==================== design 1
Figure 1. Floorplan with the power grid (design 1).
Scale bar: 20 um. Pins as bars on the die edge. Tap cells in grey.
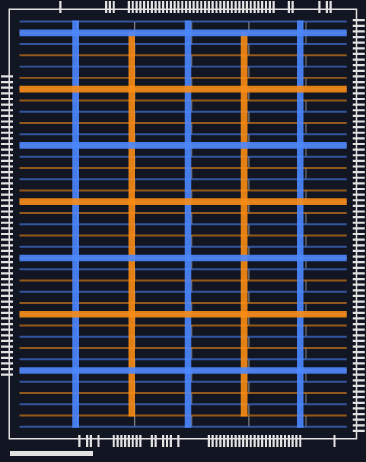
Figure 2. Placed cells, one colour a class (design 1).
Scale bar: 20 um.
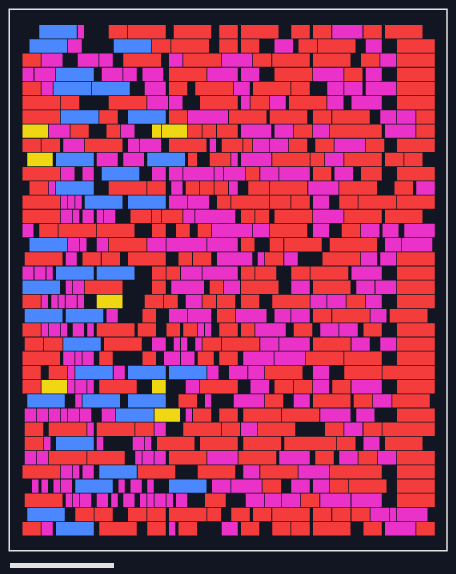
==> src/rtl/exc_ctrl.sv <==
// Exception/ERET controller: in the memory stage it picks the highest-priority cause,
// reports it to CP0, waits for the data bus to drain, then redirects fetch.
module exc_ctrl (
  input  logic        clk,
  input  logic        resetn,
  input  logic        m_valid,
  input  logic [31:0] m_pc,
  input  logic        m_in_delay_slot,
  input  logic        m_adel_if,
  input  logic        m_ri,
  input  logic        m_ov,
  input  logic        m_sys,
  input  logic        m_bp,
  input  logic        m_adel_ld,
  input  logic        m_ades_st,
  input  logic        m_eret,
  input  logic [31:0] m_badaddr,
  input  logic        cp0_interrupt,
  input  logic [31:0] cp0_epc,
  input  logic        mem_busy,
  input  logic        fetch_ready,
  output logic        exception,
  output logic [5:0]  m_excCode,
  output logic [31:0] excPC,
  output logic [31:0] invalid_addr,
  output logic        isBadAddr,
  output logic        inDelaySlot,
  output logic        ERET2pc,
  output logic        flush,
  output logic        stall,
  output logic        redirect_valid,
  output logic [31:0] redirect_pc
);
  localparam logic [31:0] EXC_VEC = 32'hBFC0_0380;

  typedef enum logic [1:0] {IDLE, DRAIN, REDIRECT} state_e;

  state_e      state_q, state_d;
  logic [31:0] tgt_q, tgt_d;
  logic        is_idle, has_cause, exc_take, eret_take;

  assign is_idle   = (state_q == IDLE);
  assign has_cause = cp0_interrupt | m_adel_if | m_ri | m_ov | m_sys | m_bp
                   | m_adel_ld | m_ades_st;
  assign exc_take  = is_idle & m_valid & has_cause;
  // An exception always wins over ERET in the same instruction.
  assign eret_take = is_idle & m_valid & m_eret & ~has_cause;

  always_comb begin
    m_excCode    = 6'd0;
    invalid_addr = 32'd0;
    isBadAddr    = 1'b0;
    if (exc_take) begin
      if (cp0_interrupt)  m_excCode = 6'd0;
      else if (m_adel_if) begin
        m_excCode    = 6'd4;
        invalid_addr = m_pc;
        isBadAddr    = 1'b1;
      end
      else if (m_ri)      m_excCode = 6'd10;
      else if (m_ov)      m_excCode = 6'd12;
      else if (m_sys)     m_excCode = 6'd8;
      else if (m_bp)      m_excCode = 6'd9;
      else if (m_adel_ld) begin
        m_excCode    = 6'd4;
        invalid_addr = m_badaddr;
        isBadAddr    = 1'b1;
      end
      else begin
        m_excCode    = 6'd5;
        invalid_addr = m_badaddr;
        isBadAddr    = 1'b1;
      end
    end
  end

  assign exception      = exc_take;
  assign excPC          = exc_take ? m_pc : 32'd0;
  assign inDelaySlot    = exc_take & m_in_delay_slot;
  assign ERET2pc        = eret_take;
  assign flush          = exc_take | eret_take | ~is_idle;
  assign stall          = (state_q == DRAIN);
  assign redirect_valid = (state_q == REDIRECT);
  assign redirect_pc    = redirect_valid ? tgt_q : 32'd0;

  always_comb begin
    state_d = state_q;
    tgt_d   = tgt_q;
    unique case (state_q)
      IDLE: if (exc_take | eret_take) begin
        tgt_d   = exc_take ? EXC_VEC : cp0_epc;
        state_d = mem_busy ? DRAIN : REDIRECT;
      end
      DRAIN:    if (!mem_busy) state_d = REDIRECT;
      REDIRECT: if (fetch_ready) state_d = IDLE;
      default:  state_d = IDLE;
    endcase
  end

  always_ff @(posedge clk) begin
    if (!resetn) begin
      state_q <= IDLE;
      tgt_q   <= 32'd0;
    end else begin
      state_q <= state_d;
      tgt_q   <= tgt_d;
    end
  end
endmodule

==> config.mk <==
export PLATFORM = sky130hd
export DESIGN_NAME = exc_ctrl
export DESIGN_NICKNAME = d
export VERILOG_FILES = /design/src/rtl/exc_ctrl.sv
export SDC_FILE = /design/constraint.sdc
export NUM_CORES = 1
export LEC_CHECK = 0
export CAP_MARGIN = 40
export CORE_ASPECT_RATIO = 1.25
export CORE_MARGIN = 2
export CORE_UTILIZATION = 30
export CTS_CLUSTER_SIZE = 40
export DETAILED_ROUTE_END_ITERATION = 16
export PLACE_DENSITY = 0.81
export SLEW_MARGIN = 0
export SYNTH_ARGS = -nofsm -noshare
export SYNTH_HDL_FRONTEND = slang
export SYNTH_SLANG_ARGS = --single-unit
==> constraint.sdc <==
create_clock -name clk -period 3 [get_ports clk]
set_clock_uncertainty 0.1 [all_clocks]
set_input_delay 0.75 -clock clk [delete_from_list [all_inputs] [get_ports clk]]
set_output_delay 0.75 -clock clk [all_outputs]
set_load 0.1 [all_outputs]
==> design notes <==
In the Yosys report, the sequential cells make up 28.7% of the chip area. From the final report, the count of setup violators was given as 69. The tools report the aggregate global routing overflow as 0. Of the total standard cell area in the layout, the multi-input combinational portion is 30.0%. The signal arrival time at the worst endpoint came out at 2.28 ns. Sorting the synthesized cells by how often they occur yields and2_1 (65), dfxtp_1 (34), nor3_1 (34). The checks that failed: negative setup slack. In the layout the commonest cells are buf_12 (110), clkdlybuf4s50_1 (101), dfxtp_1 (34), nor3_4 (33), and2_4 (33). The worst hold path terminates at tgt_q[14]$_SDFFE_PN0P_.

The transition time at the pin with the least slew margin came out at 0.543 ns. The pin count of the biggest net entering global routing came out at 35. The smallest setup slack after layout came out at -0.130 ns.

The fraction of registers with async set or reset after synthesis was 0%; the internal power summed over all cells was 0.00118 W. Per the final report, the share of cell area in non-clock buffers is 55.3%. Checking max transition, the worst relative margin is 62.8%.

The worst setup path is launched from a primary input. The flow ran to the end, but the final reports show violations. Per the hold report, the tightest min-delay path originates at tgt_q[14]$_SDFFE_PN0P_. The cell sequence reported for the critical path is buf_6 > or4_4 > o21ai_4 > buf_6 > buf_6 > buf_16 > nor3_4 > buf_12.
## Picture notes: Figure 1
legend:
  VDD:
    colour: orange
  VSS:
    colour: blue
rows: 36
met5 straps: 7

## Picture notes: Figure 2
legend:
  combinational and other logic:
    colour: magenta
    cells: 242
  sequential cells:
    colour: blue
    cells: 34
  remaining buffers and delay cells:
    colour: red
    cells: 262
  clock drivers and dummy loads:
    colour: yellow
    cells: 8
Util after Layout: 87.5%
flop share of the area: 10.0%
post-route cell area: 6780 um2


==================== design 2
Figure 3. Cell outlines without signal wires (design 2).
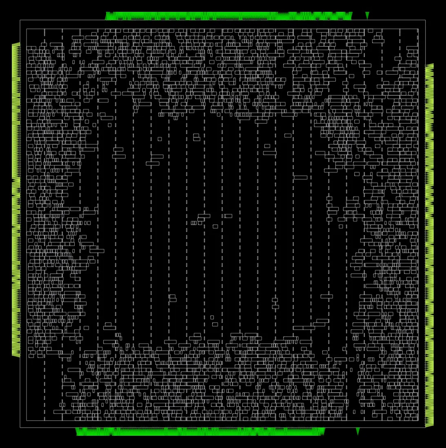
Figure 4. Clock distribution (design 2).
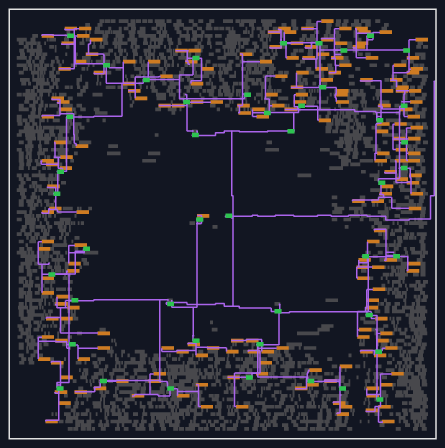
Figure 5. Placed cells, one colour a class (design 2).
Scale bar: 100 um.
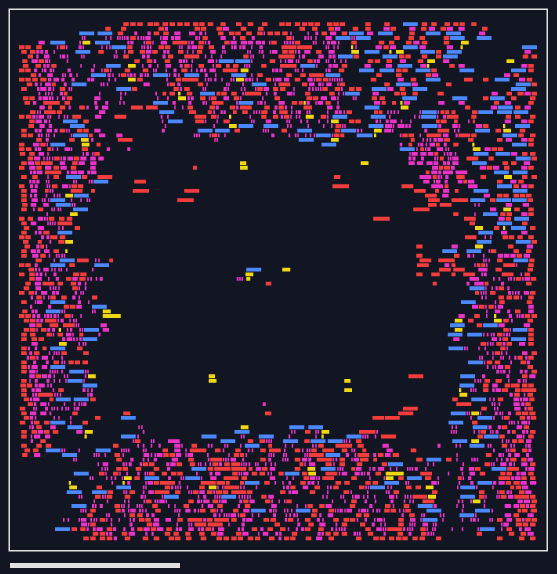
$ cat config.mk
export PLATFORM = sky130hd
export DESIGN_NAME = alu_arbiter
export DESIGN_NICKNAME = d
export VERILOG_FILES = /design/src/rtl/alu_arbiter.sv
export SDC_FILE = /design/constraint.sdc
export NUM_CORES = 1
export LEC_CHECK = 0
export ABC_AREA = 1
export CAP_MARGIN = 20
export CORE_AREA = 5 5 310 312
export CTS_BUF_LIST = sky130_fd_sc_hd__clkbuf_8
export CTS_CLUSTER_DIAMETER = 60
export DETAILED_ROUTE_END_ITERATION = 10
export DIE_AREA = 0 0 315 317
export PLACE_DENSITY = 0.46
export SLEW_MARGIN = 20
export SYNTH_ARGS = -nofsm -noshare
export SYNTH_HDL_FRONTEND = slang
export SYNTH_SLANG_ARGS = --single-unit
$ cat constraint.sdc
create_clock -name clk -period 1.88 [get_ports clk]
set_clock_uncertainty 0.05 [all_clocks]
set_input_delay 0.282 -clock clk [delete_from_list [all_inputs] [get_ports clk]]
set_output_delay 0.282 -clock clk [all_outputs]
set_load 0.02 [all_outputs]
$ cat src/rtl/alu_arbiter.sv
// Round-robin front end that time-shares one combinational ALU among NREQ requesters.
// Each operation accepts a request, holds the operands on the ALU for one cycle, then returns the registered result.
//
// state   | meaning
// --------+--------------------------------------------------------------
// ST_IDLE | scan requesters from ptr, accept the first valid one
// ST_EXEC | operands on the ALU, result captured on the next edge
// ST_RESP | resp_valid to the granted requester until it takes the result
module alu_arbiter #(
  parameter int XLEN = 64,
  parameter int NREQ = 4,
  localparam int IW  = (NREQ > 1) ? $clog2(NREQ) : 1
) (
  input  logic                 clk,
  input  logic                 rst_n,
  input  logic [NREQ-1:0]      req_valid,
  output logic [NREQ-1:0]      req_ready,
  input  logic [NREQ*XLEN-1:0] req_a,
  input  logic [NREQ*XLEN-1:0] req_b,
  input  logic [NREQ*3-1:0]    req_ctrl,
  output logic [NREQ-1:0]      resp_valid,
  input  logic [NREQ-1:0]      resp_ready,
  output logic [XLEN-1:0]      resp_result,
  output logic                 resp_zero,
  output logic [XLEN-1:0]      alu_a,
  output logic [XLEN-1:0]      alu_b,
  output logic [2:0]           alu_ctrl,
  input  logic [XLEN-1:0]      alu_result,
  input  logic                 alu_zero,
  output logic                 busy
);

  localparam int IW1 = IW + 1;

  typedef enum logic [1:0] {
    ST_IDLE = 2'd0,
    ST_EXEC = 2'd1,
    ST_RESP = 2'd2
  } state_t;

  state_t state, state_nxt;

  logic [IW-1:0]   gnt;
  logic [IW-1:0]   ptr;
  logic [IW-1:0]   scan_gnt;
  logic [IW1-1:0]  scan_idx;
  logic            scan_found;
  logic [NREQ-1:0] scan_oh;
  logic [NREQ-1:0] gnt_oh;
  logic            accept;
  logic            resp_done;

  logic [XLEN-1:0] a_arr    [NREQ];
  logic [XLEN-1:0] b_arr    [NREQ];
  logic [2:0]      ctrl_arr [NREQ];

  for (genvar i = 0; i < NREQ; i++) begin : g_unpack
    assign a_arr[i]    = req_a[i*XLEN +: XLEN];
    assign b_arr[i]    = req_b[i*XLEN +: XLEN];
    assign ctrl_arr[i] = req_ctrl[i*3 +: 3];
  end

  // Scan ptr, ptr+1, ... with an explicit wrap so NREQ need not be a power of two.
  always_comb begin
    scan_found = 1'b0;
    scan_gnt   = '0;
    scan_idx   = '0;
    for (int k = 0; k < NREQ; k++) begin
      scan_idx = {1'b0, ptr} + IW1'(k);
      if (scan_idx >= IW1'(NREQ)) begin
        scan_idx = scan_idx - IW1'(NREQ);
      end
      if (!scan_found && req_valid[scan_idx[IW-1:0]]) begin
        scan_found = 1'b1;
        scan_gnt   = scan_idx[IW-1:0];
      end
    end
  end

  always_comb begin
    scan_oh           = '0;
    scan_oh[scan_gnt] = 1'b1;
    gnt_oh            = '0;
    gnt_oh[gnt]       = 1'b1;
  end

  assign accept    = (state == ST_IDLE) && scan_found;
  assign resp_done = (state == ST_RESP) && resp_ready[gnt];

  always_ff @(posedge clk or negedge rst_n) begin
    if (!rst_n) begin
      state <= ST_IDLE;
    end else begin
      state <= state_nxt;
    end
  end

  always_comb begin
    state_nxt = state;
    case (state)
      ST_IDLE: if (scan_found) state_nxt = ST_EXEC;
      ST_EXEC: state_nxt = ST_RESP;
      ST_RESP: if (resp_ready[gnt]) state_nxt = ST_IDLE;
      default: state_nxt = ST_IDLE;
    endcase
  end

  // req_ready is gated by rst_n so no requester sees an accept during reset.
  assign req_ready  = (accept && rst_n) ? scan_oh : '0;
  assign resp_valid = (state == ST_RESP) ? gnt_oh : '0;
  assign busy       = (state != ST_IDLE);

  always_ff @(posedge clk or negedge rst_n) begin
    if (!rst_n) begin
      gnt         <= '0;
      ptr         <= '0;
      alu_a       <= '0;
      alu_b       <= '0;
      alu_ctrl    <= '0;
      resp_result <= '0;
      resp_zero   <= 1'b0;
    end else begin
      if (accept) begin
        alu_a    <= a_arr[scan_gnt];
        alu_b    <= b_arr[scan_gnt];
        alu_ctrl <= ctrl_arr[scan_gnt];
        gnt      <= scan_gnt;
      end
      if (state == ST_EXEC) begin
        resp_result <= alu_result;
        resp_zero   <= alu_zero;
      end
      if (resp_done) begin
        ptr <= (gnt == IW'(NREQ - 1)) ? '0 : gnt + IW'(1);
      end
    end
  end

endmodule

==> design notes <==
Smallest setup slack after layout: -1.01 ns. The flow ran to the end, but the final reports show violations. The library cell with the highest instance count after synthesis is nand2_1. Leaving out the clock tree, the finished layout contains an inverter count of 19. For the aggregate global routing overflow, the log shows 0. For this run, combinational gates with multiple inputs come to 1,721.

The ratio of total power to cell area was 2440 nW/um2; the area share of the largest cell type after synthesis was 37.2%. The count of buffers from port buffering works out to 803. The run gives 1 for the count of hold-fix buffers inserted at cts.

Counting the warning lines in the Yosys log gives 0. The largest registers in the layout are alu_a x64, alu_b x64, resp_result x64. The run gives 23 for the worst-case reg-to-reg path depth.

The final route contains 17,100 vias. The final reports fail on negative setup slack. The number of filler instances in the final layout came out at 10,100. The cell group occupying the most layout area is buffers. For the setup-violating endpoint count in the final report, the log shows 308.
Notes on Figure 3 above:
count of sequential standard cells: 202
Tap Count: 1,254
flop share of the area: 17.6%
Post-Layout Cell Count: 4,290

Notes on Figure 4 above:
legend:
  flip-flops:
    colour: orange
    count: 202
  clock drivers:
    colour: green
    count: 45
  clock wires:
    colour: purple
    length: 4,620 um
routed clock nets: 46
flops lie: spread over the die
power attributed to the clock group: 0.00530 W
Worst-Skew Late Latency: 0.59 ns
part of the total power dissipated in the clock network: 7.6%

Notes on Figure 5 above:
legend:
  clock drivers and dummy loads:
    colour: yellow
    cells: 81
  sequential cells:
    colour: blue
    cells: 202
  combinational and other logic:
    colour: magenta
    cells: 1,740
  remaining buffers and delay cells:
    colour: red
    cells: 1,004


==================== design 3
Figure 6. Floorplan with the power grid (design 3).
Scale bar: 50 um. Pins as bars on the die edge. Tap cells in grey.
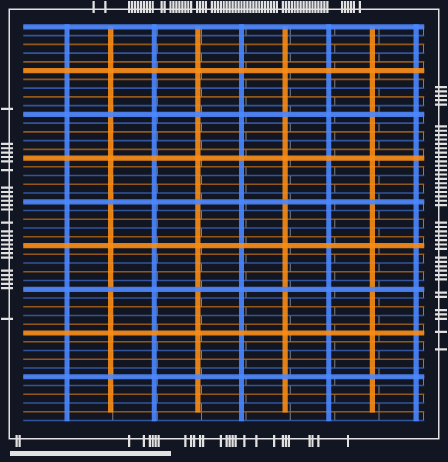
Figure 7. Placed cells, one colour a class (design 3).
Scale bar: 50 um.
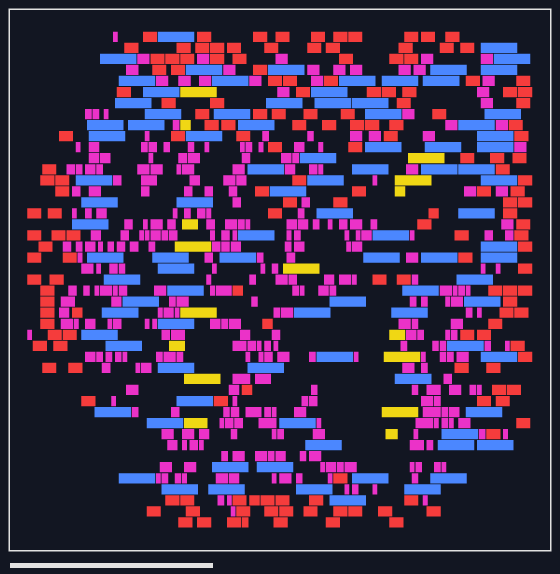
==> src/rtl/fetch_stage_pkg.sv <==
// fetch_stage_pkg: shared types and constants for the instruction-fetch stage.
package fetch_stage_pkg;
  typedef logic [31:0] word_t;
  typedef enum logic {RUN, HALTED} fetch_state_t;
  localparam word_t NOP_WORD = 32'h0000_0000;
endpackage

==> src/rtl/fetch_stage_if_id_latch.sv <==
// fetch_stage_if_id_latch: IF/ID pipeline register with hold, bubble and load controls.
module fetch_stage_if_id_latch
  import fetch_stage_pkg::*;
#(
  parameter word_t NOP = NOP_WORD
) (
  input  logic  CLK,
  input  logic  RST,
  input  logic  hold_i,
  input  logic  bubble_i,
  input  logic  load_i,
  input  word_t instr_i,
  input  word_t npc_i,
  output word_t instr_o,
  output word_t npc_o,
  output logic  valid_o
);
  word_t instr_q, npc_q;
  logic  valid_q;
  always_ff @(posedge CLK or posedge RST) begin
    if (RST) begin
      instr_q <= NOP;
      npc_q   <= '0;
      valid_q <= 1'b0;
    end else if (hold_i) begin
      instr_q <= instr_q;
    end else if (bubble_i) begin
      instr_q <= NOP;
      npc_q   <= '0;
      valid_q <= 1'b0;
    end else if (load_i) begin
      instr_q <= instr_i;
      npc_q   <= npc_i;
      valid_q <= 1'b1;
    end
  end
  assign instr_o = instr_q;
  assign npc_o   = npc_q;
  assign valid_o = valid_q;
endmodule

==> src/rtl/fetch_stage.sv <==
// fetch_stage: PC, fetch state machine and redirect/halt/stall/miss priority
// feeding the IF/ID latch.
module fetch_stage
  import fetch_stage_pkg::*;
#(
  parameter word_t PC_INIT   = 32'h0000_0000,
  parameter word_t NOP_INSTR = NOP_WORD
) (
  input  logic  CLK,
  input  logic  RST,
  input  logic  ihit,
  input  word_t iload,
  input  logic  stall,
  input  logic  redirect,
  input  word_t redirect_pc,
  input  logic  halt_in,
  output logic  imemREN,
  output word_t imemaddr,
  output word_t instr_out,
  output word_t npc_out,
  output logic  valid_out,
  output logic  halted
);
  fetch_state_t state_q, state_d;
  word_t        pc_q, pc_d, pc_plus4;
  logic         hold, bubble, load;
  assign pc_plus4 = pc_q + 32'd4;
  always_ff @(posedge CLK or posedge RST) begin
    if (RST) begin
      state_q <= RUN;
      pc_q    <= PC_INIT & 32'hFFFF_FFFC;
    end else begin
      state_q <= state_d;
      pc_q    <= pc_d;
    end
  end
  // A redirect wins over halt_in: a halt decoded in the same cycle is on the wrong path.
  always_comb begin
    state_d = state_q;
    pc_d    = pc_q;
    hold    = 1'b0;
    bubble  = 1'b0;
    load    = 1'b0;
    if (state_q == HALTED) begin
      hold = 1'b1;
    end else if (redirect) begin
      pc_d   = redirect_pc & 32'hFFFF_FFFC;
      bubble = 1'b1;
    end else if (halt_in) begin
      state_d = HALTED;
      bubble  = 1'b1;
    end else if (stall) begin
      hold = 1'b1;
    end else if (ihit) begin
      load = 1'b1;
      pc_d = pc_plus4;
    end else begin
      bubble = 1'b1;
    end
  end
  fetch_stage_if_id_latch #(.NOP(NOP_INSTR)) u_if_id (
    .CLK      (CLK),
    .RST      (RST),
    .hold_i   (hold),
    .bubble_i (bubble),
    .load_i   (load),
    .instr_i  (iload),
    .npc_i    (pc_plus4),
    .instr_o  (instr_out),
    .npc_o    (npc_out),
    .valid_o  (valid_out)
  );
  assign imemREN  = (state_q == RUN);
  assign imemaddr = pc_q;
  assign halted   = (state_q == HALTED);
endmodule

==> config.mk <==
export PLATFORM = sky130hd
export DESIGN_NAME = fetch_stage
export DESIGN_NICKNAME = d
export VERILOG_FILES = /design/src/rtl/fetch_stage_pkg.sv /design/src/rtl/fetch_stage_if_id_latch.sv /design/src/rtl/fetch_stage.sv
export SDC_FILE = /design/constraint.sdc
export NUM_CORES = 1
export LEC_CHECK = 0
export CAP_MARGIN = 20
export CELL_PAD_IN_SITES_DETAIL_PLACEMENT = 0
export CELL_PAD_IN_SITES_GLOBAL_PLACEMENT = 1
export CORE_MARGIN = 4
export CORE_UTILIZATION = 30
export CTS_BUF_LIST = sky130_fd_sc_hd__clkbuf_4 sky130_fd_sc_hd__clkbuf_8 sky130_fd_sc_hd__clkbuf_16
export CTS_CLUSTER_SIZE = 25
export DETAILED_ROUTE_END_ITERATION = 8
export PLACE_DENSITY = 0.71
export SYNTH_ARGS = -nofsm -noshare
export SYNTH_HDL_FRONTEND = slang
export SYNTH_SLANG_ARGS = --single-unit
==> constraint.sdc <==
create_clock -name CLK -period 9.3 [get_ports CLK]
set_input_delay 1.395 -clock CLK [delete_from_list [all_inputs] [get_ports CLK]]
set_output_delay 1.395 -clock CLK [all_outputs]
set_load 0.02 [all_outputs]
==> design notes <==
The run gives 52 as the number of distinct library cells after synthesis. The number of antenna diodes in the final layout is 0. TritonCTS built the clock tree.

In this run the vertical extent of the chip is 133 um. The critical setup path kind is in2reg. In the hold timing report, the worst path depth is 2.

The last timing report of the flow puts the setup violation total at 0. The completed layout was analyzed and its total power is 0.00105 W. The worst setup path is captured at a flop.

The detailed router reports a met3 wire length of 837 um. Net switching is 30.1% of the power. The run gives 0 for the remaining antenna violation count after routing. Number of instances in the synthesized netlist: 482.

Leaving out the clock tree, the finished layout contains an inverter count of 13. The logs give 9 for the TritonCTS buffer count and 17.5% for the global router's overall resource usage. At the pin with the least slew margin, the transition time is 1.04 ns. For the maximum number of buffers from clock root to sink, the log shows 2. The launch point of the critical path was reported as redirect. The dominant power group in this design is sequential cells. With the sequential logic power at 0.000481 W, the combinational share of power is 19.2%. Maximum fanout encountered on the critical timing path: 54. Main combinational cell family by area after synthesis: AND-OR/OR-AND gates. The tool flagged a number of max-cap violations equal to 0. The flow ran to the end, and the final reports show no timing, DRC or antenna violations. The run gives 0 for the aggregate global routing overflow. The placement summary gives the final routability congestion estimate as 0.737. Multi-input gates account for 30.7% of the area.

For the via count of the first global-routing pass, the log shows 4,571.
Notes on Figure 6 above:
legend:
  VSS:
    colour: blue
  VDD:
    colour: orange
signal pins: 169
rows: 45
tap cells: 211
met4 straps: 9

Notes on Figure 7 above:
legend:
  remaining buffers and delay cells:
    colour: red
    cells: 170
  combinational and other logic:
    colour: magenta
    cells: 342
  sequential cells:
    colour: blue
    cells: 95
  clock drivers and dummy loads:
    colour: yellow
    cells: 16


==================== design 4
Figure 8. Signal wires by layer (design 4).
Scale bar: 20 um. Two of the layers only.
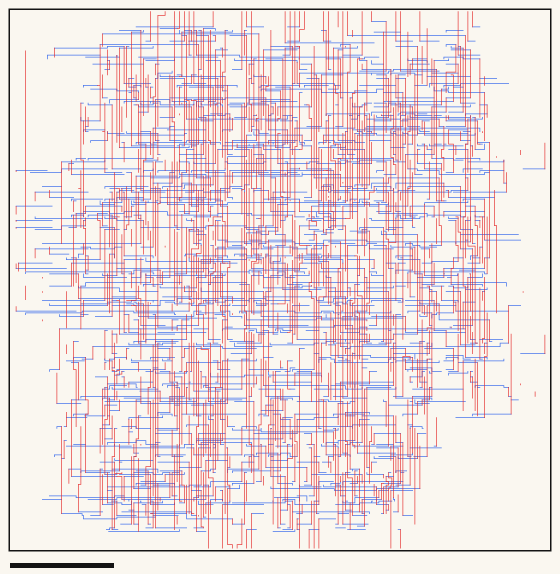
Figure 9. Placed cells, one colour a class (design 4).
Scale bar: 20 um.
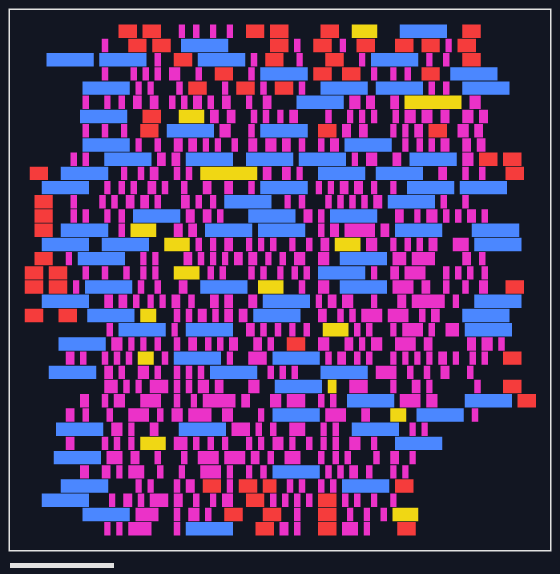
<file path="src/rtl/keypad_entry_pkg.sv">
// Shared definitions for the keypad entry block: key codes, operator
// encoding, FSM state types and small key classification helpers.
package keypad_pkg;

  // Key codes delivered by the keypad scanner
  localparam logic [3:0] KEY_ADD = 4'hA;
  localparam logic [3:0] KEY_SUB = 4'hB;
  localparam logic [3:0] KEY_MUL = 4'hC;
  localparam logic [3:0] KEY_DIV = 4'hD;
  localparam logic [3:0] KEY_CLR = 4'hE;
  localparam logic [3:0] KEY_EQ  = 4'hF;

  // Operator encoding presented to the calculator core
  localparam logic [1:0] OP_ADD = 2'd0;
  localparam logic [1:0] OP_SUB = 2'd1;
  localparam logic [1:0] OP_MUL = 2'd2;
  localparam logic [1:0] OP_DIV = 2'd3;

  // Entry FSM: editing A, editing B, request outstanding
  typedef enum logic [1:0] {
    S_A   = 2'd0,
    S_B   = 2'd1,
    S_REQ = 2'd2
  } state_t;

  // Debouncer state
  typedef enum logic {
    DB_RELEASED = 1'b0,
    DB_PRESSED  = 1'b1
  } db_state_t;

  function automatic logic is_digit(input logic [3:0] c);
    return (c <= 4'd9);
  endfunction

  function automatic logic is_oper(input logic [3:0] c);
    return (c >= KEY_ADD) && (c <= KEY_DIV);
  endfunction

  // Operator keys are contiguous, so the operator is the offset from KEY_ADD
  function automatic logic [1:0] key_to_op(input logic [3:0] c);
    return 2'(c - KEY_ADD);
  endfunction

endpackage

</file>
<file path="src/rtl/keypad_entry_if.sv">
// Request bus between the keypad entry block (master) and the
// calculator core (slave): operands, operator and req/ready handshake.
interface keypad_entry_if #(
  parameter int DIGITS = 4
);

  logic                  calc_req;
  logic                  calc_ready;
  logic [4*DIGITS-1:0]   operand_a;
  logic [4*DIGITS-1:0]   operand_b;
  logic [1:0]            op;

  modport master (
    output calc_req,
    output operand_a,
    output operand_b,
    output op,
    input  calc_ready
  );

  modport slave (
    input  calc_req,
    input  operand_a,
    input  operand_b,
    input  op,
    output calc_ready
  );

endinterface

</file>
<file path="src/rtl/keypad_entry_key_debounce.sv">
// Key debouncer: a press is accepted after DEBOUNCE_CYCLES consecutive
// cycles of key_down=1 with a steady key_code, a release after the same
// number of cycles of key_down=0. Each accepted press yields one
// single-cycle event carrying the key code; holding never repeats.
module key_debounce
  import keypad_pkg::*;
#(
  parameter int DEBOUNCE_CYCLES = 1000
) (
  input  logic       clk,
  input  logic       rst,
  input  logic [3:0] key_code,
  input  logic       key_down,
  output logic       key_evt,
  output logic [3:0] key_evt_code
);

  localparam int CW = $clog2(DEBOUNCE_CYCLES + 1);
  localparam logic [CW-1:0] TARGET = CW'(DEBOUNCE_CYCLES);

  db_state_t     state_q, state_d;
  logic [CW-1:0] cnt_q, cnt_d;
  logic [3:0]    code_q, code_d;
  logic          evt_q, evt_d;
  logic [3:0]    evt_code_q, evt_code_d;

  // Next-state: count the length of the current stable run
  always_comb begin
    state_d    = state_q;
    cnt_d      = cnt_q;
    code_d     = code_q;
    evt_d      = 1'b0;
    evt_code_d = evt_code_q;
    case (state_q)
      DB_RELEASED: begin
        if (!key_down) begin
          cnt_d = '0;
        end else begin
          // A fresh press or a code change starts a new run at length 1
          if ((cnt_q == '0) || (key_code != code_q)) begin
            code_d = key_code;
            cnt_d  = CW'(1);
          end else begin
            cnt_d = cnt_q + 1'b1;
          end
          if (cnt_d >= TARGET) begin
            state_d    = DB_PRESSED;
            cnt_d      = '0;
            evt_d      = 1'b1;
            evt_code_d = code_d;
          end
        end
      end
      DB_PRESSED: begin
        if (key_down) begin
          cnt_d = '0;
        end else begin
          cnt_d = cnt_q + 1'b1;
          if (cnt_d >= TARGET) begin
            state_d = DB_RELEASED;
            cnt_d   = '0;
          end
        end
      end
      default: begin
        state_d = DB_RELEASED;
        cnt_d   = '0;
      end
    endcase
  end

  // State registers with asynchronous reset
  always_ff @(posedge clk or posedge rst) begin
    if (rst) begin
      state_q    <= DB_RELEASED;
      cnt_q      <= '0;
      code_q     <= '0;
      evt_q      <= 1'b0;
      evt_code_q <= '0;
    end else begin
      state_q    <= state_d;
      cnt_q      <= cnt_d;
      code_q     <= code_d;
      evt_q      <= evt_d;
      evt_code_q <= evt_code_d;
    end
  end

  assign key_evt      = evt_q;
  assign key_evt_code = evt_code_q;

endmodule

</file>
<file path="src/rtl/keypad_entry.sv">
// Keypad entry: turns debounced key events into BCD operands A and B and
// an operator, then requests a calculation with a req/ready handshake.
// Optional build macro ENTRY_BACKSPACE_EN makes the clear key delete the
// last digit of a non-empty operand instead of clearing everything.
module keypad_entry
  import keypad_pkg::*;
#(
  parameter int DIGITS          = 4,
  parameter int DEBOUNCE_CYCLES = 1000
) (
  input  logic                 clk,
  input  logic                 rst,
  input  logic [3:0]           key_code,
  input  logic                 key_down,
  keypad_entry_if.master       calc,
  output logic [4*DIGITS-1:0]  entry_bcd,
  output logic                 entry_ovf
);

  localparam int W    = 4 * DIGITS;
  localparam int CNTW = $clog2(DIGITS + 1);
  localparam logic [CNTW-1:0] MAX_CNT = CNTW'(DIGITS);

  logic       evt;
  logic [3:0] evt_code;

  key_debounce #(
    .DEBOUNCE_CYCLES(DEBOUNCE_CYCLES)
  ) u_debounce (
    .clk          (clk),
    .rst          (rst),
    .key_code     (key_code),
    .key_down     (key_down),
    .key_evt      (evt),
    .key_evt_code (evt_code)
  );

  state_t          state_q, state_d;
  logic [W-1:0]    a_q, a_d, b_q, b_d, entry_q, entry_d;
  logic [CNTW-1:0] cnt_a_q, cnt_a_d, cnt_b_q, cnt_b_d;
  logic [1:0]      op_q, op_d;
  logic            req_q, req_d;
  logic            ovf_q, ovf_d;

  // Working copy of whichever operand is being edited
  logic            in_b;
  logic [W-1:0]    tgt, tgt_d;
  logic [CNTW-1:0] tcnt, tcnt_d;
  logic            full_clr;

  // Next-state: apply the key event, then the handshake, then clears
  always_comb begin
    state_d  = state_q;
    a_d      = a_q;
    b_d      = b_q;
    cnt_a_d  = cnt_a_q;
    cnt_b_d  = cnt_b_q;
    op_d     = op_q;
    req_d    = req_q;
    ovf_d    = ovf_q;
    full_clr = 1'b0;

    in_b   = (state_q != S_A);
    tgt    = in_b ? b_q : a_q;
    tcnt   = in_b ? cnt_b_q : cnt_a_q;
    tgt_d  = tgt;
    tcnt_d = tcnt;

    if (evt) begin
      if (evt_code == KEY_CLR) begin
`ifdef ENTRY_BACKSPACE_EN
        if ((state_q != S_REQ) && (tcnt != '0)) begin
          tgt_d  = tgt >> 4;
          tcnt_d = tcnt - 1'b1;
          ovf_d  = 1'b0;
        end else begin
          full_clr = 1'b1;
        end
`else
        full_clr = 1'b1;
`endif
      end else if (state_q != S_REQ) begin
        if (is_digit(evt_code)) begin
          if (tcnt < MAX_CNT) begin
            tgt_d  = (tgt << 4) | W'(evt_code);
            tcnt_d = tcnt + 1'b1;
          end else begin
            ovf_d = 1'b1;
          end
        end else if (is_oper(evt_code)) begin
          if (state_q == S_A) begin
            op_d    = key_to_op(evt_code);
            state_d = S_B;
          end else if (cnt_b_q == '0) begin
            op_d = key_to_op(evt_code);
          end
        end else if ((evt_code == KEY_EQ) && (state_q == S_B)) begin
          state_d = S_REQ;
          req_d   = 1'b1;
        end
      end
    end

    if (in_b) begin
      b_d     = tgt_d;
      cnt_b_d = tcnt_d;
    end else begin
      a_d     = tgt_d;
      cnt_a_d = tcnt_d;
    end

    // A completed handshake returns to a clean S_A and wins over any key
    if (req_q && calc.calc_ready) begin
      full_clr = 1'b1;
    end

    if (full_clr) begin
      state_d = S_A;
      a_d     = '0;
      b_d     = '0;
      cnt_a_d = '0;
      cnt_b_d = '0;
      op_d    = OP_ADD;
      req_d   = 1'b0;
      ovf_d   = 1'b0;
    end

    entry_d = (state_d == S_A) ? a_d : b_d;
  end

  // Entry FSM and registered outputs with asynchronous reset
  always_ff @(posedge clk or posedge rst) begin
    if (rst) begin
      state_q <= S_A;
      a_q     <= '0;
      b_q     <= '0;
      cnt_a_q <= '0;
      cnt_b_q <= '0;
      op_q    <= OP_ADD;
      req_q   <= 1'b0;
      ovf_q   <= 1'b0;
      entry_q <= '0;
    end else begin
      state_q <= state_d;
      a_q     <= a_d;
      b_q     <= b_d;
      cnt_a_q <= cnt_a_d;
      cnt_b_q <= cnt_b_d;
      op_q    <= op_d;
      req_q   <= req_d;
      ovf_q   <= ovf_d;
      entry_q <= entry_d;
    end
  end

  assign calc.calc_req  = req_q;
  assign calc.operand_a = a_q;
  assign calc.operand_b = b_q;
  assign calc.op        = op_q;
  assign entry_bcd      = entry_q;
  assign entry_ovf      = ovf_q;

endmodule

</file>
<file path="src/flat_wrapper.sv">
// flat-port wrapper written by rule: the top's interface ports become plain ports
module keypad_entry_flat import keypad_pkg::*;
#(
  parameter int DIGITS          = 4,
  parameter int DEBOUNCE_CYCLES = 1000
)
  (clk, rst, key_code, key_down, entry_bcd, entry_ovf, calc_calc_req, calc_operand_a, calc_operand_b, calc_op, calc_calc_ready);
  keypad_entry_if #(.DIGITS(DIGITS)) calc_i ();
  input  logic clk;
  input  logic rst;
  input  logic [3:0] key_code;
  input  logic key_down;
  output logic [4*DIGITS-1:0] entry_bcd;
  output logic entry_ovf;
  output wire logic [$bits(calc_i.calc_req)-1:0] calc_calc_req;
  output wire logic [$bits(calc_i.operand_a)-1:0] calc_operand_a;
  output wire logic [$bits(calc_i.operand_b)-1:0] calc_operand_b;
  output wire logic [$bits(calc_i.op)-1:0] calc_op;
  input wire logic [$bits(calc_i.calc_ready)-1:0] calc_calc_ready;
  assign calc_calc_req = calc_i.calc_req;
  assign calc_operand_a = calc_i.operand_a;
  assign calc_operand_b = calc_i.operand_b;
  assign calc_op = calc_i.op;
  assign calc_i.calc_ready = calc_calc_ready;
  keypad_entry #(.DIGITS(DIGITS), .DEBOUNCE_CYCLES(DEBOUNCE_CYCLES)) u_core (.clk(clk), .rst(rst), .key_code(key_code), .key_down(key_down), .calc(calc_i), .entry_bcd(entry_bcd), .entry_ovf(entry_ovf));
endmodule
</file>
<file path="config.mk">
export PLATFORM = sky130hd
export DESIGN_NAME = keypad_entry_flat
export DESIGN_NICKNAME = d
export VERILOG_FILES = /design/src/rtl/keypad_entry_pkg.sv /design/src/rtl/keypad_entry_if.sv /design/src/rtl/keypad_entry_key_debounce.sv /design/src/rtl/keypad_entry.sv /design/src/flat_wrapper.sv
export SDC_FILE = /design/constraint.sdc
export NUM_CORES = 1
export LEC_CHECK = 0
export ABC_AREA = 1
export CELL_PAD_IN_SITES_DETAIL_PLACEMENT = 1
export CELL_PAD_IN_SITES_GLOBAL_PLACEMENT = 1
export CORE_MARGIN = 2
export CORE_UTILIZATION = 44
export CTS_CLUSTER_DIAMETER = 120
export DETAILED_ROUTE_END_ITERATION = 10
export GPL_ROUTABILITY_DRIVEN = 1
export GPL_TIMING_DRIVEN = 1
export PLACE_DENSITY = 0.94
export SKIP_LAST_GASP = 1
export SLEW_MARGIN = 20
export SYNTH_ARGS = -nofsm -noshare
export SYNTH_HDL_FRONTEND = slang
export SYNTH_HIERARCHICAL = 1
export SYNTH_SLANG_ARGS = --single-unit
</file>
<file path="constraint.sdc">
create_clock -name clk -period 5.4 [get_ports clk]
set_input_delay 0.81 -clock clk [delete_from_list [all_inputs] [get_ports clk]]
set_output_delay 0.81 -clock clk [all_outputs]
set_load 0.1 [all_outputs]
</file>
==> design notes <==
Per the placement report, the placed cell count is 743. From the final report, the count of setup violators was given as 0. The largest total area in the synthesized netlist belongs to dfrtp_1. The root buffer cell was clkbuf_8.

By instance count after routing, the leading logic cell types are nand2_1 (213), dfrtp_1 (80), nand3_1 (60), clkdlybuf4s50_1 (59), inv_1 (53). Per the breakdown, switching nets consume 23.8% of all power. For the number of maximum-capacitance violations, the log shows 0. Yosys stat counts 564 cells in the synthesized netlist. The logs give 47.3% for the met2 layer usage reported by global route and 133 for the number of tap cells inserted. The logs give 0 for the post-cts gate resize count and 4.91% for the met3 demand-to-capacity share in global routing. The final weighted congestion recorded by global placement is 0.888. The flow ran to the end, and the final reports show no timing, DRC or antenna violations. The TritonCTS buffer count was 9; the critical path data required time was 4.59 ns.

The report puts the cell count of the worst reg-to-reg path at 9. For the pin with the worst max-slew slack, the measured transition is 1.03 ns.
## Picture notes: Figure 8
legend:
  metal 2:
    colour: red
    wire_length: 7,170 um
  metal 1:
    colour: blue
    wire_length: 5,730 um

## Picture notes: Figure 9
legend:
  clock drivers and dummy loads:
    colour: yellow
    cells: 16
  combinational and other logic:
    colour: magenta
    cells: 470
  remaining buffers and delay cells:
    colour: red
    cells: 60
  sequential cells:
    colour: blue
    cells: 80


==================== design 5
Figure 10. Floorplan with the power grid (design 5).
Scale bar: 20 um. Pins as bars on the die edge. Tap cells in grey.
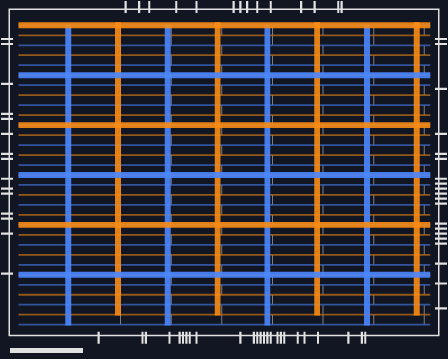
Figure 11. Placed cells, one colour a class (design 5).
Scale bar: 20 um.
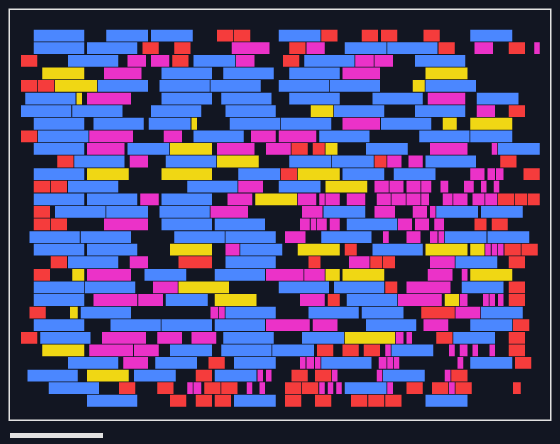
`config.mk`:
```
export PLATFORM = sky130hd
export DESIGN_NAME = alu_sequencer
export DESIGN_NICKNAME = d
export VERILOG_FILES = /design/src/rtl/alu_sequencer.sv
export SDC_FILE = /design/constraint.sdc
export NUM_CORES = 1
export LEC_CHECK = 0
export CORE_ASPECT_RATIO = 0.75
export CORE_MARGIN = 2
export CORE_UTILIZATION = 54
export CTS_CLUSTER_DIAMETER = 60
export DETAILED_ROUTE_END_ITERATION = 7
export HOLD_SLACK_MARGIN = 0.03
export PLACE_DENSITY_LB_ADDON = 0.1
export SYNTH_ARGS = -nofsm -noshare
export SYNTH_HDL_FRONTEND = slang
export SYNTH_SLANG_ARGS = --single-unit
```
`constraint.sdc`:
```
create_clock -name clk -period 2.85 [get_ports clk]
set_input_delay 0.285 -clock clk [delete_from_list [all_inputs] [get_ports clk]]
set_output_delay 0.285 -clock clk [all_outputs]
set_load 0.05 [all_outputs]
```
`src/rtl/alu_sequencer.sv`:
```
// alu_sequencer
// Instruction sequencer and accumulator controller for a shared 8-bit ALU.
// Incoming instructions are buffered in a small FIFO and issued one at a time.
// After each issue the sequencer waits out the ALU latency. The ALU result is
// then written back into the accumulator and offered on a valid/ready port.
//
// Parameters:
//   DEPTH        instruction FIFO entries (power of 2, >= 2)
//   ALU_LATENCY  clock edges from ALU input sampling to ALU_Out valid (>= 1)
//
// Ports:
//   clk, rst_n                        clock (rising edge), async active-low reset
//   in_valid/in_ready                 instruction push handshake
//   in_use_acc, in_opcode, in_a, in_b instruction fields
//   clr_acc                           synchronous accumulator clear
//   alu_a, alu_b, alu_opcode          registered operands driven to the ALU
//   alu_out                           ALU result
//   res_valid/res_ready, res_data     result handshake
//   acc                               accumulator value
//   busy                              FSM active or FIFO non-empty
//   zero                              result-zero flag (optional feature)
//
// Optional feature macro: ALU_SEQ_ZERO_FLAG_EN
//   defined   : zero is registered on writeback as (alu_out == 0). It is
//               cleared by reset and by clr_acc.
//   undefined : zero is tied low.

module alu_sequencer #(
  parameter int DEPTH       = 4,
  parameter int ALU_LATENCY = 1
) (
  input  logic       clk,
  input  logic       rst_n,
  input  logic       in_valid,
  output logic       in_ready,
  input  logic       in_use_acc,
  input  logic [3:0] in_opcode,
  input  logic [7:0] in_a,
  input  logic [7:0] in_b,
  input  logic       clr_acc,
  output logic [7:0] alu_a,
  output logic [7:0] alu_b,
  output logic [3:0] alu_opcode,
  input  logic [7:0] alu_out,
  output logic       res_valid,
  input  logic       res_ready,
  output logic [7:0] res_data,
  output logic [7:0] acc,
  output logic       busy,
  output logic       zero
);

  localparam int AW      = $clog2(DEPTH);
  localparam int PW      = AW + 1;
  localparam int CW      = (ALU_LATENCY < 1) ? 1 : $clog2(ALU_LATENCY + 1);
  localparam int ENTRY_W = 21;

  typedef enum logic [1:0] {
    IDLE = 2'd0,
    WAIT = 2'd1,
    DONE = 2'd2
  } state_t;

  state_t              state;
  state_t              state_nxt;
  logic [ENTRY_W-1:0]  fifo_mem [DEPTH];
  logic [PW-1:0]       wr_ptr;
  logic [PW-1:0]       rd_ptr;
  logic                full;
  logic                empty;
  logic                push;
  logic                pop;
  logic                writeback;
  logic                release_res;
  logic [CW-1:0]       cnt;
  logic [ENTRY_W-1:0]  head;
  logic                head_use_acc;
  logic [3:0]          head_opcode;
  logic [7:0]          head_a;
  logic [7:0]          head_b;

  // Pointers carry one extra wrap bit: equal low bits with differing MSBs
  // means full, fully equal means empty.
  assign full     = (wr_ptr[AW] != rd_ptr[AW]) && (wr_ptr[AW-1:0] == rd_ptr[AW-1:0]);
  assign empty    = (wr_ptr == rd_ptr);
  assign in_ready = !full;
  assign push     = in_valid && !full;
  assign busy     = (state != IDLE) || !empty;

  assign head = fifo_mem[rd_ptr[AW-1:0]];
  assign {head_use_acc, head_opcode, head_a, head_b} = head;

  always_ff @(posedge clk) begin
    if (push) begin
      fifo_mem[wr_ptr[AW-1:0]] <= {in_use_acc, in_opcode, in_a, in_b};
    end
  end

  always_ff @(posedge clk or negedge rst_n) begin
    if (!rst_n) begin
      wr_ptr <= '0;
      rd_ptr <= '0;
    end else begin
      if (push) begin
        wr_ptr <= wr_ptr + PW'(1);
      end
      if (pop) begin
        rd_ptr <= rd_ptr + PW'(1);
      end
    end
  end

  always_ff @(posedge clk or negedge rst_n) begin
    if (!rst_n) begin
      state <= IDLE;
    end else begin
      state <= state_nxt;
    end
  end

  always_comb begin
    state_nxt   = state;
    pop         = 1'b0;
    writeback   = 1'b0;
    release_res = 1'b0;
    case (state)
      IDLE: begin
        if (!empty) begin
          pop       = 1'b1;
          state_nxt = WAIT;
        end
      end
      WAIT: begin
        if (cnt == '0) begin
          writeback = 1'b1;
          state_nxt = DONE;
        end
      end
      DONE: begin
        if (res_ready) begin
          release_res = 1'b1;
          state_nxt   = IDLE;
        end
      end
      default: state_nxt = IDLE;
    endcase
  end

  // Operand A is taken from acc before any clear that happens on the same edge.
  always_ff @(posedge clk or negedge rst_n) begin
    if (!rst_n) begin
      alu_a      <= '0;
      alu_b      <= '0;
      alu_opcode <= '0;
      cnt        <= '0;
    end else begin
      if (pop) begin
        alu_a      <= head_use_acc ? acc : head_a;
        alu_b      <= head_b;
        alu_opcode <= head_opcode;
        cnt        <= CW'(ALU_LATENCY);
      end else if ((state == WAIT) && (cnt != '0)) begin
        cnt <= cnt - CW'(1);
      end
    end
  end

  // When clr_acc and writeback coincide, the clear wins for acc.
  // res_data still takes the ALU result.
  always_ff @(posedge clk or negedge rst_n) begin
    if (!rst_n) begin
      res_valid <= 1'b0;
      res_data  <= '0;
      acc       <= '0;
    end else begin
      if (writeback) begin
        res_valid <= 1'b1;
        res_data  <= alu_out;
      end else if (release_res) begin
        res_valid <= 1'b0;
      end
      if (clr_acc) begin
        acc <= '0;
      end else if (writeback) begin
        acc <= alu_out;
      end
    end
  end

`ifdef ALU_SEQ_ZERO_FLAG_EN
  logic zero_q;

  always_ff @(posedge clk or negedge rst_n) begin
    if (!rst_n) begin
      zero_q <= 1'b0;
    end else if (clr_acc) begin
      zero_q <= 1'b0;
    end else if (writeback) begin
      zero_q <= (alu_out == 8'h00);
    end
  end

  assign zero = zero_q;
`else
  assign zero = 1'b0;
`endif

endmodule

```
==> design notes <==
The run finished with clean final reports. Per the synthesis report, the XOR/XNOR share of the synthesized area is 1.70%. Counting flops with an async set or reset pin after synthesis yields a share of 35.4%. The number of antenna diodes in the final layout is 0. Synthesis produced a netlist whose cell count is 276. TritonCTS created 17 clock buffers.

Across the run, the number of max-cap violations was 0. The arithmetic-cell share of the synthesized area counting full adders, half adders and majority gates came out at 1.22%. Kind of capture point of the worst setup path: a flop. The class of the tightest hold or removal check is in2async.

Per the post-route antenna check, the number of violating nets is 0. The logs give 4 for the count of H-tree levels built during CTS and 0.00861 W for the overall power after layout. Total power normalized to cell area comes to 1290 nW/um2. The run gives 0.00559 W for the internal power summed over all cells. Cell family with the largest share of critical-path delay: multiplexers. Summing every instance area after synthesis gives 5140 um2. The worst-case reg-to-reg path depth came out at 4.
About Figure 10:
legend:
  VSS:
    colour: blue
  VDD:
    colour: orange
tap cells: 128
met5 straps: 6

About Figure 11:
legend:
  clock drivers and dummy loads:
    colour: yellow
    cells: 32
  combinational and other logic:
    colour: magenta
    cells: 133
  remaining buffers and delay cells:
    colour: red
    cells: 83
  sequential cells:
    colour: blue
    cells: 130
floorplan core area: 9160 um2
flop share of the area: 55.2%
Util after Layout: 72.7%
post-route cell area: 6660 um2
standard-cell row count: 30


==================== design 6
Figure 12. Cell outlines without signal wires (design 6).
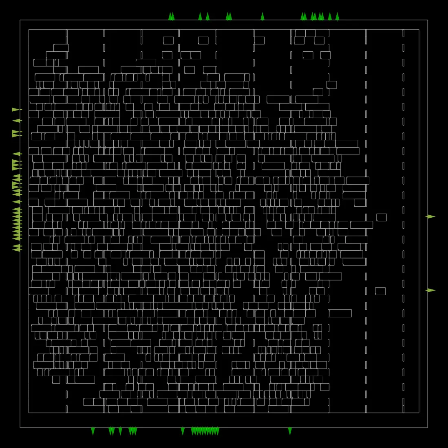
Figure 13. Placed cells, one colour a class (design 6).
Scale bar: 50 um.
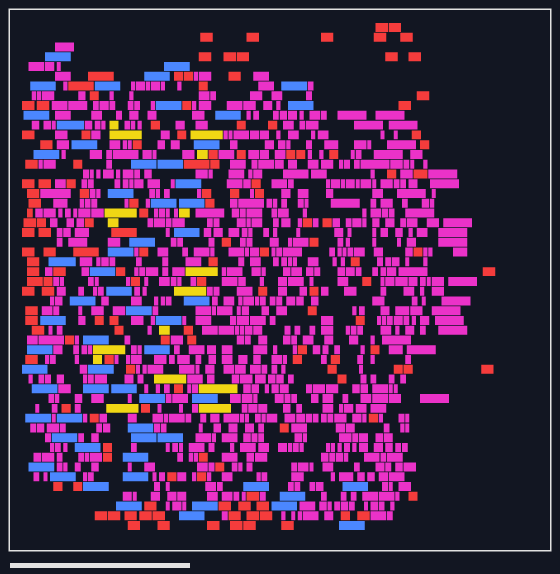
Figure 14. Clock distribution (design 6).
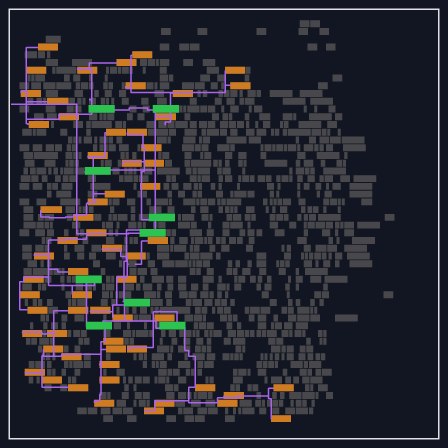
$ cat config.mk
export PLATFORM = sky130hd
export DESIGN_NAME = calc_core_param_flat
export DESIGN_NICKNAME = d
export VERILOG_FILES = /design/src/rtl/calc_core_param_if.sv /design/src/rtl/calc_core_param.sv /design/src/flat_wrapper.sv
export SDC_FILE = /design/constraint.sdc
export NUM_CORES = 1
export LEC_CHECK = 0
export CORE_MARGIN = 3
export CORE_UTILIZATION = 35
export DETAILED_ROUTE_END_ITERATION = 10
export GPL_ROUTABILITY_DRIVEN = 0
export SETUP_SLACK_MARGIN = 0.02
export SLEW_MARGIN = 25
export SYNTH_ARGS = -nofsm -noshare
export SYNTH_HDL_FRONTEND = slang
export SYNTH_SLANG_ARGS = --single-unit
$ cat constraint.sdc
create_clock -name clk -period 3.1 [get_ports clk]
set_input_delay 0.62 -clock clk [delete_from_list [all_inputs] [get_ports clk]]
set_output_delay 0.62 -clock clk [all_outputs]
set_load 0.02 [all_outputs]
$ cat src/rtl/calc_core_param_if.sv
// Keypad/button inputs and display/status outputs of the hex calculator core.
// The master side drives btnc/val; the slave side (core) drives everything else.
interface calc_core_param_if #(
   parameter int W = 16
);
   logic         btnc;
   logic [4:0]   val;
   logic [W-1:0] canal_pantalla;
   logic [1:0]   estado;
   logic [2:0]   op;
   logic [W-1:0] op1;
   logic [W-1:0] op2;
   logic         carry;
   logic         res_valid;

   modport master (
      output btnc, val,
      input  canal_pantalla, estado, op, op1, op2, carry, res_valid
   );

   modport slave (
      input  btnc, val,
      output canal_pantalla, estado, op, op1, op2, carry, res_valid
   );
endinterface

$ cat src/rtl/calc_core_param.sv
// Hex calculator: A entry, B entry, operator select, result display; one key per press edge.
// Result registered on the EXE press leaving OPSEL (1 cycle); no backpressure, presses are never stalled.
module calc_core_param #(
   parameter int W = 16
) (
   input  logic             clk,
   input  logic             rst,
   calc_core_param_if.slave bus
);
   localparam int DIGITS = W / 4;
   localparam int CW     = $clog2(DIGITS + 1);
   localparam logic [CW-1:0] DIG_MAX = CW'(DIGITS);
   localparam logic [W-1:0]  W_LIM   = W'(W);

   typedef enum logic [1:0] {
      ENT_A = 2'd0,
      ENT_B = 2'd1,
      OPSEL = 2'd2,
      SHOW  = 2'd3
   } state_t;

   state_t        state, state_n;
   logic          btn_q;
   logic [W-1:0]  op1, op1_n;
   logic [W-1:0]  op2, op2_n;
   logic [2:0]    op, op_n;
   logic [W-1:0]  result, result_n;
   logic          carry, carry_n;
   logic [CW-1:0] cnt_a, cnt_a_n;
   logic [CW-1:0] cnt_b, cnt_b_n;

   logic          press;
   logic          key_dig, key_bksp, key_exe, key_clr, key_op;
   logic          do_clr, seed_digit;
   logic [W:0]    sum;
   logic [W-1:0]  alu_res;
   logic          alu_c;

   assign press    = bus.btnc & ~btn_q;
   assign key_dig  = (bus.val[4] == 1'b0);
   assign key_bksp = (bus.val == 5'h12);
   assign key_exe  = (bus.val == 5'h13);
   assign key_clr  = (bus.val == 5'h14);
   assign key_op   = (bus.val[4:3] == 2'b00);

   assign sum = {1'b0, op1} + {1'b0, op2};

   always_comb begin
      alu_res = '0;
      alu_c   = 1'b0;
      unique case (op)
         3'd0: {alu_c, alu_res} = sum;
         3'd1: begin
            alu_res = op1 - op2;
            alu_c   = (op1 < op2);
         end
         3'd2: alu_res = op1 & op2;
         3'd3: alu_res = op1 | op2;
         3'd4: alu_res = op1 ^ op2;
         3'd5: alu_res = (op2 >= W_LIM) ? '0 : (op1 << op2);
         3'd6: alu_res = (op2 >= W_LIM) ? '0 : (op1 >> op2);
         3'd7: alu_res = ~op1;
         default: alu_res = '0;
      endcase
   end

   always_comb begin
      state_n    = state;
      op1_n      = op1;
      op2_n      = op2;
      op_n       = op;
      result_n   = result;
      carry_n    = carry;
      cnt_a_n    = cnt_a;
      cnt_b_n    = cnt_b;
      do_clr     = 1'b0;
      seed_digit = 1'b0;

      if (press) begin
         unique case (state)
            ENT_A, ENT_B: begin
               if (key_clr) begin
                  do_clr = 1'b1;
               end else if (key_dig) begin
                  // Digits beyond the operand width saturate rather than wrap.
                  if (state == ENT_A) begin
                     if (cnt_a != DIG_MAX) begin
                        op1_n   = {op1[W-5:0], bus.val[3:0]};
                        cnt_a_n = cnt_a + CW'(1);
                     end
                  end else begin
                     if (cnt_b != DIG_MAX) begin
                        op2_n   = {op2[W-5:0], bus.val[3:0]};
                        cnt_b_n = cnt_b + CW'(1);
                     end
                  end
               end else if (key_bksp) begin
                  if (state == ENT_A) begin
                     if (cnt_a != '0) begin
                        op1_n   = op1 >> 4;
                        cnt_a_n = cnt_a - CW'(1);
                     end
                  end else begin
                     if (cnt_b != '0) begin
                        op2_n   = op2 >> 4;
                        cnt_b_n = cnt_b - CW'(1);
                     end
                  end
               end else if (key_exe) begin
                  state_n = (state == ENT_A) ? ENT_B : OPSEL;
               end
            end
            OPSEL: begin
               if (key_op) begin
                  op_n = bus.val[2:0];
               end else if (key_exe) begin
                  result_n = alu_res;
                  carry_n  = alu_c;
                  state_n  = SHOW;
               end else if (key_clr) begin
                  do_clr = 1'b1;
               end
            end
            SHOW: begin
               if (key_exe) begin
                  // Chain: result becomes a fully-entered A, operator kept.
                  op1_n   = result;
                  cnt_a_n = DIG_MAX;
                  op2_n   = '0;
                  cnt_b_n = '0;
                  state_n = ENT_B;
               end else if (key_dig) begin
                  do_clr     = 1'b1;
                  seed_digit = 1'b1;
               end else if (key_clr) begin
                  do_clr = 1'b1;
               end
            end
            default: state_n = ENT_A;
         endcase
      end

      if (do_clr) begin
         state_n  = ENT_A;
         op1_n    = '0;
         op2_n    = '0;
         op_n     = '0;
         result_n = '0;
         carry_n  = 1'b0;
         cnt_a_n  = '0;
         cnt_b_n  = '0;
         if (seed_digit) begin
            op1_n   = W'(bus.val[3:0]);
            cnt_a_n = CW'(1);
         end
      end
   end

   always_ff @(posedge clk) begin
      if (rst) begin
         // A button held through reset must not register as a press.
         btn_q  <= 1'b1;
         state  <= ENT_A;
         op1    <= '0;
         op2    <= '0;
         op     <= '0;
         result <= '0;
         carry  <= 1'b0;
         cnt_a  <= '0;
         cnt_b  <= '0;
      end else begin
         btn_q  <= bus.btnc;
         state  <= state_n;
         op1    <= op1_n;
         op2    <= op2_n;
         op     <= op_n;
         result <= result_n;
         carry  <= carry_n;
         cnt_a  <= cnt_a_n;
         cnt_b  <= cnt_b_n;
      end
   end

   always_comb begin
      bus.canal_pantalla = '0;
      unique case (state)
         ENT_A:   bus.canal_pantalla = op1;
         ENT_B:   bus.canal_pantalla = op2;
         OPSEL:   bus.canal_pantalla = {{(W-3){1'b0}}, op};
         SHOW:    bus.canal_pantalla = result;
         default: bus.canal_pantalla = '0;
      endcase
   end

   assign bus.estado    = state;
   assign bus.op        = op;
   assign bus.op1       = op1;
   assign bus.op2       = op2;
   assign bus.carry     = carry;
   assign bus.res_valid = (state == SHOW);
endmodule
$ cat src/flat_wrapper.sv
// flat-port wrapper written by rule: the top's interface ports become plain ports
module calc_core_param_flat 
#(
   parameter int W = 16
)
  (clk, rst, bus_btnc, bus_val, bus_canal_pantalla, bus_estado, bus_op, bus_op1, bus_op2, bus_carry, bus_res_valid);
  calc_core_param_if #(.W(W)) bus_i ();
  input  logic clk;
  input  logic rst;
  input wire logic [$bits(bus_i.btnc)-1:0] bus_btnc;
  input wire logic [$bits(bus_i.val)-1:0] bus_val;
  output wire logic [$bits(bus_i.canal_pantalla)-1:0] bus_canal_pantalla;
  output wire logic [$bits(bus_i.estado)-1:0] bus_estado;
  output wire logic [$bits(bus_i.op)-1:0] bus_op;
  output wire logic [$bits(bus_i.op1)-1:0] bus_op1;
  output wire logic [$bits(bus_i.op2)-1:0] bus_op2;
  output wire logic [$bits(bus_i.carry)-1:0] bus_carry;
  output wire logic [$bits(bus_i.res_valid)-1:0] bus_res_valid;
  assign bus_i.btnc = bus_btnc;
  assign bus_i.val = bus_val;
  assign bus_canal_pantalla = bus_i.canal_pantalla;
  assign bus_estado = bus_i.estado;
  assign bus_op = bus_i.op;
  assign bus_op1 = bus_i.op1;
  assign bus_op2 = bus_i.op2;
  assign bus_carry = bus_i.carry;
  assign bus_res_valid = bus_i.res_valid;
  calc_core_param #(.W(W)) u_core (.clk(clk), .rst(rst), .bus(bus_i));
endmodule
==> design notes <==
Period utilization: 96.9%. The compound-gate portion of the synthesized area came out at 30.0%. The run gives 22.8% for the post-synthesis to final-layout area growth. In the layout the commonest cells are a21oi_1 (123), nor2_1 (92), buf_4 (83), nand2_1 (76).

The number of buffers and inverters on the critical path is 2. The run gives 5.42% as the met3 demand-to-capacity share in global routing. Setup repair after global routing could not meet its margin everywhere. The routed length per instance came out at 22.4 um. The worst slew slack as a fraction of its limit came out at 54.3%. The commonest cells after synthesis are a21oi_1 (123), nor2_1 (92), nand2_1 (76). Counting every instance in the synthesized netlist gives 978. With the number of detailed-routing iterations run before antenna repair at 6, the horizontal extent of the die is 150 um.

The flow ran to the end, and the final reports show no timing, DRC or antenna violations. The placed instances occupy a cell area of 8620 um2. The tools report the kind of capture point of the worst setup path as a primary output.
About Figure 12:
fill count: 2,098
count of sequential standard cells: 61
Util after Layout: 44.0%

About Figure 13:
legend:
  sequential cells:
    colour: blue
    cells: 61
  clock drivers and dummy loads:
    colour: yellow
    cells: 16
  combinational and other logic:
    colour: magenta
    cells: 825
  remaining buffers and delay cells:
    colour: red
    cells: 151

About Figure 14:
legend:
  clock wires:
    colour: purple
    length: 1,000 um
  flip-flops:
    colour: orange
    count: 61
  clock drivers:
    colour: green
    count: 9
routed clock nets: 10
power attributed to the clock group: 0.00106 W
part of the total power dissipated in the clock network: 50.4%
Worst-Skew Late Latency: 0.34 ns


==================== design 7
Figure 15. Floorplan with the power grid (design 7).
Scale bar: 20 um. Pins as bars on the die edge. Tap cells in grey.
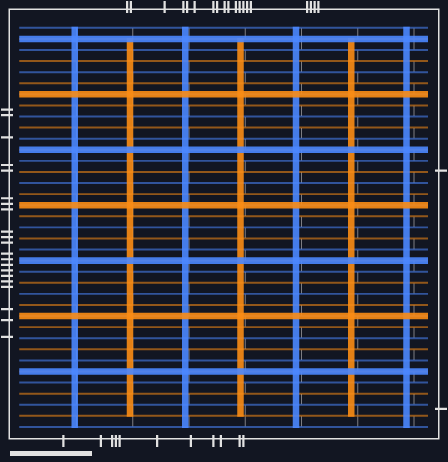
Figure 16. Placed cells, one colour a class (design 7).
Scale bar: 20 um.
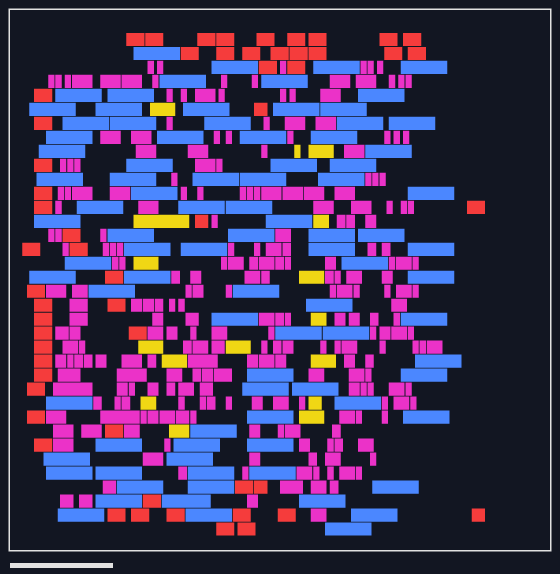
Figure 17. Clock distribution (design 7).
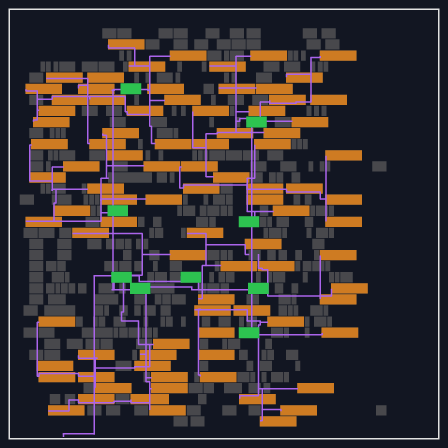
$ cat config.mk
export PLATFORM = sky130hd
export DESIGN_NAME = jtag_param_sequencer
export DESIGN_NICKNAME = d
export VERILOG_FILES = /design/src/rtl/jtag_param_sequencer.sv
export SDC_FILE = /design/constraint.sdc
export NUM_CORES = 1
export LEC_CHECK = 0
export CELL_PAD_IN_SITES_DETAIL_PLACEMENT = 0
export CELL_PAD_IN_SITES_GLOBAL_PLACEMENT = 2
export CORE_MARGIN = 2
export CORE_UTILIZATION = 38
export DETAILED_ROUTE_END_ITERATION = 16
export PLACE_DENSITY = 0.94
export SYNTH_ARGS = -nofsm -noshare
export SYNTH_HDL_FRONTEND = slang
export SYNTH_SLANG_ARGS = --single-unit
$ cat constraint.sdc
create_clock -name iCLK -period 3.85 [get_ports iCLK]
set_input_delay 0.77 -clock iCLK [delete_from_list [all_inputs] [get_ports iCLK]]
set_output_delay 0.77 -clock iCLK [all_outputs]
set_load 0.03 [all_outputs]
$ cat src/rtl/jtag_param_sequencer.sv
// -----------------------------------------------------------------------------
// jtag_param_sequencer
//
// Outer command sequencer behind the JTAG-UART decoder. It takes decoded
// instructions, gathers the two argument bytes of a parameter-update command
// and commits them as a single register-write strobe. Bulk-transfer codes
// (1..9) are handed to the frame-loader path, and the sequencer waits for that
// path to finish. Each argument byte must arrive within TIMEOUT_CYCLES cycles.
//
// Ports
//   iCLK, iRST_N            clock, asynchronous active-low reset
//   iNEW_INSTR / iINSTR     decoder instruction flag and 7-bit code
//   iNEW_DATA  / iDATA      decoder data flag and byte
//   oACK_INSTR / oACK_DATA  one-cycle consume pulses back to the decoder
//   oIDLE_TO_TAKE_COMMAND   high while in IDLE or ERROR
//   oPARAM_WE/SEL/VALUE     register-write strobe, target (0..5), {hi, lo}
//   oHANDOFF_START/INSTR    bulk-path start pulse and the code handed off
//   iHANDOFF_DONE           bulk path finished (level or pulse)
//   oERROR                  sticky error flag, cleared only by CODE_IDLE
//   oBUSY                   high outside IDLE and ERROR
// -----------------------------------------------------------------------------
module jtag_param_sequencer #(
    parameter logic [6:0] CODE_IDLE        = 7'd0,
    parameter logic [6:0] CODE_ACK         = 7'd126,
    parameter logic [6:0] CODE_ERROR       = 7'd127,
    parameter logic [6:0] CODE_OFS_H       = 7'd10,
    parameter logic [6:0] CODE_OFS_V       = 7'd11,
    parameter logic [6:0] CODE_GALVO_X     = 7'd20,
    parameter logic [6:0] CODE_GALVO_Y     = 7'd21,
    parameter logic [6:0] CODE_NUM_FRAMES  = 7'd30,
    parameter logic [6:0] CODE_CYC_DISPLAY = 7'd31,
    parameter int         TIMEOUT_CYCLES   = 50_000_000
) (
    input  logic        iCLK,
    input  logic        iRST_N,
    input  logic        iNEW_INSTR,
    input  logic [6:0]  iINSTR,
    input  logic        iNEW_DATA,
    input  logic [7:0]  iDATA,
    output logic        oACK_INSTR,
    output logic        oACK_DATA,
    output logic        oIDLE_TO_TAKE_COMMAND,
    output logic        oPARAM_WE,
    output logic [2:0]  oPARAM_SEL,
    output logic [15:0] oPARAM_VALUE,
    output logic        oHANDOFF_START,
    output logic [6:0]  oHANDOFF_INSTR,
    input  logic        iHANDOFF_DONE,
    output logic        oERROR,
    output logic        oBUSY
);

    localparam int TW = (TIMEOUT_CYCLES > 1) ? $clog2(TIMEOUT_CYCLES) : 1;
    localparam logic [TW-1:0] TIMER_LAST = TW'(TIMEOUT_CYCLES - 1);

    typedef enum logic [2:0] {
        ST_IDLE    = 3'd0,
        ST_GET_HI  = 3'd1,
        ST_GET_LO  = 3'd2,
        ST_COMMIT  = 3'd3,
        ST_HANDOFF = 3'd4,
        ST_ERROR   = 3'd5
    } stateT;

    // Maps a parameter-update code to {hit, sel}; hit=0 for every other code.
    function automatic logic [3:0] decodeParam(input logic [6:0] code);
        logic [3:0] res;
        if (code == CODE_OFS_H) begin
            res = {1'b1, 3'd0};
        end else if (code == CODE_OFS_V) begin
            res = {1'b1, 3'd1};
        end else if (code == CODE_GALVO_X) begin
            res = {1'b1, 3'd2};
        end else if (code == CODE_GALVO_Y) begin
            res = {1'b1, 3'd3};
        end else if (code == CODE_NUM_FRAMES) begin
            res = {1'b1, 3'd4};
        end else if (code == CODE_CYC_DISPLAY) begin
            res = {1'b1, 3'd5};
        end else begin
            res = {1'b0, 3'd0};
        end
        return res;
    endfunction

    stateT         state;
    stateT         nextState;
    logic [TW-1:0] timer;
    logic [7:0]    hiByte;
    logic [2:0]    pendingSel;
    logic [15:0]   pendingValue;

    logic       instrAvail;
    logic       dataAvail;
    logic       timerExpired;
    logic [3:0] paramInfo;
    logic       isHandoffCode;

    logic ackInstrNext;
    logic ackDataNext;
    logic weNext;
    logic startNext;
    logic latchSel;
    logic latchHi;
    logic latchLo;
    logic clearTimer;

    // The decoder drops its flag one cycle after our ack, so a flag seen while
    // our own ack is still high is the item we already took.
    assign instrAvail    = iNEW_INSTR && !oACK_INSTR;
    assign dataAvail     = iNEW_DATA && !oACK_DATA;
    assign timerExpired  = (timer == TIMER_LAST);
    assign paramInfo     = decodeParam(iINSTR);
    assign isHandoffCode = (iINSTR >= 7'd1) && (iINSTR <= 7'd9);

    // Next-state and strobe decode; instructions always take priority over data.
    always_comb begin
        nextState    = state;
        ackInstrNext = 1'b0;
        ackDataNext  = 1'b0;
        weNext       = 1'b0;
        startNext    = 1'b0;
        latchSel     = 1'b0;
        latchHi      = 1'b0;
        latchLo      = 1'b0;
        clearTimer   = 1'b0;
        case (state)
            ST_IDLE: begin
                if (instrAvail) begin
                    ackInstrNext = 1'b1;
                    if (paramInfo[3]) begin
                        latchSel   = 1'b1;
                        clearTimer = 1'b1;
                        nextState  = ST_GET_HI;
                    end else if ((iINSTR == CODE_IDLE) || (iINSTR == CODE_ACK)) begin
                        nextState = ST_IDLE;
                    end else if ((iINSTR != CODE_ERROR) && isHandoffCode) begin
                        startNext = 1'b1;
                        nextState = ST_HANDOFF;
                    end else begin
                        nextState = ST_ERROR;
                    end
                end else if (dataAvail) begin
                    ackDataNext = 1'b1;
                    nextState   = ST_IDLE;
                end else begin
                    nextState = ST_IDLE;
                end
            end
            ST_GET_HI, ST_GET_LO: begin
                if (instrAvail) begin
                    ackInstrNext = 1'b1;
                    if (iINSTR == CODE_IDLE) begin
                        nextState = ST_IDLE;
                    end else if (iINSTR == CODE_ACK) begin
                        nextState = timerExpired ? ST_ERROR : state;
                    end else begin
                        nextState = ST_ERROR;
                    end
                end else if (dataAvail) begin
                    // A byte arriving on the expiry cycle still counts.
                    ackDataNext = 1'b1;
                    if (state == ST_GET_HI) begin
                        latchHi    = 1'b1;
                        clearTimer = 1'b1;
                        nextState  = ST_GET_LO;
                    end else begin
                        latchLo   = 1'b1;
                        nextState = ST_COMMIT;
                    end
                end else if (timerExpired) begin
                    nextState = ST_ERROR;
                end else begin
                    nextState = state;
                end
            end
            ST_COMMIT: begin
                weNext    = 1'b1;
                nextState = ST_IDLE;
            end
            ST_HANDOFF: begin
                // Data bytes are left for the bulk path to read.
                if (instrAvail) begin
                    ackInstrNext = 1'b1;
                    if (iINSTR == CODE_IDLE) begin
                        nextState = ST_IDLE;
                    end else if (iINSTR == CODE_ACK) begin
                        nextState = ST_HANDOFF;
                    end else begin
                        nextState = ST_ERROR;
                    end
                end else if (iHANDOFF_DONE) begin
                    nextState = ST_IDLE;
                end else begin
                    nextState = ST_HANDOFF;
                end
            end
            ST_ERROR: begin
                if (instrAvail) begin
                    ackInstrNext = 1'b1;
                    nextState    = (iINSTR == CODE_IDLE) ? ST_IDLE : ST_ERROR;
                end else if (dataAvail) begin
                    ackDataNext = 1'b1;
                    nextState   = ST_ERROR;
                end else begin
                    nextState = ST_ERROR;
                end
            end
            default: begin
                nextState = ST_IDLE;
            end
        endcase
    end

    // State register and the argument byte timer.
    always_ff @(posedge iCLK or negedge iRST_N) begin
        if (!iRST_N) begin
            state <= ST_IDLE;
            timer <= '0;
        end else begin
            state <= nextState;
            if (clearTimer) begin
                timer <= '0;
            end else if ((state == ST_GET_HI) || (state == ST_GET_LO)) begin
                timer <= timer + TW'(1);
            end else begin
                timer <= '0;
            end
        end
    end

    // Argument capture; the outputs only change on the commit cycle.
    always_ff @(posedge iCLK or negedge iRST_N) begin
        if (!iRST_N) begin
            hiByte       <= 8'h00;
            pendingSel   <= 3'd0;
            pendingValue <= 16'h0000;
            oPARAM_SEL   <= 3'd0;
            oPARAM_VALUE <= 16'h0000;
        end else begin
            if (latchSel) begin
                pendingSel <= paramInfo[2:0];
            end
            if (latchHi) begin
                hiByte <= iDATA;
            end
            if (latchLo) begin
                pendingValue <= {hiByte, iDATA};
            end
            if (weNext) begin
                oPARAM_SEL   <= pendingSel;
                oPARAM_VALUE <= pendingValue;
            end
        end
    end

    // Registered handshake strobes and status flags.
    always_ff @(posedge iCLK or negedge iRST_N) begin
        if (!iRST_N) begin
            oACK_INSTR            <= 1'b0;
            oACK_DATA             <= 1'b0;
            oPARAM_WE             <= 1'b0;
            oHANDOFF_START        <= 1'b0;
            oHANDOFF_INSTR        <= 7'd0;
            oERROR                <= 1'b0;
            oBUSY                 <= 1'b0;
            oIDLE_TO_TAKE_COMMAND <= 1'b1;
        end else begin
            oACK_INSTR     <= ackInstrNext;
            oACK_DATA      <= ackDataNext;
            oPARAM_WE      <= weNext;
            oHANDOFF_START <= startNext;
            if (startNext) begin
                oHANDOFF_INSTR <= iINSTR;
            end
            oERROR                <= (nextState == ST_ERROR);
            oBUSY                 <= (nextState != ST_IDLE) && (nextState != ST_ERROR);
            oIDLE_TO_TAKE_COMMAND <= (nextState == ST_IDLE) || (nextState == ST_ERROR);
        end
    end

endmodule

==> design notes <==
Looking at the power breakdown, sequential logic takes 49.0% of the total. All stages included, the depth of the critical timing path comes to 7. For the final database, setup skew stands at 0.0111 ns. The portion of the post-synthesis area used by sequential elements was 57.5%; the total leakage power was 2.13 nW. Once detailed placement completed, the half-perimeter wirelength came to 5270 um. Max fanout on the critical path was recorded as 8.

Per the layout area report, the combinational fraction of cell area is 33.4%. Dividing the detail-routed wire length by the instance count gives 13.9 um. Chip area: 11,000 um2. The flow ran to the end, and the final reports show no timing, DRC or antenna violations. The number of distinct library cells after synthesis was 51.

Once detail routing completed, the nets flagged for antenna violations numbered 0. The register with the most flip-flops in the layout has 26 of them. Highest layer used for signal routing: met4. The floorplan step records an initial core utilization of 39.5%. The worst path needs 2.73 ns of the cycle, external delays included. The floorplan report gives the top-level pin count as 53. The post-synthesis to final-layout area growth is 22.4%, and the combinational gate area is 1580 um2. Summing all flip-flop and latch instances after layout gives 2230 um2. The met1 layer wirelength in the final routing came out at 3580 um.

Looking at the reg2reg group, the worst path starts from state[2]$_DFF_PN0_. The global routing stage identified its most utilized layer as met2. For the number of antenna cells inserted, the log shows 0.

The run gives 5 for the worst-case reg-to-reg path depth. The run gives 0.000777 W as the net switching power figure. The synthesized netlist devotes 21.1% of its cell area to simple gates.
Notes on Figure 15 above:
legend:
  VSS:
    colour: blue
  VDD:
    colour: orange
tap cells: 133
met1 rails: 37
vertical die dimension: 105 um
Worst IR Drop VDD: 0.257 mV
floorplan core area: 9820 um2
die x size: 105 um

Notes on Figure 16 above:
legend:
  sequential cells:
    colour: blue
    cells: 89
  combinational and other logic:
    colour: magenta
    cells: 254
  clock drivers and dummy loads:
    colour: yellow
    cells: 16
  remaining buffers and delay cells:
    colour: red
    cells: 55

Notes on Figure 17 above:
legend:
  clock drivers:
    colour: green
    count: 9
  clock wires:
    colour: purple
    length: 1,050 um
  flip-flops:
    colour: orange
    count: 89
routed clock nets: 10


==================== design 8
Figure 18. Floorplan with the power grid (design 8).
Scale bar: 20 um. Pins as bars on the die edge. Tap cells in grey.
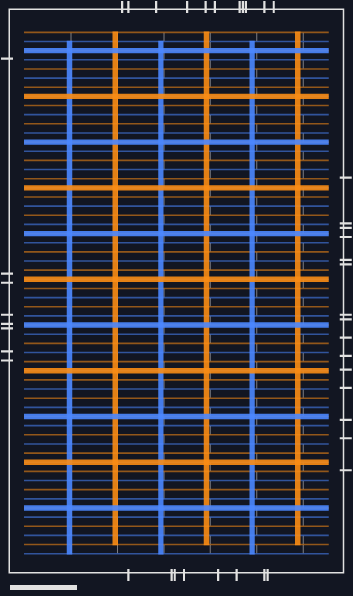
Figure 19. Placed cells, one colour a class (design 8).
Scale bar: 20 um.
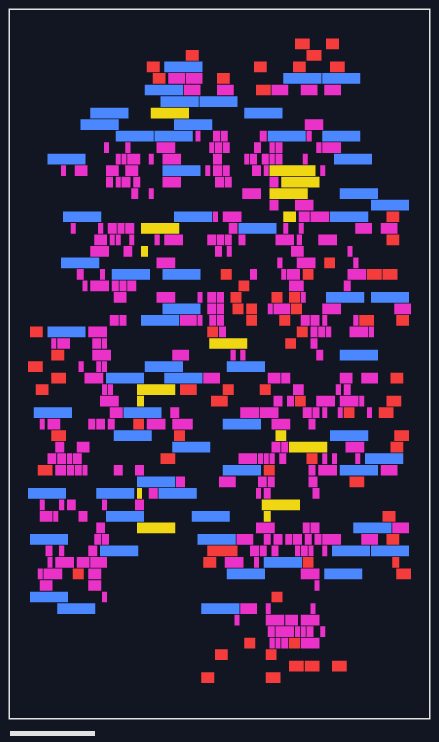
$ cat src/rtl/lambda_search_ctrl_if.sv
// lambda_search_ctrl_if: handshake and result bus of the lambda search controller.
// Ports (controller view, slave modport):
//   i_start, i_abort           window request / synchronous cancel
//   i_sample_valid, o_sample_ready   upstream sample handshake
//   i_lambda_in                signed lambda from the datapath output
//   o_busy, o_done             status and one-cycle completion pulse
//   o_best_idx, o_best_lambda  argmax index and value of the last window
interface lambda_search_ctrl_if #(
    parameter int IDX_W    = 6,
    parameter int LAMBDA_W = 14
);
    logic                       i_start;
    logic                       i_abort;
    logic                       i_sample_valid;
    logic                       o_sample_ready;
    logic signed [LAMBDA_W-1:0] i_lambda_in;
    logic                       o_busy;
    logic                       o_done;
    logic [IDX_W-1:0]           o_best_idx;
    logic signed [LAMBDA_W-1:0] o_best_lambda;

    modport master (
        output i_start, i_abort, i_sample_valid, i_lambda_in,
        input  o_sample_ready, o_busy, o_done, o_best_idx, o_best_lambda
    );

    modport slave (
        input  i_start, i_abort, i_sample_valid, i_lambda_in,
        output o_sample_ready, o_busy, o_done, o_best_idx, o_best_lambda
    );
endinterface

$ cat src/rtl/lambda_search_ctrl.sv
// lambda_search_ctrl: window sequencer and argmax tracker for the lambda datapath.
// Ports:
//   i_clk    rising-edge clock
//   i_rst_n  asynchronous active-low reset
//   bus      lambda_search_ctrl_if.slave (start/abort, sample handshake,
//            lambda input, busy/done, best index and value)
module lambda_search_ctrl #(
    parameter int WIN_LEN  = 64,
    parameter int IDX_W    = $clog2(WIN_LEN),
    parameter int DP_LAT   = 6,
    parameter int LAMBDA_W = 14
) (
    input logic                 i_clk,
    input logic                 i_rst_n,
    lambda_search_ctrl_if.slave bus
);
    typedef enum logic [1:0] {S_IDLE, S_FEED, S_DRAIN, S_REPORT} state_t;

    localparam logic [IDX_W:0] L_WIN = (IDX_W + 1)'(WIN_LEN);

    state_t                     r_state, w_next;
    logic [DP_LAT-1:0]          r_vpipe;
    logic [IDX_W:0]             r_issue_cnt, r_res_cnt, w_issue_inc, w_res_inc;
    logic signed [LAMBDA_W-1:0] r_max, r_best_lambda;
    logic [IDX_W-1:0]           r_max_idx, r_best_idx;
    logic                       r_first;
    logic                       w_accept, w_res_valid, w_take, w_report, w_clear;

    always_comb begin
        w_issue_inc = r_issue_cnt + 1'b1;
        w_res_inc   = r_res_cnt + 1'b1;
        w_accept    = bus.i_sample_valid && r_state == S_FEED;
        // last valid-pipe stage is cycle-aligned with i_lambda_in
        w_res_valid = r_vpipe[DP_LAT-1];
        w_take      = w_res_valid && (r_state == S_FEED || r_state == S_DRAIN);
        w_report    = r_state == S_REPORT && !bus.i_abort;
        w_clear     = r_state == S_IDLE && bus.i_start;
        w_next      = r_state;
        case (r_state)
            S_IDLE:   w_next = bus.i_start ? S_FEED : S_IDLE;
            S_FEED:   w_next = (w_accept && w_issue_inc == L_WIN) ? S_DRAIN : S_FEED;
            // leave on the cycle the final result arrives so done lands one cycle later
            S_DRAIN:  w_next = (w_res_valid && w_res_inc == L_WIN) ? S_REPORT : S_DRAIN;
            default:  w_next = S_IDLE;
        endcase
        if (bus.i_abort) w_next = S_IDLE;
    end

    assign bus.o_sample_ready = r_state == S_FEED;
    assign bus.o_busy         = r_state != S_IDLE;
    assign bus.o_done         = w_report;
    // best_* show the new result already in the REPORT cycle, unless aborted
    assign bus.o_best_idx     = w_report ? r_max_idx : r_best_idx;
    assign bus.o_best_lambda  = w_report ? r_max : r_best_lambda;

    always_ff @(posedge i_clk or negedge i_rst_n) begin
        if (!i_rst_n) begin
            r_state       <= S_IDLE;
            r_vpipe       <= '0;
            r_issue_cnt   <= '0;
            r_res_cnt     <= '0;
            r_max         <= '0;
            r_max_idx     <= '0;
            r_first       <= 1'b0;
            r_best_idx    <= '0;
            r_best_lambda <= '0;
        end else begin
            r_state    <= w_next;
            r_vpipe[0] <= w_accept && !bus.i_abort;
            for (int i = 1; i < DP_LAT; i++) r_vpipe[i] <= bus.i_abort ? 1'b0 : r_vpipe[i-1];
            if (bus.i_abort || w_clear) begin
                r_issue_cnt <= '0;
                r_res_cnt   <= '0;
            end else begin
                if (w_accept) r_issue_cnt <= w_issue_inc;
                if (w_take) r_res_cnt <= w_res_inc;
            end
            // strict greater-than keeps the earliest index on ties
            if (w_clear) begin
                r_max     <= '0;
                r_max_idx <= '0;
                r_first   <= 1'b1;
            end else if (w_take && (r_first || bus.i_lambda_in > r_max)) begin
                r_max     <= bus.i_lambda_in;
                r_max_idx <= r_res_cnt[IDX_W-1:0];
                r_first   <= 1'b0;
            end
            if (w_report) begin
                r_best_idx    <= r_max_idx;
                r_best_lambda <= r_max;
            end
        end
    end
endmodule

$ cat src/flat_wrapper.sv
// flat-port wrapper written by rule: the top's interface ports become plain ports
module lambda_search_ctrl_flat 
#(
    parameter int WIN_LEN  = 64,
    parameter int IDX_W    = $clog2(WIN_LEN),
    parameter int DP_LAT   = 6,
    parameter int LAMBDA_W = 14
)
  (i_clk, i_rst_n, bus_i_start, bus_i_abort, bus_i_sample_valid, bus_i_lambda_in, bus_o_sample_ready, bus_o_busy, bus_o_done, bus_o_best_idx, bus_o_best_lambda);
  lambda_search_ctrl_if #(.IDX_W(IDX_W), .LAMBDA_W(LAMBDA_W)) bus_i ();
  input logic i_clk;
  input logic i_rst_n;
  input wire logic [$bits(bus_i.i_start)-1:0] bus_i_start;
  input wire logic [$bits(bus_i.i_abort)-1:0] bus_i_abort;
  input wire logic [$bits(bus_i.i_sample_valid)-1:0] bus_i_sample_valid;
  input wire logic [$bits(bus_i.i_lambda_in)-1:0] bus_i_lambda_in;
  output wire logic [$bits(bus_i.o_sample_ready)-1:0] bus_o_sample_ready;
  output wire logic [$bits(bus_i.o_busy)-1:0] bus_o_busy;
  output wire logic [$bits(bus_i.o_done)-1:0] bus_o_done;
  output wire logic [$bits(bus_i.o_best_idx)-1:0] bus_o_best_idx;
  output wire logic [$bits(bus_i.o_best_lambda)-1:0] bus_o_best_lambda;
  assign bus_i.i_start = bus_i_start;
  assign bus_i.i_abort = bus_i_abort;
  assign bus_i.i_sample_valid = bus_i_sample_valid;
  assign bus_i.i_lambda_in = bus_i_lambda_in;
  assign bus_o_sample_ready = bus_i.o_sample_ready;
  assign bus_o_busy = bus_i.o_busy;
  assign bus_o_done = bus_i.o_done;
  assign bus_o_best_idx = bus_i.o_best_idx;
  assign bus_o_best_lambda = bus_i.o_best_lambda;
  lambda_search_ctrl #(.WIN_LEN(WIN_LEN), .IDX_W(IDX_W), .DP_LAT(DP_LAT), .LAMBDA_W(LAMBDA_W)) u_core (.i_clk(i_clk), .i_rst_n(i_rst_n), .bus(bus_i));
endmodule
$ cat config.mk
export PLATFORM = sky130hd
export DESIGN_NAME = lambda_search_ctrl_flat
export DESIGN_NICKNAME = d
export VERILOG_FILES = /design/src/rtl/lambda_search_ctrl_if.sv /design/src/rtl/lambda_search_ctrl.sv /design/src/flat_wrapper.sv
export SDC_FILE = /design/constraint.sdc
export NUM_CORES = 1
export LEC_CHECK = 0
export CORE_ASPECT_RATIO = 1.75
export CORE_MARGIN = 4
export CORE_UTILIZATION = 25
export CTS_CLUSTER_SIZE = 25
export DETAILED_ROUTE_END_ITERATION = 16
export GPL_ROUTABILITY_DRIVEN = 1
export PLACE_DENSITY_LB_ADDON = 0.1
export SLEW_MARGIN = 20
export SYNTH_ARGS = -nofsm -noshare
export SYNTH_HDL_FRONTEND = slang
export SYNTH_SLANG_ARGS = --single-unit
$ cat constraint.sdc
create_clock -name i_clk -period 2.3 [get_ports i_clk]
set_input_delay 0.23 -clock i_clk [delete_from_list [all_inputs] [get_ports i_clk]]
set_output_delay 0.23 -clock i_clk [all_outputs]
set_load 0.02 [all_outputs]
==> design notes <==
The biggest area contributor in the post-synthesis netlist is dfrtp_1. Setup repair after global routing left no endpoint under its margin. Total wirelength of the detailed-routed design: 9800 um.

For met3 alone, demand over resource in global routing was 2.62%. By count the netlist is led by dfrtp_1 (63), a21oi_1 (52), nand2_1 (39). Clock-pin slew was measured on the worst setup and hold paths at 0.06 ns. Per report_power, the Combinational row totals 0.000213 W. For the DRC marker count from the first detailed-route iteration, the log shows 84. Among cell families on the critical path, the largest total delay comes from buffers and inverters. The reg-to-reg startpoint is u_core.r_max[7]$_DFFE_PN0P_. The flow ran to the end, and the final reports show no timing, DRC or antenna violations. Per the placement log, port buffering inserted 41 buffers.

Yosys mapped a number of flops with a built-in enable equal to 0. The run gives 10 as the number of clock buffer instances in the layout. At the worst endpoint, the arrival time is 1.93 ns. With the number of ordinary inverters in the final layout at 36, the number of antenna cells inserted is 0. Net switching is 23.6% of the power. Count of hold-fix buffers inserted at cts: 1.
Notes on Figure 18 above:
legend:
  VSS:
    colour: blue
  VDD:
    colour: orange
met4 straps: 6
met5 straps: 11
rows: 57
signal pins: 42
vertical die dimension: 167 um
floorplan core area: 14,000 um2
die x size: 98.9 um
Worst IR Drop VDD: 0.338 mV

Notes on Figure 19 above:
legend:
  clock drivers and dummy loads:
    colour: yellow
    cells: 16
  remaining buffers and delay cells:
    colour: red
    cells: 74
  sequential cells:
    colour: blue
    cells: 63
  combinational and other logic:
    colour: magenta
    cells: 286


==================== design 9
### src/rtl/serial_subtractor.sv
`default_nettype none
// ============================================================================
//  Module      : serial_subtractor
//  Description : Bit-serial N-bit subtractor. Computes A - B - borrow_in one
//                bit per clock, LSB first, through a single full-subtractor
//                cell and a borrow flip-flop. Uses a start/ready request
//                handshake and a valid/ack result handshake.
//
//  Parameters  : N             operand/result width in bits (N >= 1)
//
//  Ports       : i_clk         clock, rising edge
//                i_rst_n       asynchronous active-low reset
//                i_start       request, accepted only while o_ready=1
//                i_a           minuend, sampled on the accept edge
//                i_b           subtrahend, sampled on the accept edge
//                i_borrow_in   borrow into bit 0, sampled on the accept edge
//                o_ready       1 while idle
//                o_valid       1 while a result is presented
//                i_ack         result consumed, acted on only while o_valid=1
//                o_diff        (A - B - borrow_in) mod 2^N
//                o_borrow_out  1 iff A < B + borrow_in (unsigned)
//                o_overflow    two's-complement overflow
//                              (only when SERIAL_SUB_OVF_EN is defined)
//
//  Build macro : SERIAL_SUB_OVF_EN - adds the o_overflow port and its logic
//
//  Revision    : 1.0 - initial release
// ============================================================================
module serial_subtractor #(
    parameter int N = 8
) (
    input  logic         i_clk,
    input  logic         i_rst_n,
    input  logic         i_start,
    input  logic [N-1:0] i_a,
    input  logic [N-1:0] i_b,
    input  logic         i_borrow_in,
    output logic         o_ready,
    output logic         o_valid,
    input  logic         i_ack,
    output logic [N-1:0] o_diff,
    output logic         o_borrow_out
`ifdef SERIAL_SUB_OVF_EN
    ,
    output logic         o_overflow
`endif
);

    // ------------------------------------------------------------------------
    // Constants
    // ------------------------------------------------------------------------
    // A one-bit operand still needs a one-bit counter (it just never counts).
    localparam int               C_CNT_W    = (N > 1) ? $clog2(N) : 1;
    localparam logic [C_CNT_W-1:0] C_CNT_LAST = C_CNT_W'(N - 1);

    localparam logic [1:0] S_IDLE = 2'd0;
    localparam logic [1:0] S_RUN  = 2'd1;
    localparam logic [1:0] S_DONE = 2'd2;

    // ------------------------------------------------------------------------
    // State and datapath registers
    // ------------------------------------------------------------------------
    logic [1:0]         r_state;
    logic [1:0]         w_state_nxt;

    logic [N-1:0]       r_a_sh;
    logic [N-1:0]       r_b_sh;
    logic [N-1:0]       r_d_sh;
    logic               r_borrow;
    logic [C_CNT_W-1:0] r_cnt;

    logic [N-1:0]       r_diff;
    logic               r_borrow_out;
`ifdef SERIAL_SUB_OVF_EN
    logic               r_overflow;
`endif

    // ------------------------------------------------------------------------
    // Full-subtractor cell
    // ------------------------------------------------------------------------
    logic         w_bit_a;
    logic         w_bit_b;
    logic         w_d;
    logic         w_borrow_nxt;
    logic         w_cnt_last;
    logic [N-1:0] w_d_sh_nxt;

    assign w_bit_a      = r_a_sh[0];
    assign w_bit_b      = r_b_sh[0];
    assign w_d          = w_bit_a ^ w_bit_b ^ r_borrow;
    assign w_borrow_nxt = (~w_bit_a & w_bit_b) |
                          (~w_bit_a & r_borrow) |
                          (w_bit_b  & r_borrow);
    assign w_cnt_last   = (r_cnt == C_CNT_LAST);

    // Result bits enter at the MSB end so that after N shifts the first
    // (least significant) bit has arrived at position 0. A one-bit build has
    // nothing to shift in from above, so the slice is avoided there.
    generate
        if (N == 1) begin : g_dsh_single
            assign w_d_sh_nxt = w_d;
        end else begin : g_dsh_multi
            assign w_d_sh_nxt = {w_d, r_d_sh[N-1:1]};
        end
    endgenerate

    // ------------------------------------------------------------------------
    // FSM: state register
    // ------------------------------------------------------------------------
    always_ff @(posedge i_clk or negedge i_rst_n) begin
        if (!i_rst_n) begin
            r_state <= S_IDLE;
        end else begin
            r_state <= w_state_nxt;
        end
    end

    // ------------------------------------------------------------------------
    // FSM: next-state logic
    // ------------------------------------------------------------------------
    always_comb begin
        w_state_nxt = r_state;
        case (r_state)
            S_IDLE: begin
                if (i_start) begin
                    w_state_nxt = S_RUN;
                end
            end
            S_RUN: begin
                if (w_cnt_last) begin
                    w_state_nxt = S_DONE;
                end
            end
            S_DONE: begin
                // A start request arriving with the ack is not queued; the
                // next operation must be requested again once idle.
                if (i_ack) begin
                    w_state_nxt = S_IDLE;
                end
            end
            default: begin
                w_state_nxt = S_IDLE;
            end
        endcase
    end

    // ------------------------------------------------------------------------
    // Datapath
    // ------------------------------------------------------------------------
    always_ff @(posedge i_clk or negedge i_rst_n) begin
        if (!i_rst_n) begin
            r_a_sh       <= '0;
            r_b_sh       <= '0;
            r_d_sh       <= '0;
            r_borrow     <= 1'b0;
            r_cnt        <= '0;
            r_diff       <= '0;
            r_borrow_out <= 1'b0;
`ifdef SERIAL_SUB_OVF_EN
            r_overflow   <= 1'b0;
`endif
        end else begin
            case (r_state)
                S_IDLE: begin
                    if (i_start) begin
                        r_a_sh   <= i_a;
                        r_b_sh   <= i_b;
                        r_d_sh   <= '0;
                        r_borrow <= i_borrow_in;
                        r_cnt    <= '0;
                    end
                end
                S_RUN: begin
                    r_a_sh   <= r_a_sh >> 1;
                    r_b_sh   <= r_b_sh >> 1;
                    r_d_sh   <= w_d_sh_nxt;
                    r_borrow <= w_borrow_nxt;
                    if (w_cnt_last) begin
                        // Published result only changes here, so it holds
                        // through DONE and the following idle period.
                        r_diff       <= w_d_sh_nxt;
                        r_borrow_out <= w_borrow_nxt;
`ifdef SERIAL_SUB_OVF_EN
                        // On the last bit r_borrow is the borrow into the
                        // MSB and w_borrow_nxt the borrow out of it.
                        r_overflow   <= r_borrow ^ w_borrow_nxt;
`endif
                    end else begin
                        r_cnt <= r_cnt + 1'b1;
                    end
                end
                default: begin
                end
            endcase
        end
    end

    // ------------------------------------------------------------------------
    // Outputs
    // ------------------------------------------------------------------------
    assign o_ready      = (r_state == S_IDLE);
    assign o_valid      = (r_state == S_DONE);
    assign o_diff       = r_diff;
    assign o_borrow_out = r_borrow_out;
`ifdef SERIAL_SUB_OVF_EN
    assign o_overflow   = r_overflow;
`endif

endmodule
`default_nettype wire
### config.mk
export PLATFORM = sky130hd
export DESIGN_NAME = serial_subtractor
export DESIGN_NICKNAME = d
export VERILOG_FILES = /design/src/rtl/serial_subtractor.sv
export SDC_FILE = /design/constraint.sdc
export NUM_CORES = 1
export LEC_CHECK = 0
export CAP_MARGIN = 30
export CELL_PAD_IN_SITES_DETAIL_PLACEMENT = 1
export CELL_PAD_IN_SITES_GLOBAL_PLACEMENT = 2
export CORE_ASPECT_RATIO = 0.7
export CORE_MARGIN = 3
export CORE_UTILIZATION = 25
export CTS_CLUSTER_DIAMETER = 120
export DETAILED_ROUTE_END_ITERATION = 10
export DONT_BUFFER_PORTS = 1
export GPL_ROUTABILITY_DRIVEN = 0
export PLACE_DENSITY = 0.51
export SYNTH_ARGS = -nofsm -noshare
export SYNTH_HDL_FRONTEND = slang
export SYNTH_SLANG_ARGS = --single-unit
### constraint.sdc
create_clock -name i_clk -period 2 [get_ports i_clk]
set_input_delay 0.3 -clock i_clk [delete_from_list [all_inputs] [get_ports i_clk]]
set_output_delay 0.3 -clock i_clk [all_outputs]
set_load 0.05 [all_outputs]
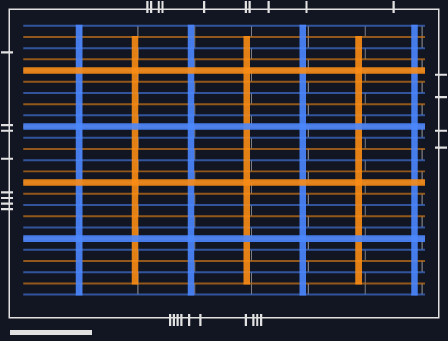
Figure 20: design 9, floorplan with the power grid.
Scale bar: 20 um. Pins as bars on the die edge. Tap cells in grey.
legend:
  VDD:
    colour: orange
  VSS:
    colour: blue
met5 straps: 4
met1 rails: 25
rows: 24
tap cells: 91
met4 straps: 7
die x size: 104 um
Worst IR Drop VDD: 0.345 mV

==> design notes <==
The tools report the number of antenna cells inserted as 0. The flow measured a signed area growth from synthesis to layout of 13.3%. The arrival time of data at the worst endpoint is listed as 1.93 ns. The tools report the chip area as 7750 um2.

The smallest setup slack after layout is 0.238 ns. With the share of cells above drive strength 1 at 20.3%, the number of post-CTS setup repair buffers is 0. The synthesis area per yosys was 1680 um2. The power consumed by combinational cells is 0.00105 W, and the register area is 951 um2. In the setup report, the worst path falls into the class reg2reg. The ratio of total power to cell area works out to 1760 nW/um2.

The net switching power figure came out at 0.00137 W. The run finished with clean final reports. Number of distinct library cells after synthesis: 32.

The critical path startpoint was r_cnt[0]$_DFFE_PN0P_. Counting the clock-network buffers in the layout gives 5. TritonCTS built the clock tree. STA classifies the critical path startpoint as a flop.

Post-route worst hold slack: 0.0902 ns. The area share of the largest cell type after synthesis was 56.7%. The run gives 0.08 ns for the post-CTS clock slew at the launch and capture registers of the worst setup and hold paths. There are 38 flip-flops and latches. Post-CTS repair changed the size of 0 cells.

The share of synthesized area spent on multiplexers came out at 6.94%.

==================== design 10
Figure 21. Cell outlines without signal wires (design 10).
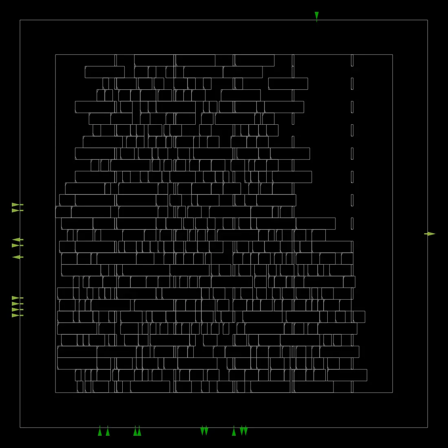
Figure 22. Clock distribution (design 10).
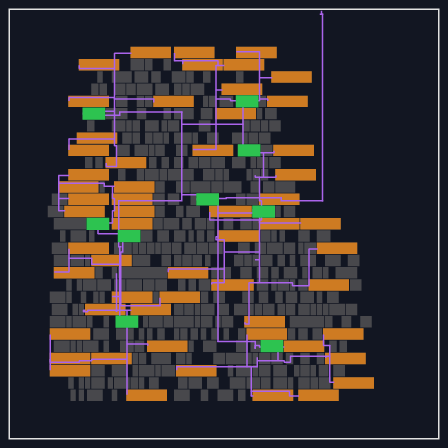
Figure 23. Floorplan with the power grid (design 10).
Scale bar: 20 um. Pins as bars on the die edge. Tap cells in grey.
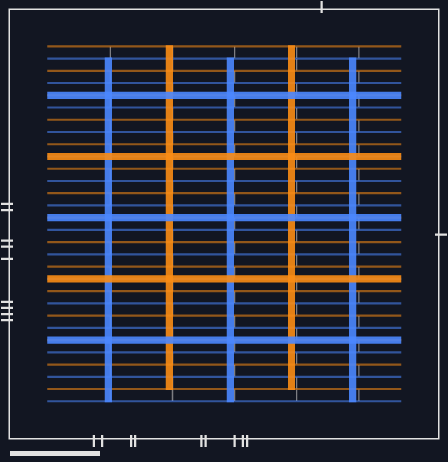
File: src/rtl/ps2_pkg.sv
// Shared types and constants for the PS/2 host-to-keyboard command path.
// Holds the controller state encoding, keyboard command bytes and the ACK response.
package ps2_pkg;

    typedef enum logic [2:0] {
        ST_IDLE      = 3'd0,
        ST_INHIBIT   = 3'd1,
        ST_RTS       = 3'd2,
        ST_SEND      = 3'd3,
        ST_ACK       = 3'd4,
        ST_WAIT_IDLE = 3'd5,
        ST_FINISH    = 3'd6
    } ps2_state_t;

    localparam logic [7:0] CMD_SET_LED = 8'hED;
    localparam logic [7:0] CMD_ENABLE  = 8'hF4;
    localparam logic [7:0] CMD_RESET   = 8'hFF;
    localparam logic [7:0] RSP_ACK     = 8'hFA;

    // PS/2 frames carry odd parity: the parity bit makes the total count of ones odd.
    function automatic logic odd_parity(input logic [7:0] byte_val);
        return ~^byte_val;
    endfunction

endpackage

File: src/rtl/ps2_clk_sync.sv
// Three-flop synchroniser for one raw PS/2 line with a falling-edge strobe.
// The edge is taken between the two oldest stages so it is already metastability-filtered.
module ps2_clk_sync (
    input  logic clk,
    input  logic rst,
    input  logic line_in,
    output logic line_sync,
    output logic line_fall
);

    logic [2:0] sync_reg;

    always_ff @(posedge clk or posedge rst) begin
        if (rst) begin
            sync_reg <= '0;
        end else begin
            sync_reg <= {sync_reg[1:0], line_in};
        end
    end

    assign line_sync = sync_reg[1];
    assign line_fall = sync_reg[2] & ~sync_reg[1];

endmodule

File: src/rtl/ps2_cmd_ctrl.sv
// Host-to-keyboard PS/2 command transmitter: inhibit, request-to-send, 11-bit frame,
// device ACK sampling and bus-idle wait, with an inter-edge watchdog.
module ps2_cmd_ctrl
    import ps2_pkg::*;
#(
    parameter int INHIBIT_CYCLES = 5000,
    parameter int TIMEOUT_CYCLES = 750000
) (
    input  logic       clk,
    input  logic       rst,
    input  logic       cmd_valid,
    input  logic [7:0] cmd_data,
    output logic       cmd_ready,
    input  logic       ps2_clk_in,
    input  logic       ps2_data_in,
    output logic       ps2_clk_oe,
    output logic       ps2_data_oe,
    output logic       rx_inhibit,
    output logic       done,
    output logic       ack_ok,
    output logic       err_timeout
);

    localparam int INH_W = (INHIBIT_CYCLES > 1) ? $clog2(INHIBIT_CYCLES) : 1;
    localparam int TO_W  = (TIMEOUT_CYCLES > 1) ? $clog2(TIMEOUT_CYCLES) : 1;
    localparam logic [INH_W-1:0] INH_LAST = INH_W'(INHIBIT_CYCLES - 1);
    localparam logic [TO_W-1:0]  TO_LAST  = TO_W'(TIMEOUT_CYCLES - 1);

    // Line 0 is the PS/2 clock, line 1 the PS/2 data.
    logic [1:0] raw_line;
    logic [1:0] line_sync;
    logic [1:0] line_fall;
    logic       clk_sync;
    logic       data_sync;
    logic       clk_fall;
    logic       unused_data_fall;

    assign raw_line = {ps2_data_in, ps2_clk_in};

    for (genvar gi = 0; gi < 2; gi++) begin : g_sync
        ps2_clk_sync u_sync (
            .clk       (clk),
            .rst       (rst),
            .line_in   (raw_line[gi]),
            .line_sync (line_sync[gi]),
            .line_fall (line_fall[gi])
        );
    end

    assign clk_sync         = line_sync[0];
    assign data_sync        = line_sync[1];
    assign clk_fall         = line_fall[0];
    assign unused_data_fall = line_fall[1];

    ps2_state_t       state_reg,       state_next;
    logic [INH_W-1:0] inh_cnt_reg,     inh_cnt_next;
    logic [TO_W-1:0]  to_cnt_reg,      to_cnt_next;
    logic [3:0]       bit_cnt_reg,     bit_cnt_next;
    logic [7:0]       byte_reg,        byte_next;
    logic             parity_reg,      parity_next;
    logic             data_oe_reg,     data_oe_next;
    logic             ack_ok_reg,      ack_ok_next;
    logic             err_timeout_reg, err_timeout_next;
    logic             timed_state;

    always_ff @(posedge clk or posedge rst) begin
        if (rst) begin
            state_reg       <= ST_IDLE;
            inh_cnt_reg     <= '0;
            to_cnt_reg      <= '0;
            bit_cnt_reg     <= '0;
            byte_reg        <= '0;
            parity_reg      <= 1'b0;
            data_oe_reg     <= 1'b0;
            ack_ok_reg      <= 1'b0;
            err_timeout_reg <= 1'b0;
        end else begin
            state_reg       <= state_next;
            inh_cnt_reg     <= inh_cnt_next;
            to_cnt_reg      <= to_cnt_next;
            bit_cnt_reg     <= bit_cnt_next;
            byte_reg        <= byte_next;
            parity_reg      <= parity_next;
            data_oe_reg     <= data_oe_next;
            ack_ok_reg      <= ack_ok_next;
            err_timeout_reg <= err_timeout_next;
        end
    end

    always_comb begin
        state_next       = state_reg;
        inh_cnt_next     = inh_cnt_reg;
        bit_cnt_next     = bit_cnt_reg;
        byte_next        = byte_reg;
        parity_next      = parity_reg;
        data_oe_next     = data_oe_reg;
        ack_ok_next      = ack_ok_reg;
        err_timeout_next = err_timeout_reg;
        cmd_ready        = 1'b0;
        ps2_clk_oe       = 1'b0;
        ps2_data_oe      = 1'b0;
        done             = 1'b0;
        timed_state      = 1'b0;

        case (state_reg)
            ST_IDLE: begin
                cmd_ready = 1'b1;
                if (cmd_valid) begin
                    byte_next        = cmd_data;
                    parity_next      = odd_parity(cmd_data);
                    inh_cnt_next     = '0;
                    bit_cnt_next     = '0;
                    data_oe_next     = 1'b0;
                    ack_ok_next      = 1'b0;
                    err_timeout_next = 1'b0;
                    state_next       = ST_INHIBIT;
                end
            end
            ST_INHIBIT: begin
                // Device clock edges here are our own pull-down echoing back; ignore them.
                ps2_clk_oe = 1'b1;
                if (inh_cnt_reg == INH_LAST) begin
                    ps2_data_oe = 1'b1;
                    state_next  = ST_RTS;
                end else begin
                    inh_cnt_next = inh_cnt_reg + 1'b1;
                end
            end
            ST_RTS: begin
                timed_state  = 1'b1;
                ps2_data_oe  = 1'b1;
                data_oe_next = 1'b1;
                state_next   = ST_SEND;
            end
            ST_SEND: begin
                timed_state = 1'b1;
                ps2_data_oe = data_oe_reg;
                if (clk_fall) begin
                    bit_cnt_next = bit_cnt_reg + 4'd1;
                    if (bit_cnt_reg < 4'd8) begin
                        data_oe_next = ~byte_reg[bit_cnt_reg[2:0]];
                    end else if (bit_cnt_reg == 4'd8) begin
                        data_oe_next = ~parity_reg;
                    end else begin
                        data_oe_next = 1'b0;
                        state_next   = ST_ACK;
                    end
                end
            end
            ST_ACK: begin
                timed_state = 1'b1;
                if (clk_fall) begin
                    ack_ok_next = ~data_sync;
                    state_next  = ST_WAIT_IDLE;
                end
            end
            ST_WAIT_IDLE: begin
                timed_state = 1'b1;
                if (clk_sync && data_sync) begin
                    state_next = ST_FINISH;
                end
            end
            ST_FINISH: begin
                done       = 1'b1;
                state_next = ST_IDLE;
            end
            default: begin
                state_next = ST_IDLE;
            end
        endcase

        // Watchdog: a silent device aborts the frame with both lines released.
        if (timed_state && !clk_fall && (to_cnt_reg == TO_LAST)) begin
            state_next       = ST_FINISH;
            data_oe_next     = 1'b0;
            ack_ok_next      = 1'b0;
            err_timeout_next = 1'b1;
        end

        if ((state_next != state_reg) || clk_fall || !timed_state) begin
            to_cnt_next = '0;
        end else begin
            to_cnt_next = to_cnt_reg + 1'b1;
        end
    end

    assign rx_inhibit  = (state_reg != ST_IDLE);
    assign ack_ok      = ack_ok_reg;
    assign err_timeout = err_timeout_reg;

endmodule

File: config.mk
export PLATFORM = sky130hd
export DESIGN_NAME = ps2_cmd_ctrl
export DESIGN_NICKNAME = d
export VERILOG_FILES = /design/src/rtl/ps2_pkg.sv /design/src/rtl/ps2_clk_sync.sv /design/src/rtl/ps2_cmd_ctrl.sv
export SDC_FILE = /design/constraint.sdc
export NUM_CORES = 1
export LEC_CHECK = 0
export ABC_CLOCK_PERIOD_IN_PS = 2300
export CAP_MARGIN = 20
export CORE_MARGIN = 8
export CORE_UTILIZATION = 50
export CTS_CLUSTER_DIAMETER = 30
export CTS_CLUSTER_SIZE = 40
export DETAILED_ROUTE_END_ITERATION = 7
export MAX_ROUTING_LAYER = met4
export PLACE_DENSITY = 0.83
export SLEW_MARGIN = 25
export SYNTH_ARGS = -nofsm -noshare
export SYNTH_HDL_FRONTEND = slang
export SYNTH_SLANG_ARGS = --single-unit
File: constraint.sdc
create_clock -name clk -period 2.3 [get_ports clk]
set_input_delay 0.69 -clock clk [delete_from_list [all_inputs] [get_ports clk]]
set_output_delay 0.69 -clock clk [all_outputs]
set_load 0.005 [all_outputs]
==> design notes <==
Among all flip-flop cells after synthesis, the most frequent one is dfrtp_1. In this run, power in combinational logic comes to 0.00117 W. After clock tree synthesis, the clock-pin slew on the worst setup and hold paths is 0.07 ns. The flow ran to the end, but the final reports show violations. In this run, post-CTS hold repair placed 0 buffers.

The met1 layer wirelength in the final routing was 3210 um. After routing the design area is 3870 um2. The portion of the post-synthesis area used by sequential elements is 45.6%. The checks that failed: negative setup slack. The critical path runs through a total of 5 cells. For the smallest setup slack after layout, the log shows -0.217 ns. The most critical setup path has its endpoint at ps2_data_oe. The report counts max-capacitance violations totalling 0. The run gives 1 as the setup-violating endpoint count in the final report.

The run gives 342 for the number of instances in the synthesized netlist. The run gives 5 for the worst-case reg-to-reg path depth.
Notes on Figure 21 above:
Util after Layout: 62.4%
fill count: 487

Notes on Figure 22 above:
legend:
  flip-flops:
    colour: orange
    count: 57
  clock wires:
    colour: purple
    length: 781 um
  clock drivers:
    colour: green
    count: 9
routed clock nets: 10
part of the total power dissipated in the clock network: 26.5%
Post-Route Skew: 0.0118 ns
Worst-Skew Late Latency: 0.34 ns

Notes on Figure 23 above:
legend:
  VDD:
    colour: orange
  VSS:
    colour: blue
met4 straps: 5
signal pins: 20


==================== design 11
## src/rtl/spi_shift_ctrl.sv

```systemverilog
// spi_shift_ctrl
// SPI master shift engine that sits between the TX and RX byte FIFOs.
// A byte is popped from the TX FIFO in LOAD and shifted out on MOSI while
// MISO is captured in parallel during SHIFT. The received byte is pushed in
// DONE. Chip select stays low across back-to-back bytes while TX data is
// available and the engine is enabled.
//
// Byte timing: LOAD (1) + SHIFT (17 half-periods of clk_div+1 cycles) +
// DONE (1). The 17th half-period is the closing interval after the last
// SCLK edge, so SCLK is back at its idle level before DONE.
module spi_shift_ctrl (
   input  logic       clk_i,
   input  logic       rstb_i,
   input  logic       en_i,
   input  logic       cpol_i,
   input  logic       cpha_i,
   input  logic       lsb_first_i,
   input  logic [7:0] clk_div_i,
   input  logic [7:0] tx_dout_i,
   input  logic       tx_empty_i,
   output logic       tx_read_o,
   output logic [7:0] rx_din_o,
   output logic       rx_write_o,
   input  logic       rx_full_i,
   output logic       sclk_o,
   output logic       mosi_o,
   input  logic       miso_i,
   output logic       csn_o,
   output logic       busy_o,
   output logic       rx_ovf_o,
   input  logic       ovf_clr_i
);

   typedef enum logic [1:0] {
      ST_IDLE  = 2'd0,
      ST_LOAD  = 2'd1,
      ST_SHIFT = 2'd2,
      ST_DONE  = 2'd3
   } state_t;

   state_t     state;
   state_t     state_nxt;

   // SCLK generation: divider within a half-period, edge number, clock phase.
   // edge_cnt runs 0..15 for real SCLK edges; 16 marks the closing half-period.
   logic [7:0] div_cnt;
   logic [4:0] edge_cnt;
   logic       phase;

   // Per-byte configuration captured in LOAD.
   logic       cpol_q;
   logic       cpha_q;
   logic       lsb_q;
   logic [7:0] div_q;

   // Shift registers.
   logic [7:0] tx_sr;
   logic [7:0] rx_sr;
   logic       ovf_q;

   // Strobes derived from the divider and edge counter.
   logic       half_done;
   logic       edge_stb;
   logic       close_stb;
   logic       sample_stb;
   logic       shift_stb;
   logic       start_ok;
   logic       cpol_eff;

   // First bit presented on MOSI for a freshly loaded byte.
   function automatic logic first_bit(input logic [7:0] b, input logic lsb);
      first_bit = lsb ? b[0] : b[7];
   endfunction

   // Advance the transmit register so the next bit sits at the output position.
   function automatic logic [7:0] shift_out(input logic [7:0] b, input logic lsb);
      shift_out = lsb ? {1'b0, b[7:1]} : {b[6:0], 1'b0};
   endfunction

   // Insert a received bit so the byte assembles in transmit bit order.
   function automatic logic [7:0] shift_in(input logic [7:0] b, input logic bit_in,
                                           input logic lsb);
      shift_in = lsb ? {bit_in, b[7:1]} : {b[6:0], bit_in};
   endfunction

   // Decode divider terminal count and which SCLK edge (if any) fires this cycle.
   always_comb begin
      half_done  = (div_cnt == div_q);
      edge_stb   = (state == ST_SHIFT) && half_done && !edge_cnt[4];
      close_stb  = (state == ST_SHIFT) && half_done &&  edge_cnt[4];
      sample_stb = edge_stb && (edge_cnt[0] == cpha_q);
      // cpha=0: new data after each trailing edge except the last one.
      // cpha=1: new data on each leading edge except edge 0, because the
      // first bit is already on MOSI from LOAD.
      if (cpha_q) begin
         shift_stb = edge_stb && !edge_cnt[0] && (edge_cnt[3:0] != 4'd0);
      end else begin
         shift_stb = edge_stb &&  edge_cnt[0] && (edge_cnt[3:0] != 4'd15);
      end
      start_ok   = en_i && !tx_empty_i;
   end

   // State register.
   always_ff @(posedge clk_i or negedge rstb_i) begin
      if (!rstb_i) begin
         state <= ST_IDLE;
      end else begin
         state <= state_nxt;
      end
   end

   // Next-state logic and FIFO handshake / chip-select outputs.
   always_comb begin
      state_nxt  = state;
      tx_read_o  = 1'b0;
      rx_write_o = 1'b0;
      csn_o      = 1'b0;
      busy_o     = 1'b1;
      unique case (state)
         ST_IDLE: begin
            csn_o  = 1'b1;
            busy_o = 1'b0;
            if (start_ok) begin
               state_nxt = ST_LOAD;
            end
         end
         ST_LOAD: begin
            tx_read_o = !tx_empty_i;
            state_nxt = ST_SHIFT;
         end
         ST_SHIFT: begin
            if (close_stb) begin
               state_nxt = ST_DONE;
            end
         end
         ST_DONE: begin
            rx_write_o = !rx_full_i;
            state_nxt  = start_ok ? ST_LOAD : ST_IDLE;
         end
         default: begin
            state_nxt = ST_IDLE;
         end
      endcase
   end

   // Half-period divider, edge counter and SCLK phase; idle outside SHIFT.
   always_ff @(posedge clk_i or negedge rstb_i) begin
      if (!rstb_i) begin
         div_cnt  <= 8'd0;
         edge_cnt <= 5'd0;
         phase    <= 1'b0;
      end else if (state == ST_SHIFT) begin
         if (half_done) begin
            div_cnt <= 8'd0;
            if (!edge_cnt[4]) begin
               phase    <= ~phase;
               edge_cnt <= edge_cnt + 5'd1;
            end
         end else begin
            div_cnt <= div_cnt + 8'd1;
         end
      end else begin
         div_cnt  <= 8'd0;
         edge_cnt <= 5'd0;
         phase    <= 1'b0;
      end
   end

   // Capture mode and divider for the byte; they are frozen until the next LOAD.
   always_ff @(posedge clk_i) begin
      if (state == ST_LOAD) begin
         cpol_q <= cpol_i;
         cpha_q <= cpha_i;
         lsb_q  <= lsb_first_i;
         div_q  <= clk_div_i;
      end
   end

   // Transmit shift register: loaded from the FIFO head, advanced on shift edges.
   always_ff @(posedge clk_i) begin
      if (state == ST_LOAD) begin
         tx_sr <= tx_dout_i;
      end else if (shift_stb) begin
         tx_sr <= shift_out(tx_sr, lsb_q);
      end
   end

   // Receive shift register; reset clears any partial byte from rx_din_o.
   always_ff @(posedge clk_i or negedge rstb_i) begin
      if (!rstb_i) begin
         rx_sr <= 8'h00;
      end else if (sample_stb) begin
         rx_sr <= shift_in(rx_sr, miso_i, lsb_q);
      end
   end

   // Sticky overflow flag; a clear request wins over a same-cycle drop.
   always_ff @(posedge clk_i or negedge rstb_i) begin
      if (!rstb_i) begin
         ovf_q <= 1'b0;
      end else if (ovf_clr_i) begin
         ovf_q <= 1'b0;
      end else if ((state == ST_DONE) && rx_full_i) begin
         ovf_q <= 1'b1;
      end
   end

   // Serial outputs: SCLK idles at the live cpol until the latched copy takes over.
   always_comb begin
      cpol_eff = ((state == ST_IDLE) || (state == ST_LOAD)) ? cpol_i : cpol_q;
      sclk_o   = cpol_eff ^ phase;
      if (state == ST_IDLE) begin
         mosi_o = 1'b0;
      end else if (state == ST_LOAD) begin
         mosi_o = first_bit(tx_dout_i, lsb_first_i);
      end else begin
         mosi_o = first_bit(tx_sr, lsb_q);
      end
      rx_din_o = rx_sr;
      rx_ovf_o = ovf_q;
   end

endmodule
```

## config.mk

```make
export PLATFORM = sky130hd
export DESIGN_NAME = spi_shift_ctrl
export DESIGN_NICKNAME = d
export VERILOG_FILES = /design/src/rtl/spi_shift_ctrl.sv
export SDC_FILE = /design/constraint.sdc
export NUM_CORES = 1
export LEC_CHECK = 0
export CORE_MARGIN = 5
export CORE_UTILIZATION = 47
export CTS_CLUSTER_SIZE = 14
export DETAILED_ROUTE_END_ITERATION = 10
export MAX_ROUTING_LAYER = met4
export PLACE_DENSITY = 0.86
export SLEW_MARGIN = 30
export SYNTH_ARGS = -nofsm -noshare
export SYNTH_HDL_FRONTEND = slang
export SYNTH_SLANG_ARGS = --single-unit
```

## constraint.sdc

```tcl
create_clock -name clk_i -period 1.9 [get_ports clk_i]
set_clock_uncertainty 0.2 [all_clocks]
set_input_delay 0.285 -clock clk_i [delete_from_list [all_inputs] [get_ports clk_i]]
set_output_delay 0.285 -clock clk_i [all_outputs]
set_load 0.02 [all_outputs]
```

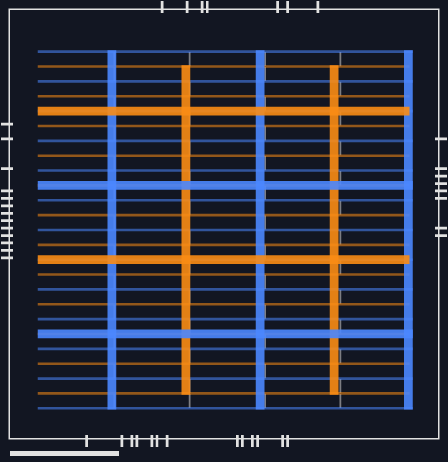
Figure 24: design 11, floorplan with the power grid.
Scale bar: 20 um. Pins as bars on the die edge. Tap cells in grey.
legend:
  VSS:
    colour: blue
  VDD:
    colour: orange
met1 rails: 25
tap cells: 52
met5 straps: 4
signal pins: 41
die x size: 78.4 um
floorplan core area: 4440 um2

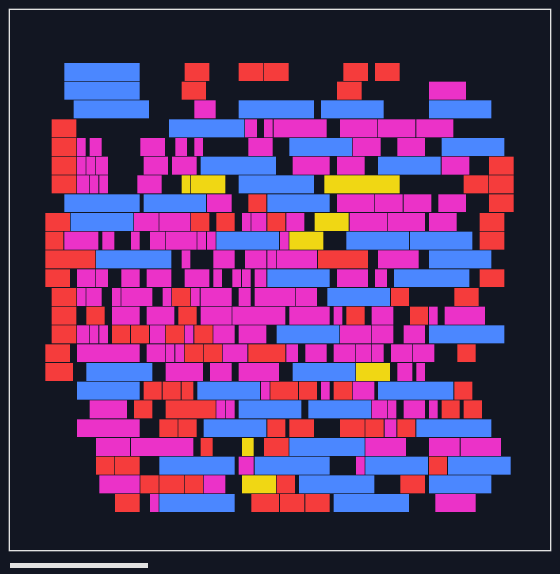
Figure 25: design 11, placed cells, one colour a class.
Scale bar: 20 um.
legend:
  remaining buffers and delay cells:
    colour: red
    cells: 79
  clock drivers and dummy loads:
    colour: yellow
    cells: 8
  combinational and other logic:
    colour: magenta
    cells: 135
  sequential cells:
    colour: blue
    cells: 44
Util after Layout: 74.5%
flop share of the area: 36.2%
post-route cell area: 3310 um2
standard-cell row count: 24

==> design notes <==
The routed length per instance is 17.0 um. The logs give 0.30 ns for the latest clock arrival within the worst-skew pair and -0.205 ns for the smallest setup slack after layout. The run finished, with violations left. For the number of tap cells inserted, the log shows 52. Grouping non-sequential cells by family puts the most area in multiplexers. Synthesis produced a netlist with a net count of 216.

Ranking logic cells in the layout by count gives the top entries buf_4 (36), clkdlybuf4s50_1 (34), dfrtp_1 (24), edfxtp_1 (19), nor2_1 (18). The checks that failed: negative setup slack. The OpenROAD warning count was 33; the count of plain and timing-repair buffers was 79. Summed over all nets, the switching power comes to 0.00133 W. The first-pass GRT wire length is 8420 um, and the setup-violating endpoint count in the final report is 23. The number of clock buffer instances in the layout is 6. The tools report the routed length on met2 as 2900 um. Area share of the largest cell type after synthesis: 28.5%. Buffers inserted during clock tree synthesis total 5. The area taken by multi-input combinational cells is reported as 1180 um2.

==================== design 12
`src/rtl/bk_adder_16b_reg.sv`:
```
// 16-bit Brent-Kung parallel-prefix adder with a registered 17-bit result.
// The prefix network is written out cell by cell so the tree shape
// (up-sweep levels 1-4, down-sweep A/B/C) is visible and fixed in the netlist.
module bk_adder_16b_reg (
  input  logic        clk,
  input  logic        rst,
  input  logic [15:0] in0,
  input  logic [15:0] in1,
  output logic [16:0] out0
);

  // Bitwise generate / propagate
  logic [15:0] w_g;
  logic [15:0] w_p;

  // Up-sweep group signals; index k covers span [W*k+W-1 : W*k].
  // Group P is omitted for spans ending at bit 0 (gray cells need only G).
  logic [7:0]  w_g1;
  logic [7:1]  w_p1;
  logic [3:0]  w_g2;
  logic [3:1]  w_p2;
  logic [1:0]  w_g3;
  logic        w_p3;
  logic        w_g4;

  // w_c[i] = carry into bit i = G[i-1:0]
  logic [16:0] w_c;
  logic [15:0] w_sum;
  logic [16:0] r_out0;

  assign w_g = in0 & in1;
  assign w_p = in0 ^ in1;

  // Up-sweep level 1: [2k+1:2k]
  for (genvar k = 0; k < 8; k++) begin : g_lvl1
    assign w_g1[k] = w_g[2*k+1] | (w_p[2*k+1] & w_g[2*k]);
    if (k > 0) begin : g_p
      assign w_p1[k] = w_p[2*k+1] & w_p[2*k];
    end
  end

  // Up-sweep level 2: [4k+3:4k]
  for (genvar k = 0; k < 4; k++) begin : g_lvl2
    assign w_g2[k] = w_g1[2*k+1] | (w_p1[2*k+1] & w_g1[2*k]);
    if (k > 0) begin : g_p
      assign w_p2[k] = w_p1[2*k+1] & w_p1[2*k];
    end
  end

  // Up-sweep level 3: [7:0], [15:8]
  assign w_g3[0] = w_g2[1] | (w_p2[1] & w_g2[0]);
  assign w_g3[1] = w_g2[3] | (w_p2[3] & w_g2[2]);
  assign w_p3    = w_p2[3] & w_p2[2];

  // Up-sweep level 4: [15:0]
  assign w_g4 = w_g3[1] | (w_p3 & w_g3[0]);

  // Carries available straight from the up-sweep
  assign w_c[0]  = 1'b0;
  assign w_c[1]  = w_g[0];
  assign w_c[2]  = w_g1[0];
  assign w_c[4]  = w_g2[0];
  assign w_c[8]  = w_g3[0];
  assign w_c[16] = w_g4;

  // Down-sweep A: [11:0] = [11:8] o [7:0]
  assign w_c[12] = w_g2[2] | (w_p2[2] & w_c[8]);

  // Down-sweep B: [5:0], [9:0], [13:0]
  assign w_c[6]  = w_g1[2] | (w_p1[2] & w_c[4]);
  assign w_c[10] = w_g1[4] | (w_p1[4] & w_c[8]);
  assign w_c[14] = w_g1[6] | (w_p1[6] & w_c[12]);

  // Down-sweep C: [2k:0] = [2k:2k] o [2k-1:0] for k = 1..7
  for (genvar k = 1; k < 8; k++) begin : g_dnc
    assign w_c[2*k+1] = w_g[2*k] | (w_p[2*k] & w_c[2*k]);
  end

  assign w_sum = w_p ^ w_c[15:0];

  // Output register: async clear, captures sum and carry-out every edge
  always_ff @(posedge clk or posedge rst) begin
    if (rst) r_out0 <= 17'h0;
    else     r_out0 <= {w_c[16], w_sum};
  end

  assign out0 = r_out0;

endmodule

```
`config.mk`:
```
export PLATFORM = sky130hd
export DESIGN_NAME = bk_adder_16b_reg
export DESIGN_NICKNAME = d
export VERILOG_FILES = /design/src/rtl/bk_adder_16b_reg.sv
export SDC_FILE = /design/constraint.sdc
export NUM_CORES = 1
export LEC_CHECK = 0
export CAP_MARGIN = 40
export CORE_MARGIN = 2
export CORE_UTILIZATION = 37
export DETAILED_ROUTE_END_ITERATION = 6
export PLACE_DENSITY = 0.86
export SLEW_MARGIN = 25
export SYNTH_ARGS = -nofsm -noshare
export SYNTH_HDL_FRONTEND = slang
export SYNTH_SLANG_ARGS = --single-unit
```
`constraint.sdc`:
```
create_clock -name clk -period 0.8 [get_ports clk]
set_clock_uncertainty 0.15 [all_clocks]
set_input_delay 0.16 -clock clk [delete_from_list [all_inputs] [get_ports clk]]
set_output_delay 0.16 -clock clk [all_outputs]
set_load 0.05 [all_outputs]
```
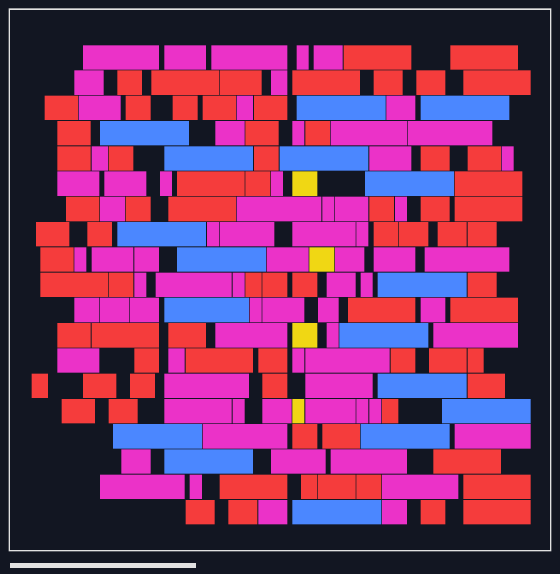
Figure 26: design 12, placed cells, one colour a class.
Scale bar: 20 um.
legend:
  remaining buffers and delay cells:
    colour: red
    cells: 75
  sequential cells:
    colour: blue
    cells: 17
  combinational and other logic:
    colour: magenta
    cells: 74
  clock drivers and dummy loads:
    colour: yellow
    cells: 4
post-route cell area: 2210 um2
floorplan core area: 2780 um2
standard-cell row count: 19
Util after Layout: 79.6%
flop share of the area: 20.1%

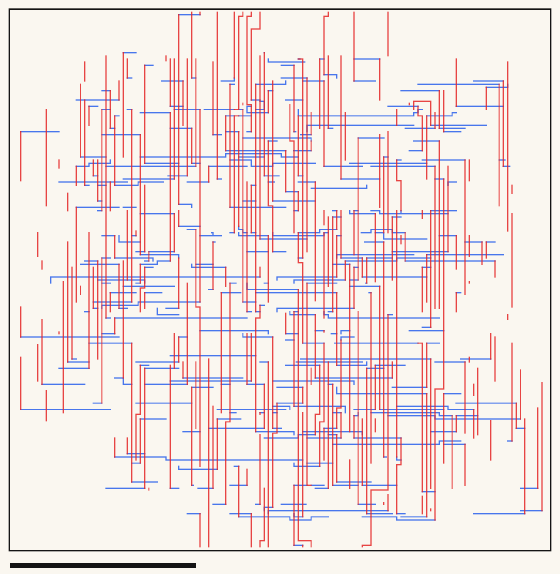
Figure 27: design 12, signal wires by layer.
Scale bar: 20 um. Two of the layers only.
legend:
  metal 2:
    colour: red
    wire_length: 2,030 um
  metal 1:
    colour: blue
    wire_length: 1,090 um

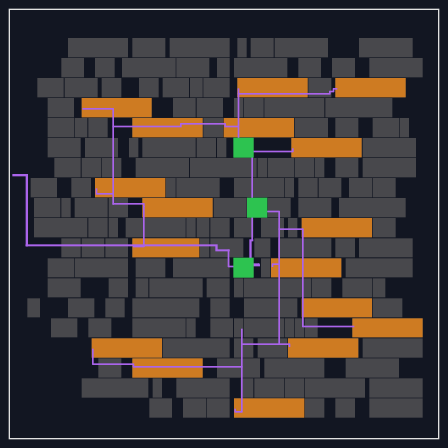
Figure 28: design 12, clock distribution.
legend:
  flip-flops:
    colour: orange
    count: 17
  clock wires:
    colour: purple
    length: 227 um
  clock drivers:
    colour: green
    count: 3
routed clock nets: 4
part of the total power dissipated in the clock network: 11.5%
power attributed to the clock group: 0.000466 W

==> design notes <==
According to the timing report, the arrival time at the worst endpoint equals 2.04 ns. The run gives 1,164 as the via count of the first global-routing pass. By instance count after routing, the leading logic cell types are buf_4 (21), buf_12 (18), dfrtp_2 (16), inv_1 (13). In this run the remaining antenna-violating nets after routing total 0. The flow reported a cell area power density of 1830 nW/um2.

The post-route worst hold slack is -0.0715 ns. The checks that failed: negative hold slack, negative setup slack. Summed over all routing layers, the global router reports a total usage of 20.5%. The number of antenna diodes in the final layout is 0. After clock tree synthesis, the setup repair step added 4 buffers. In the final report, the number of endpoints failing setup comes to 33. The smallest setup slack after layout came out at -1.21 ns.

Synthesized cell area: 1080 um2. Post-route period utilization is reported as 252%. With the routed length on met3 at 265 um, the number of failing hold endpoints at the final stage is 1. The tools report the overall power after layout as 0.00404 W. The run finished, with violations left.


## Gallery

Signal wires by layer.
(a)
Scale bar: 100 um. Two of the layers only.
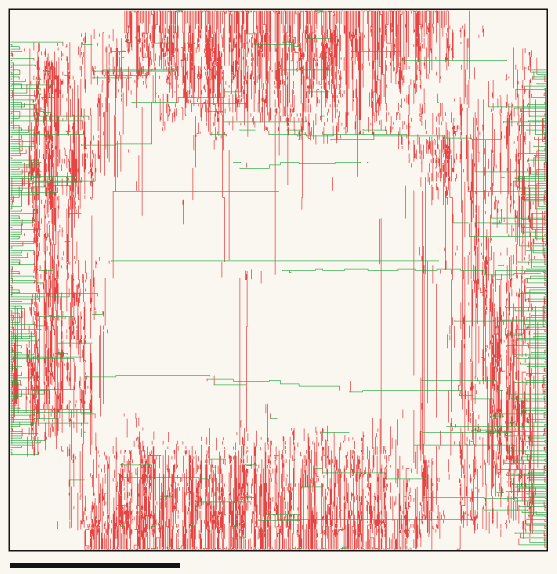
(b)
Scale bar: 20 um. Two of the layers only.
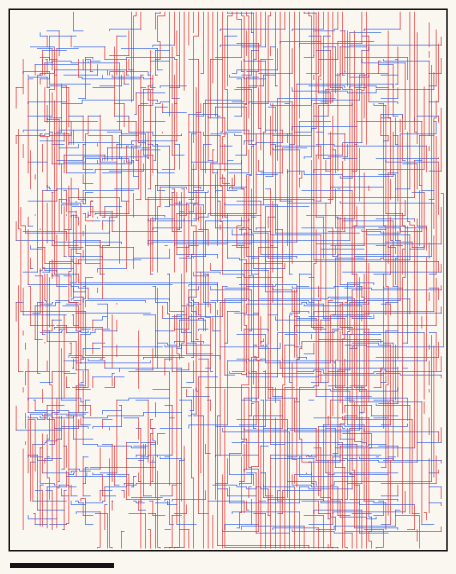
(c)
Scale bar: 20 um. Two of the layers only.
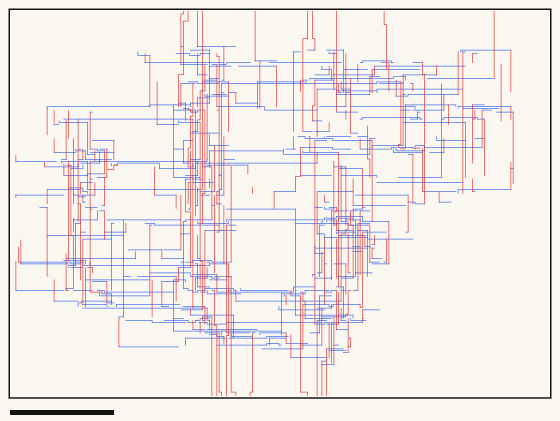
(d)
Scale bar: 20 um. Two of the layers only.
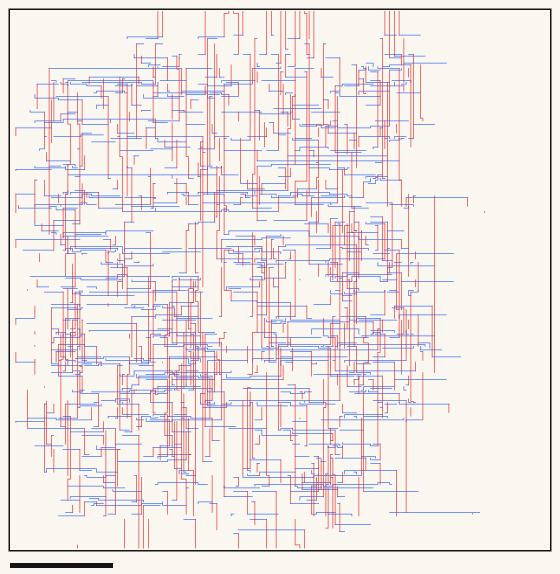
(e)
Scale bar: 20 um. Two of the layers only.
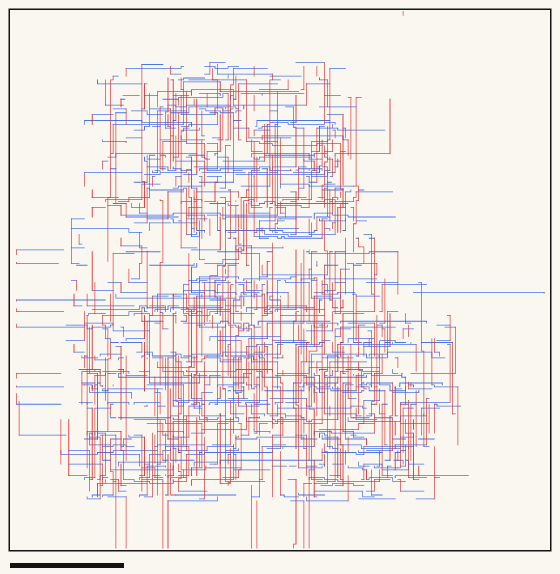
(f)
Scale bar: 20 um. Two of the layers only.
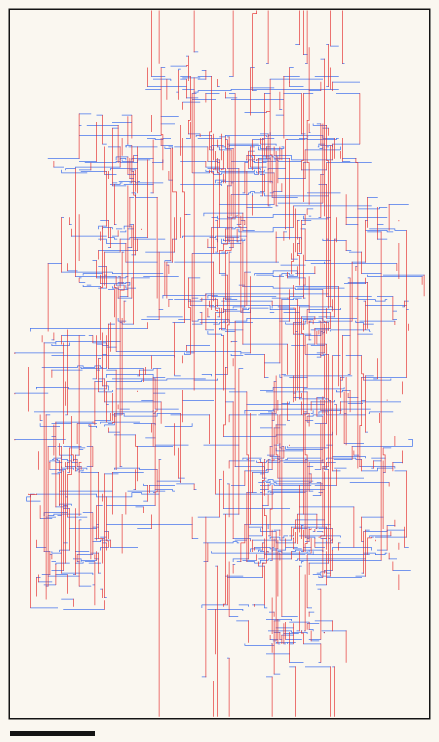
Of these, least wire: (c)
Of these, most wire: (a)
(c) -> design 9
(b) -> design 1
(d) -> design 7
(a) -> design 2
(e) -> design 10
(f) -> design 8


## Gallery

Signal wires by layer.
image #1
Scale bar: 20 um. Two of the layers only.
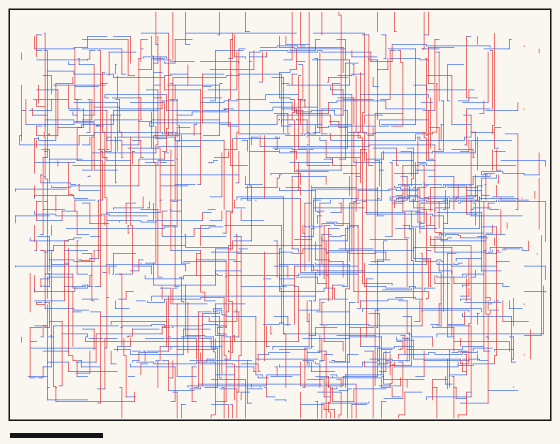
image #2
Scale bar: 50 um. Two of the layers only.
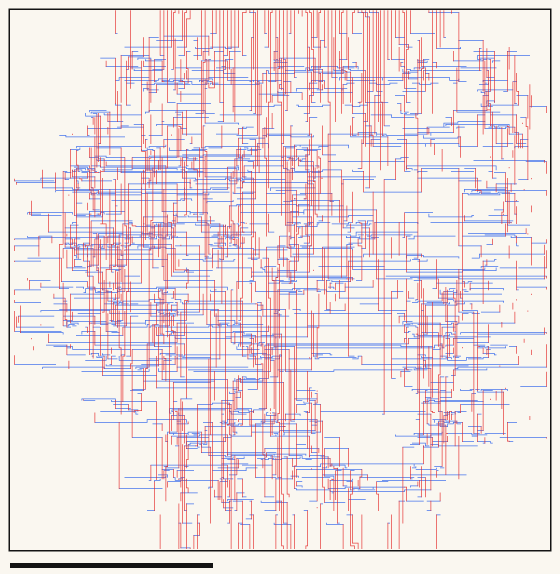
image #3
Scale bar: 20 um. Two of the layers only.
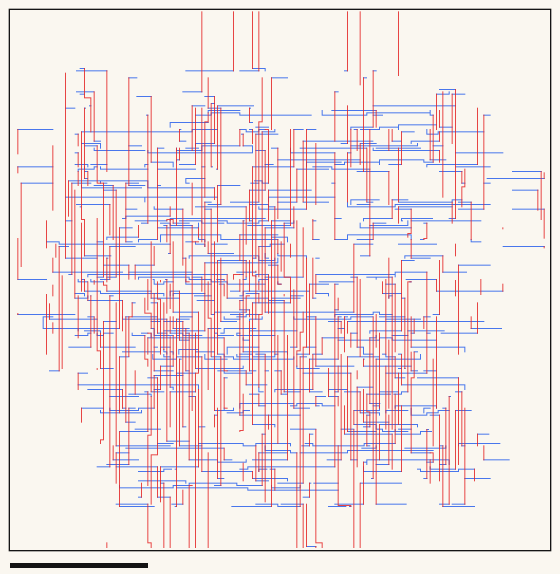
Image #1 is design 5.
Image #3 is design 11.
Image #2 is design 3.

Key to image #1:
legend:
  metal 2:
    colour: red
    wire_length: 4,520 um
  metal 1:
    colour: blue
    wire_length: 4,520 um

Power and IR drop assume default switching activity.
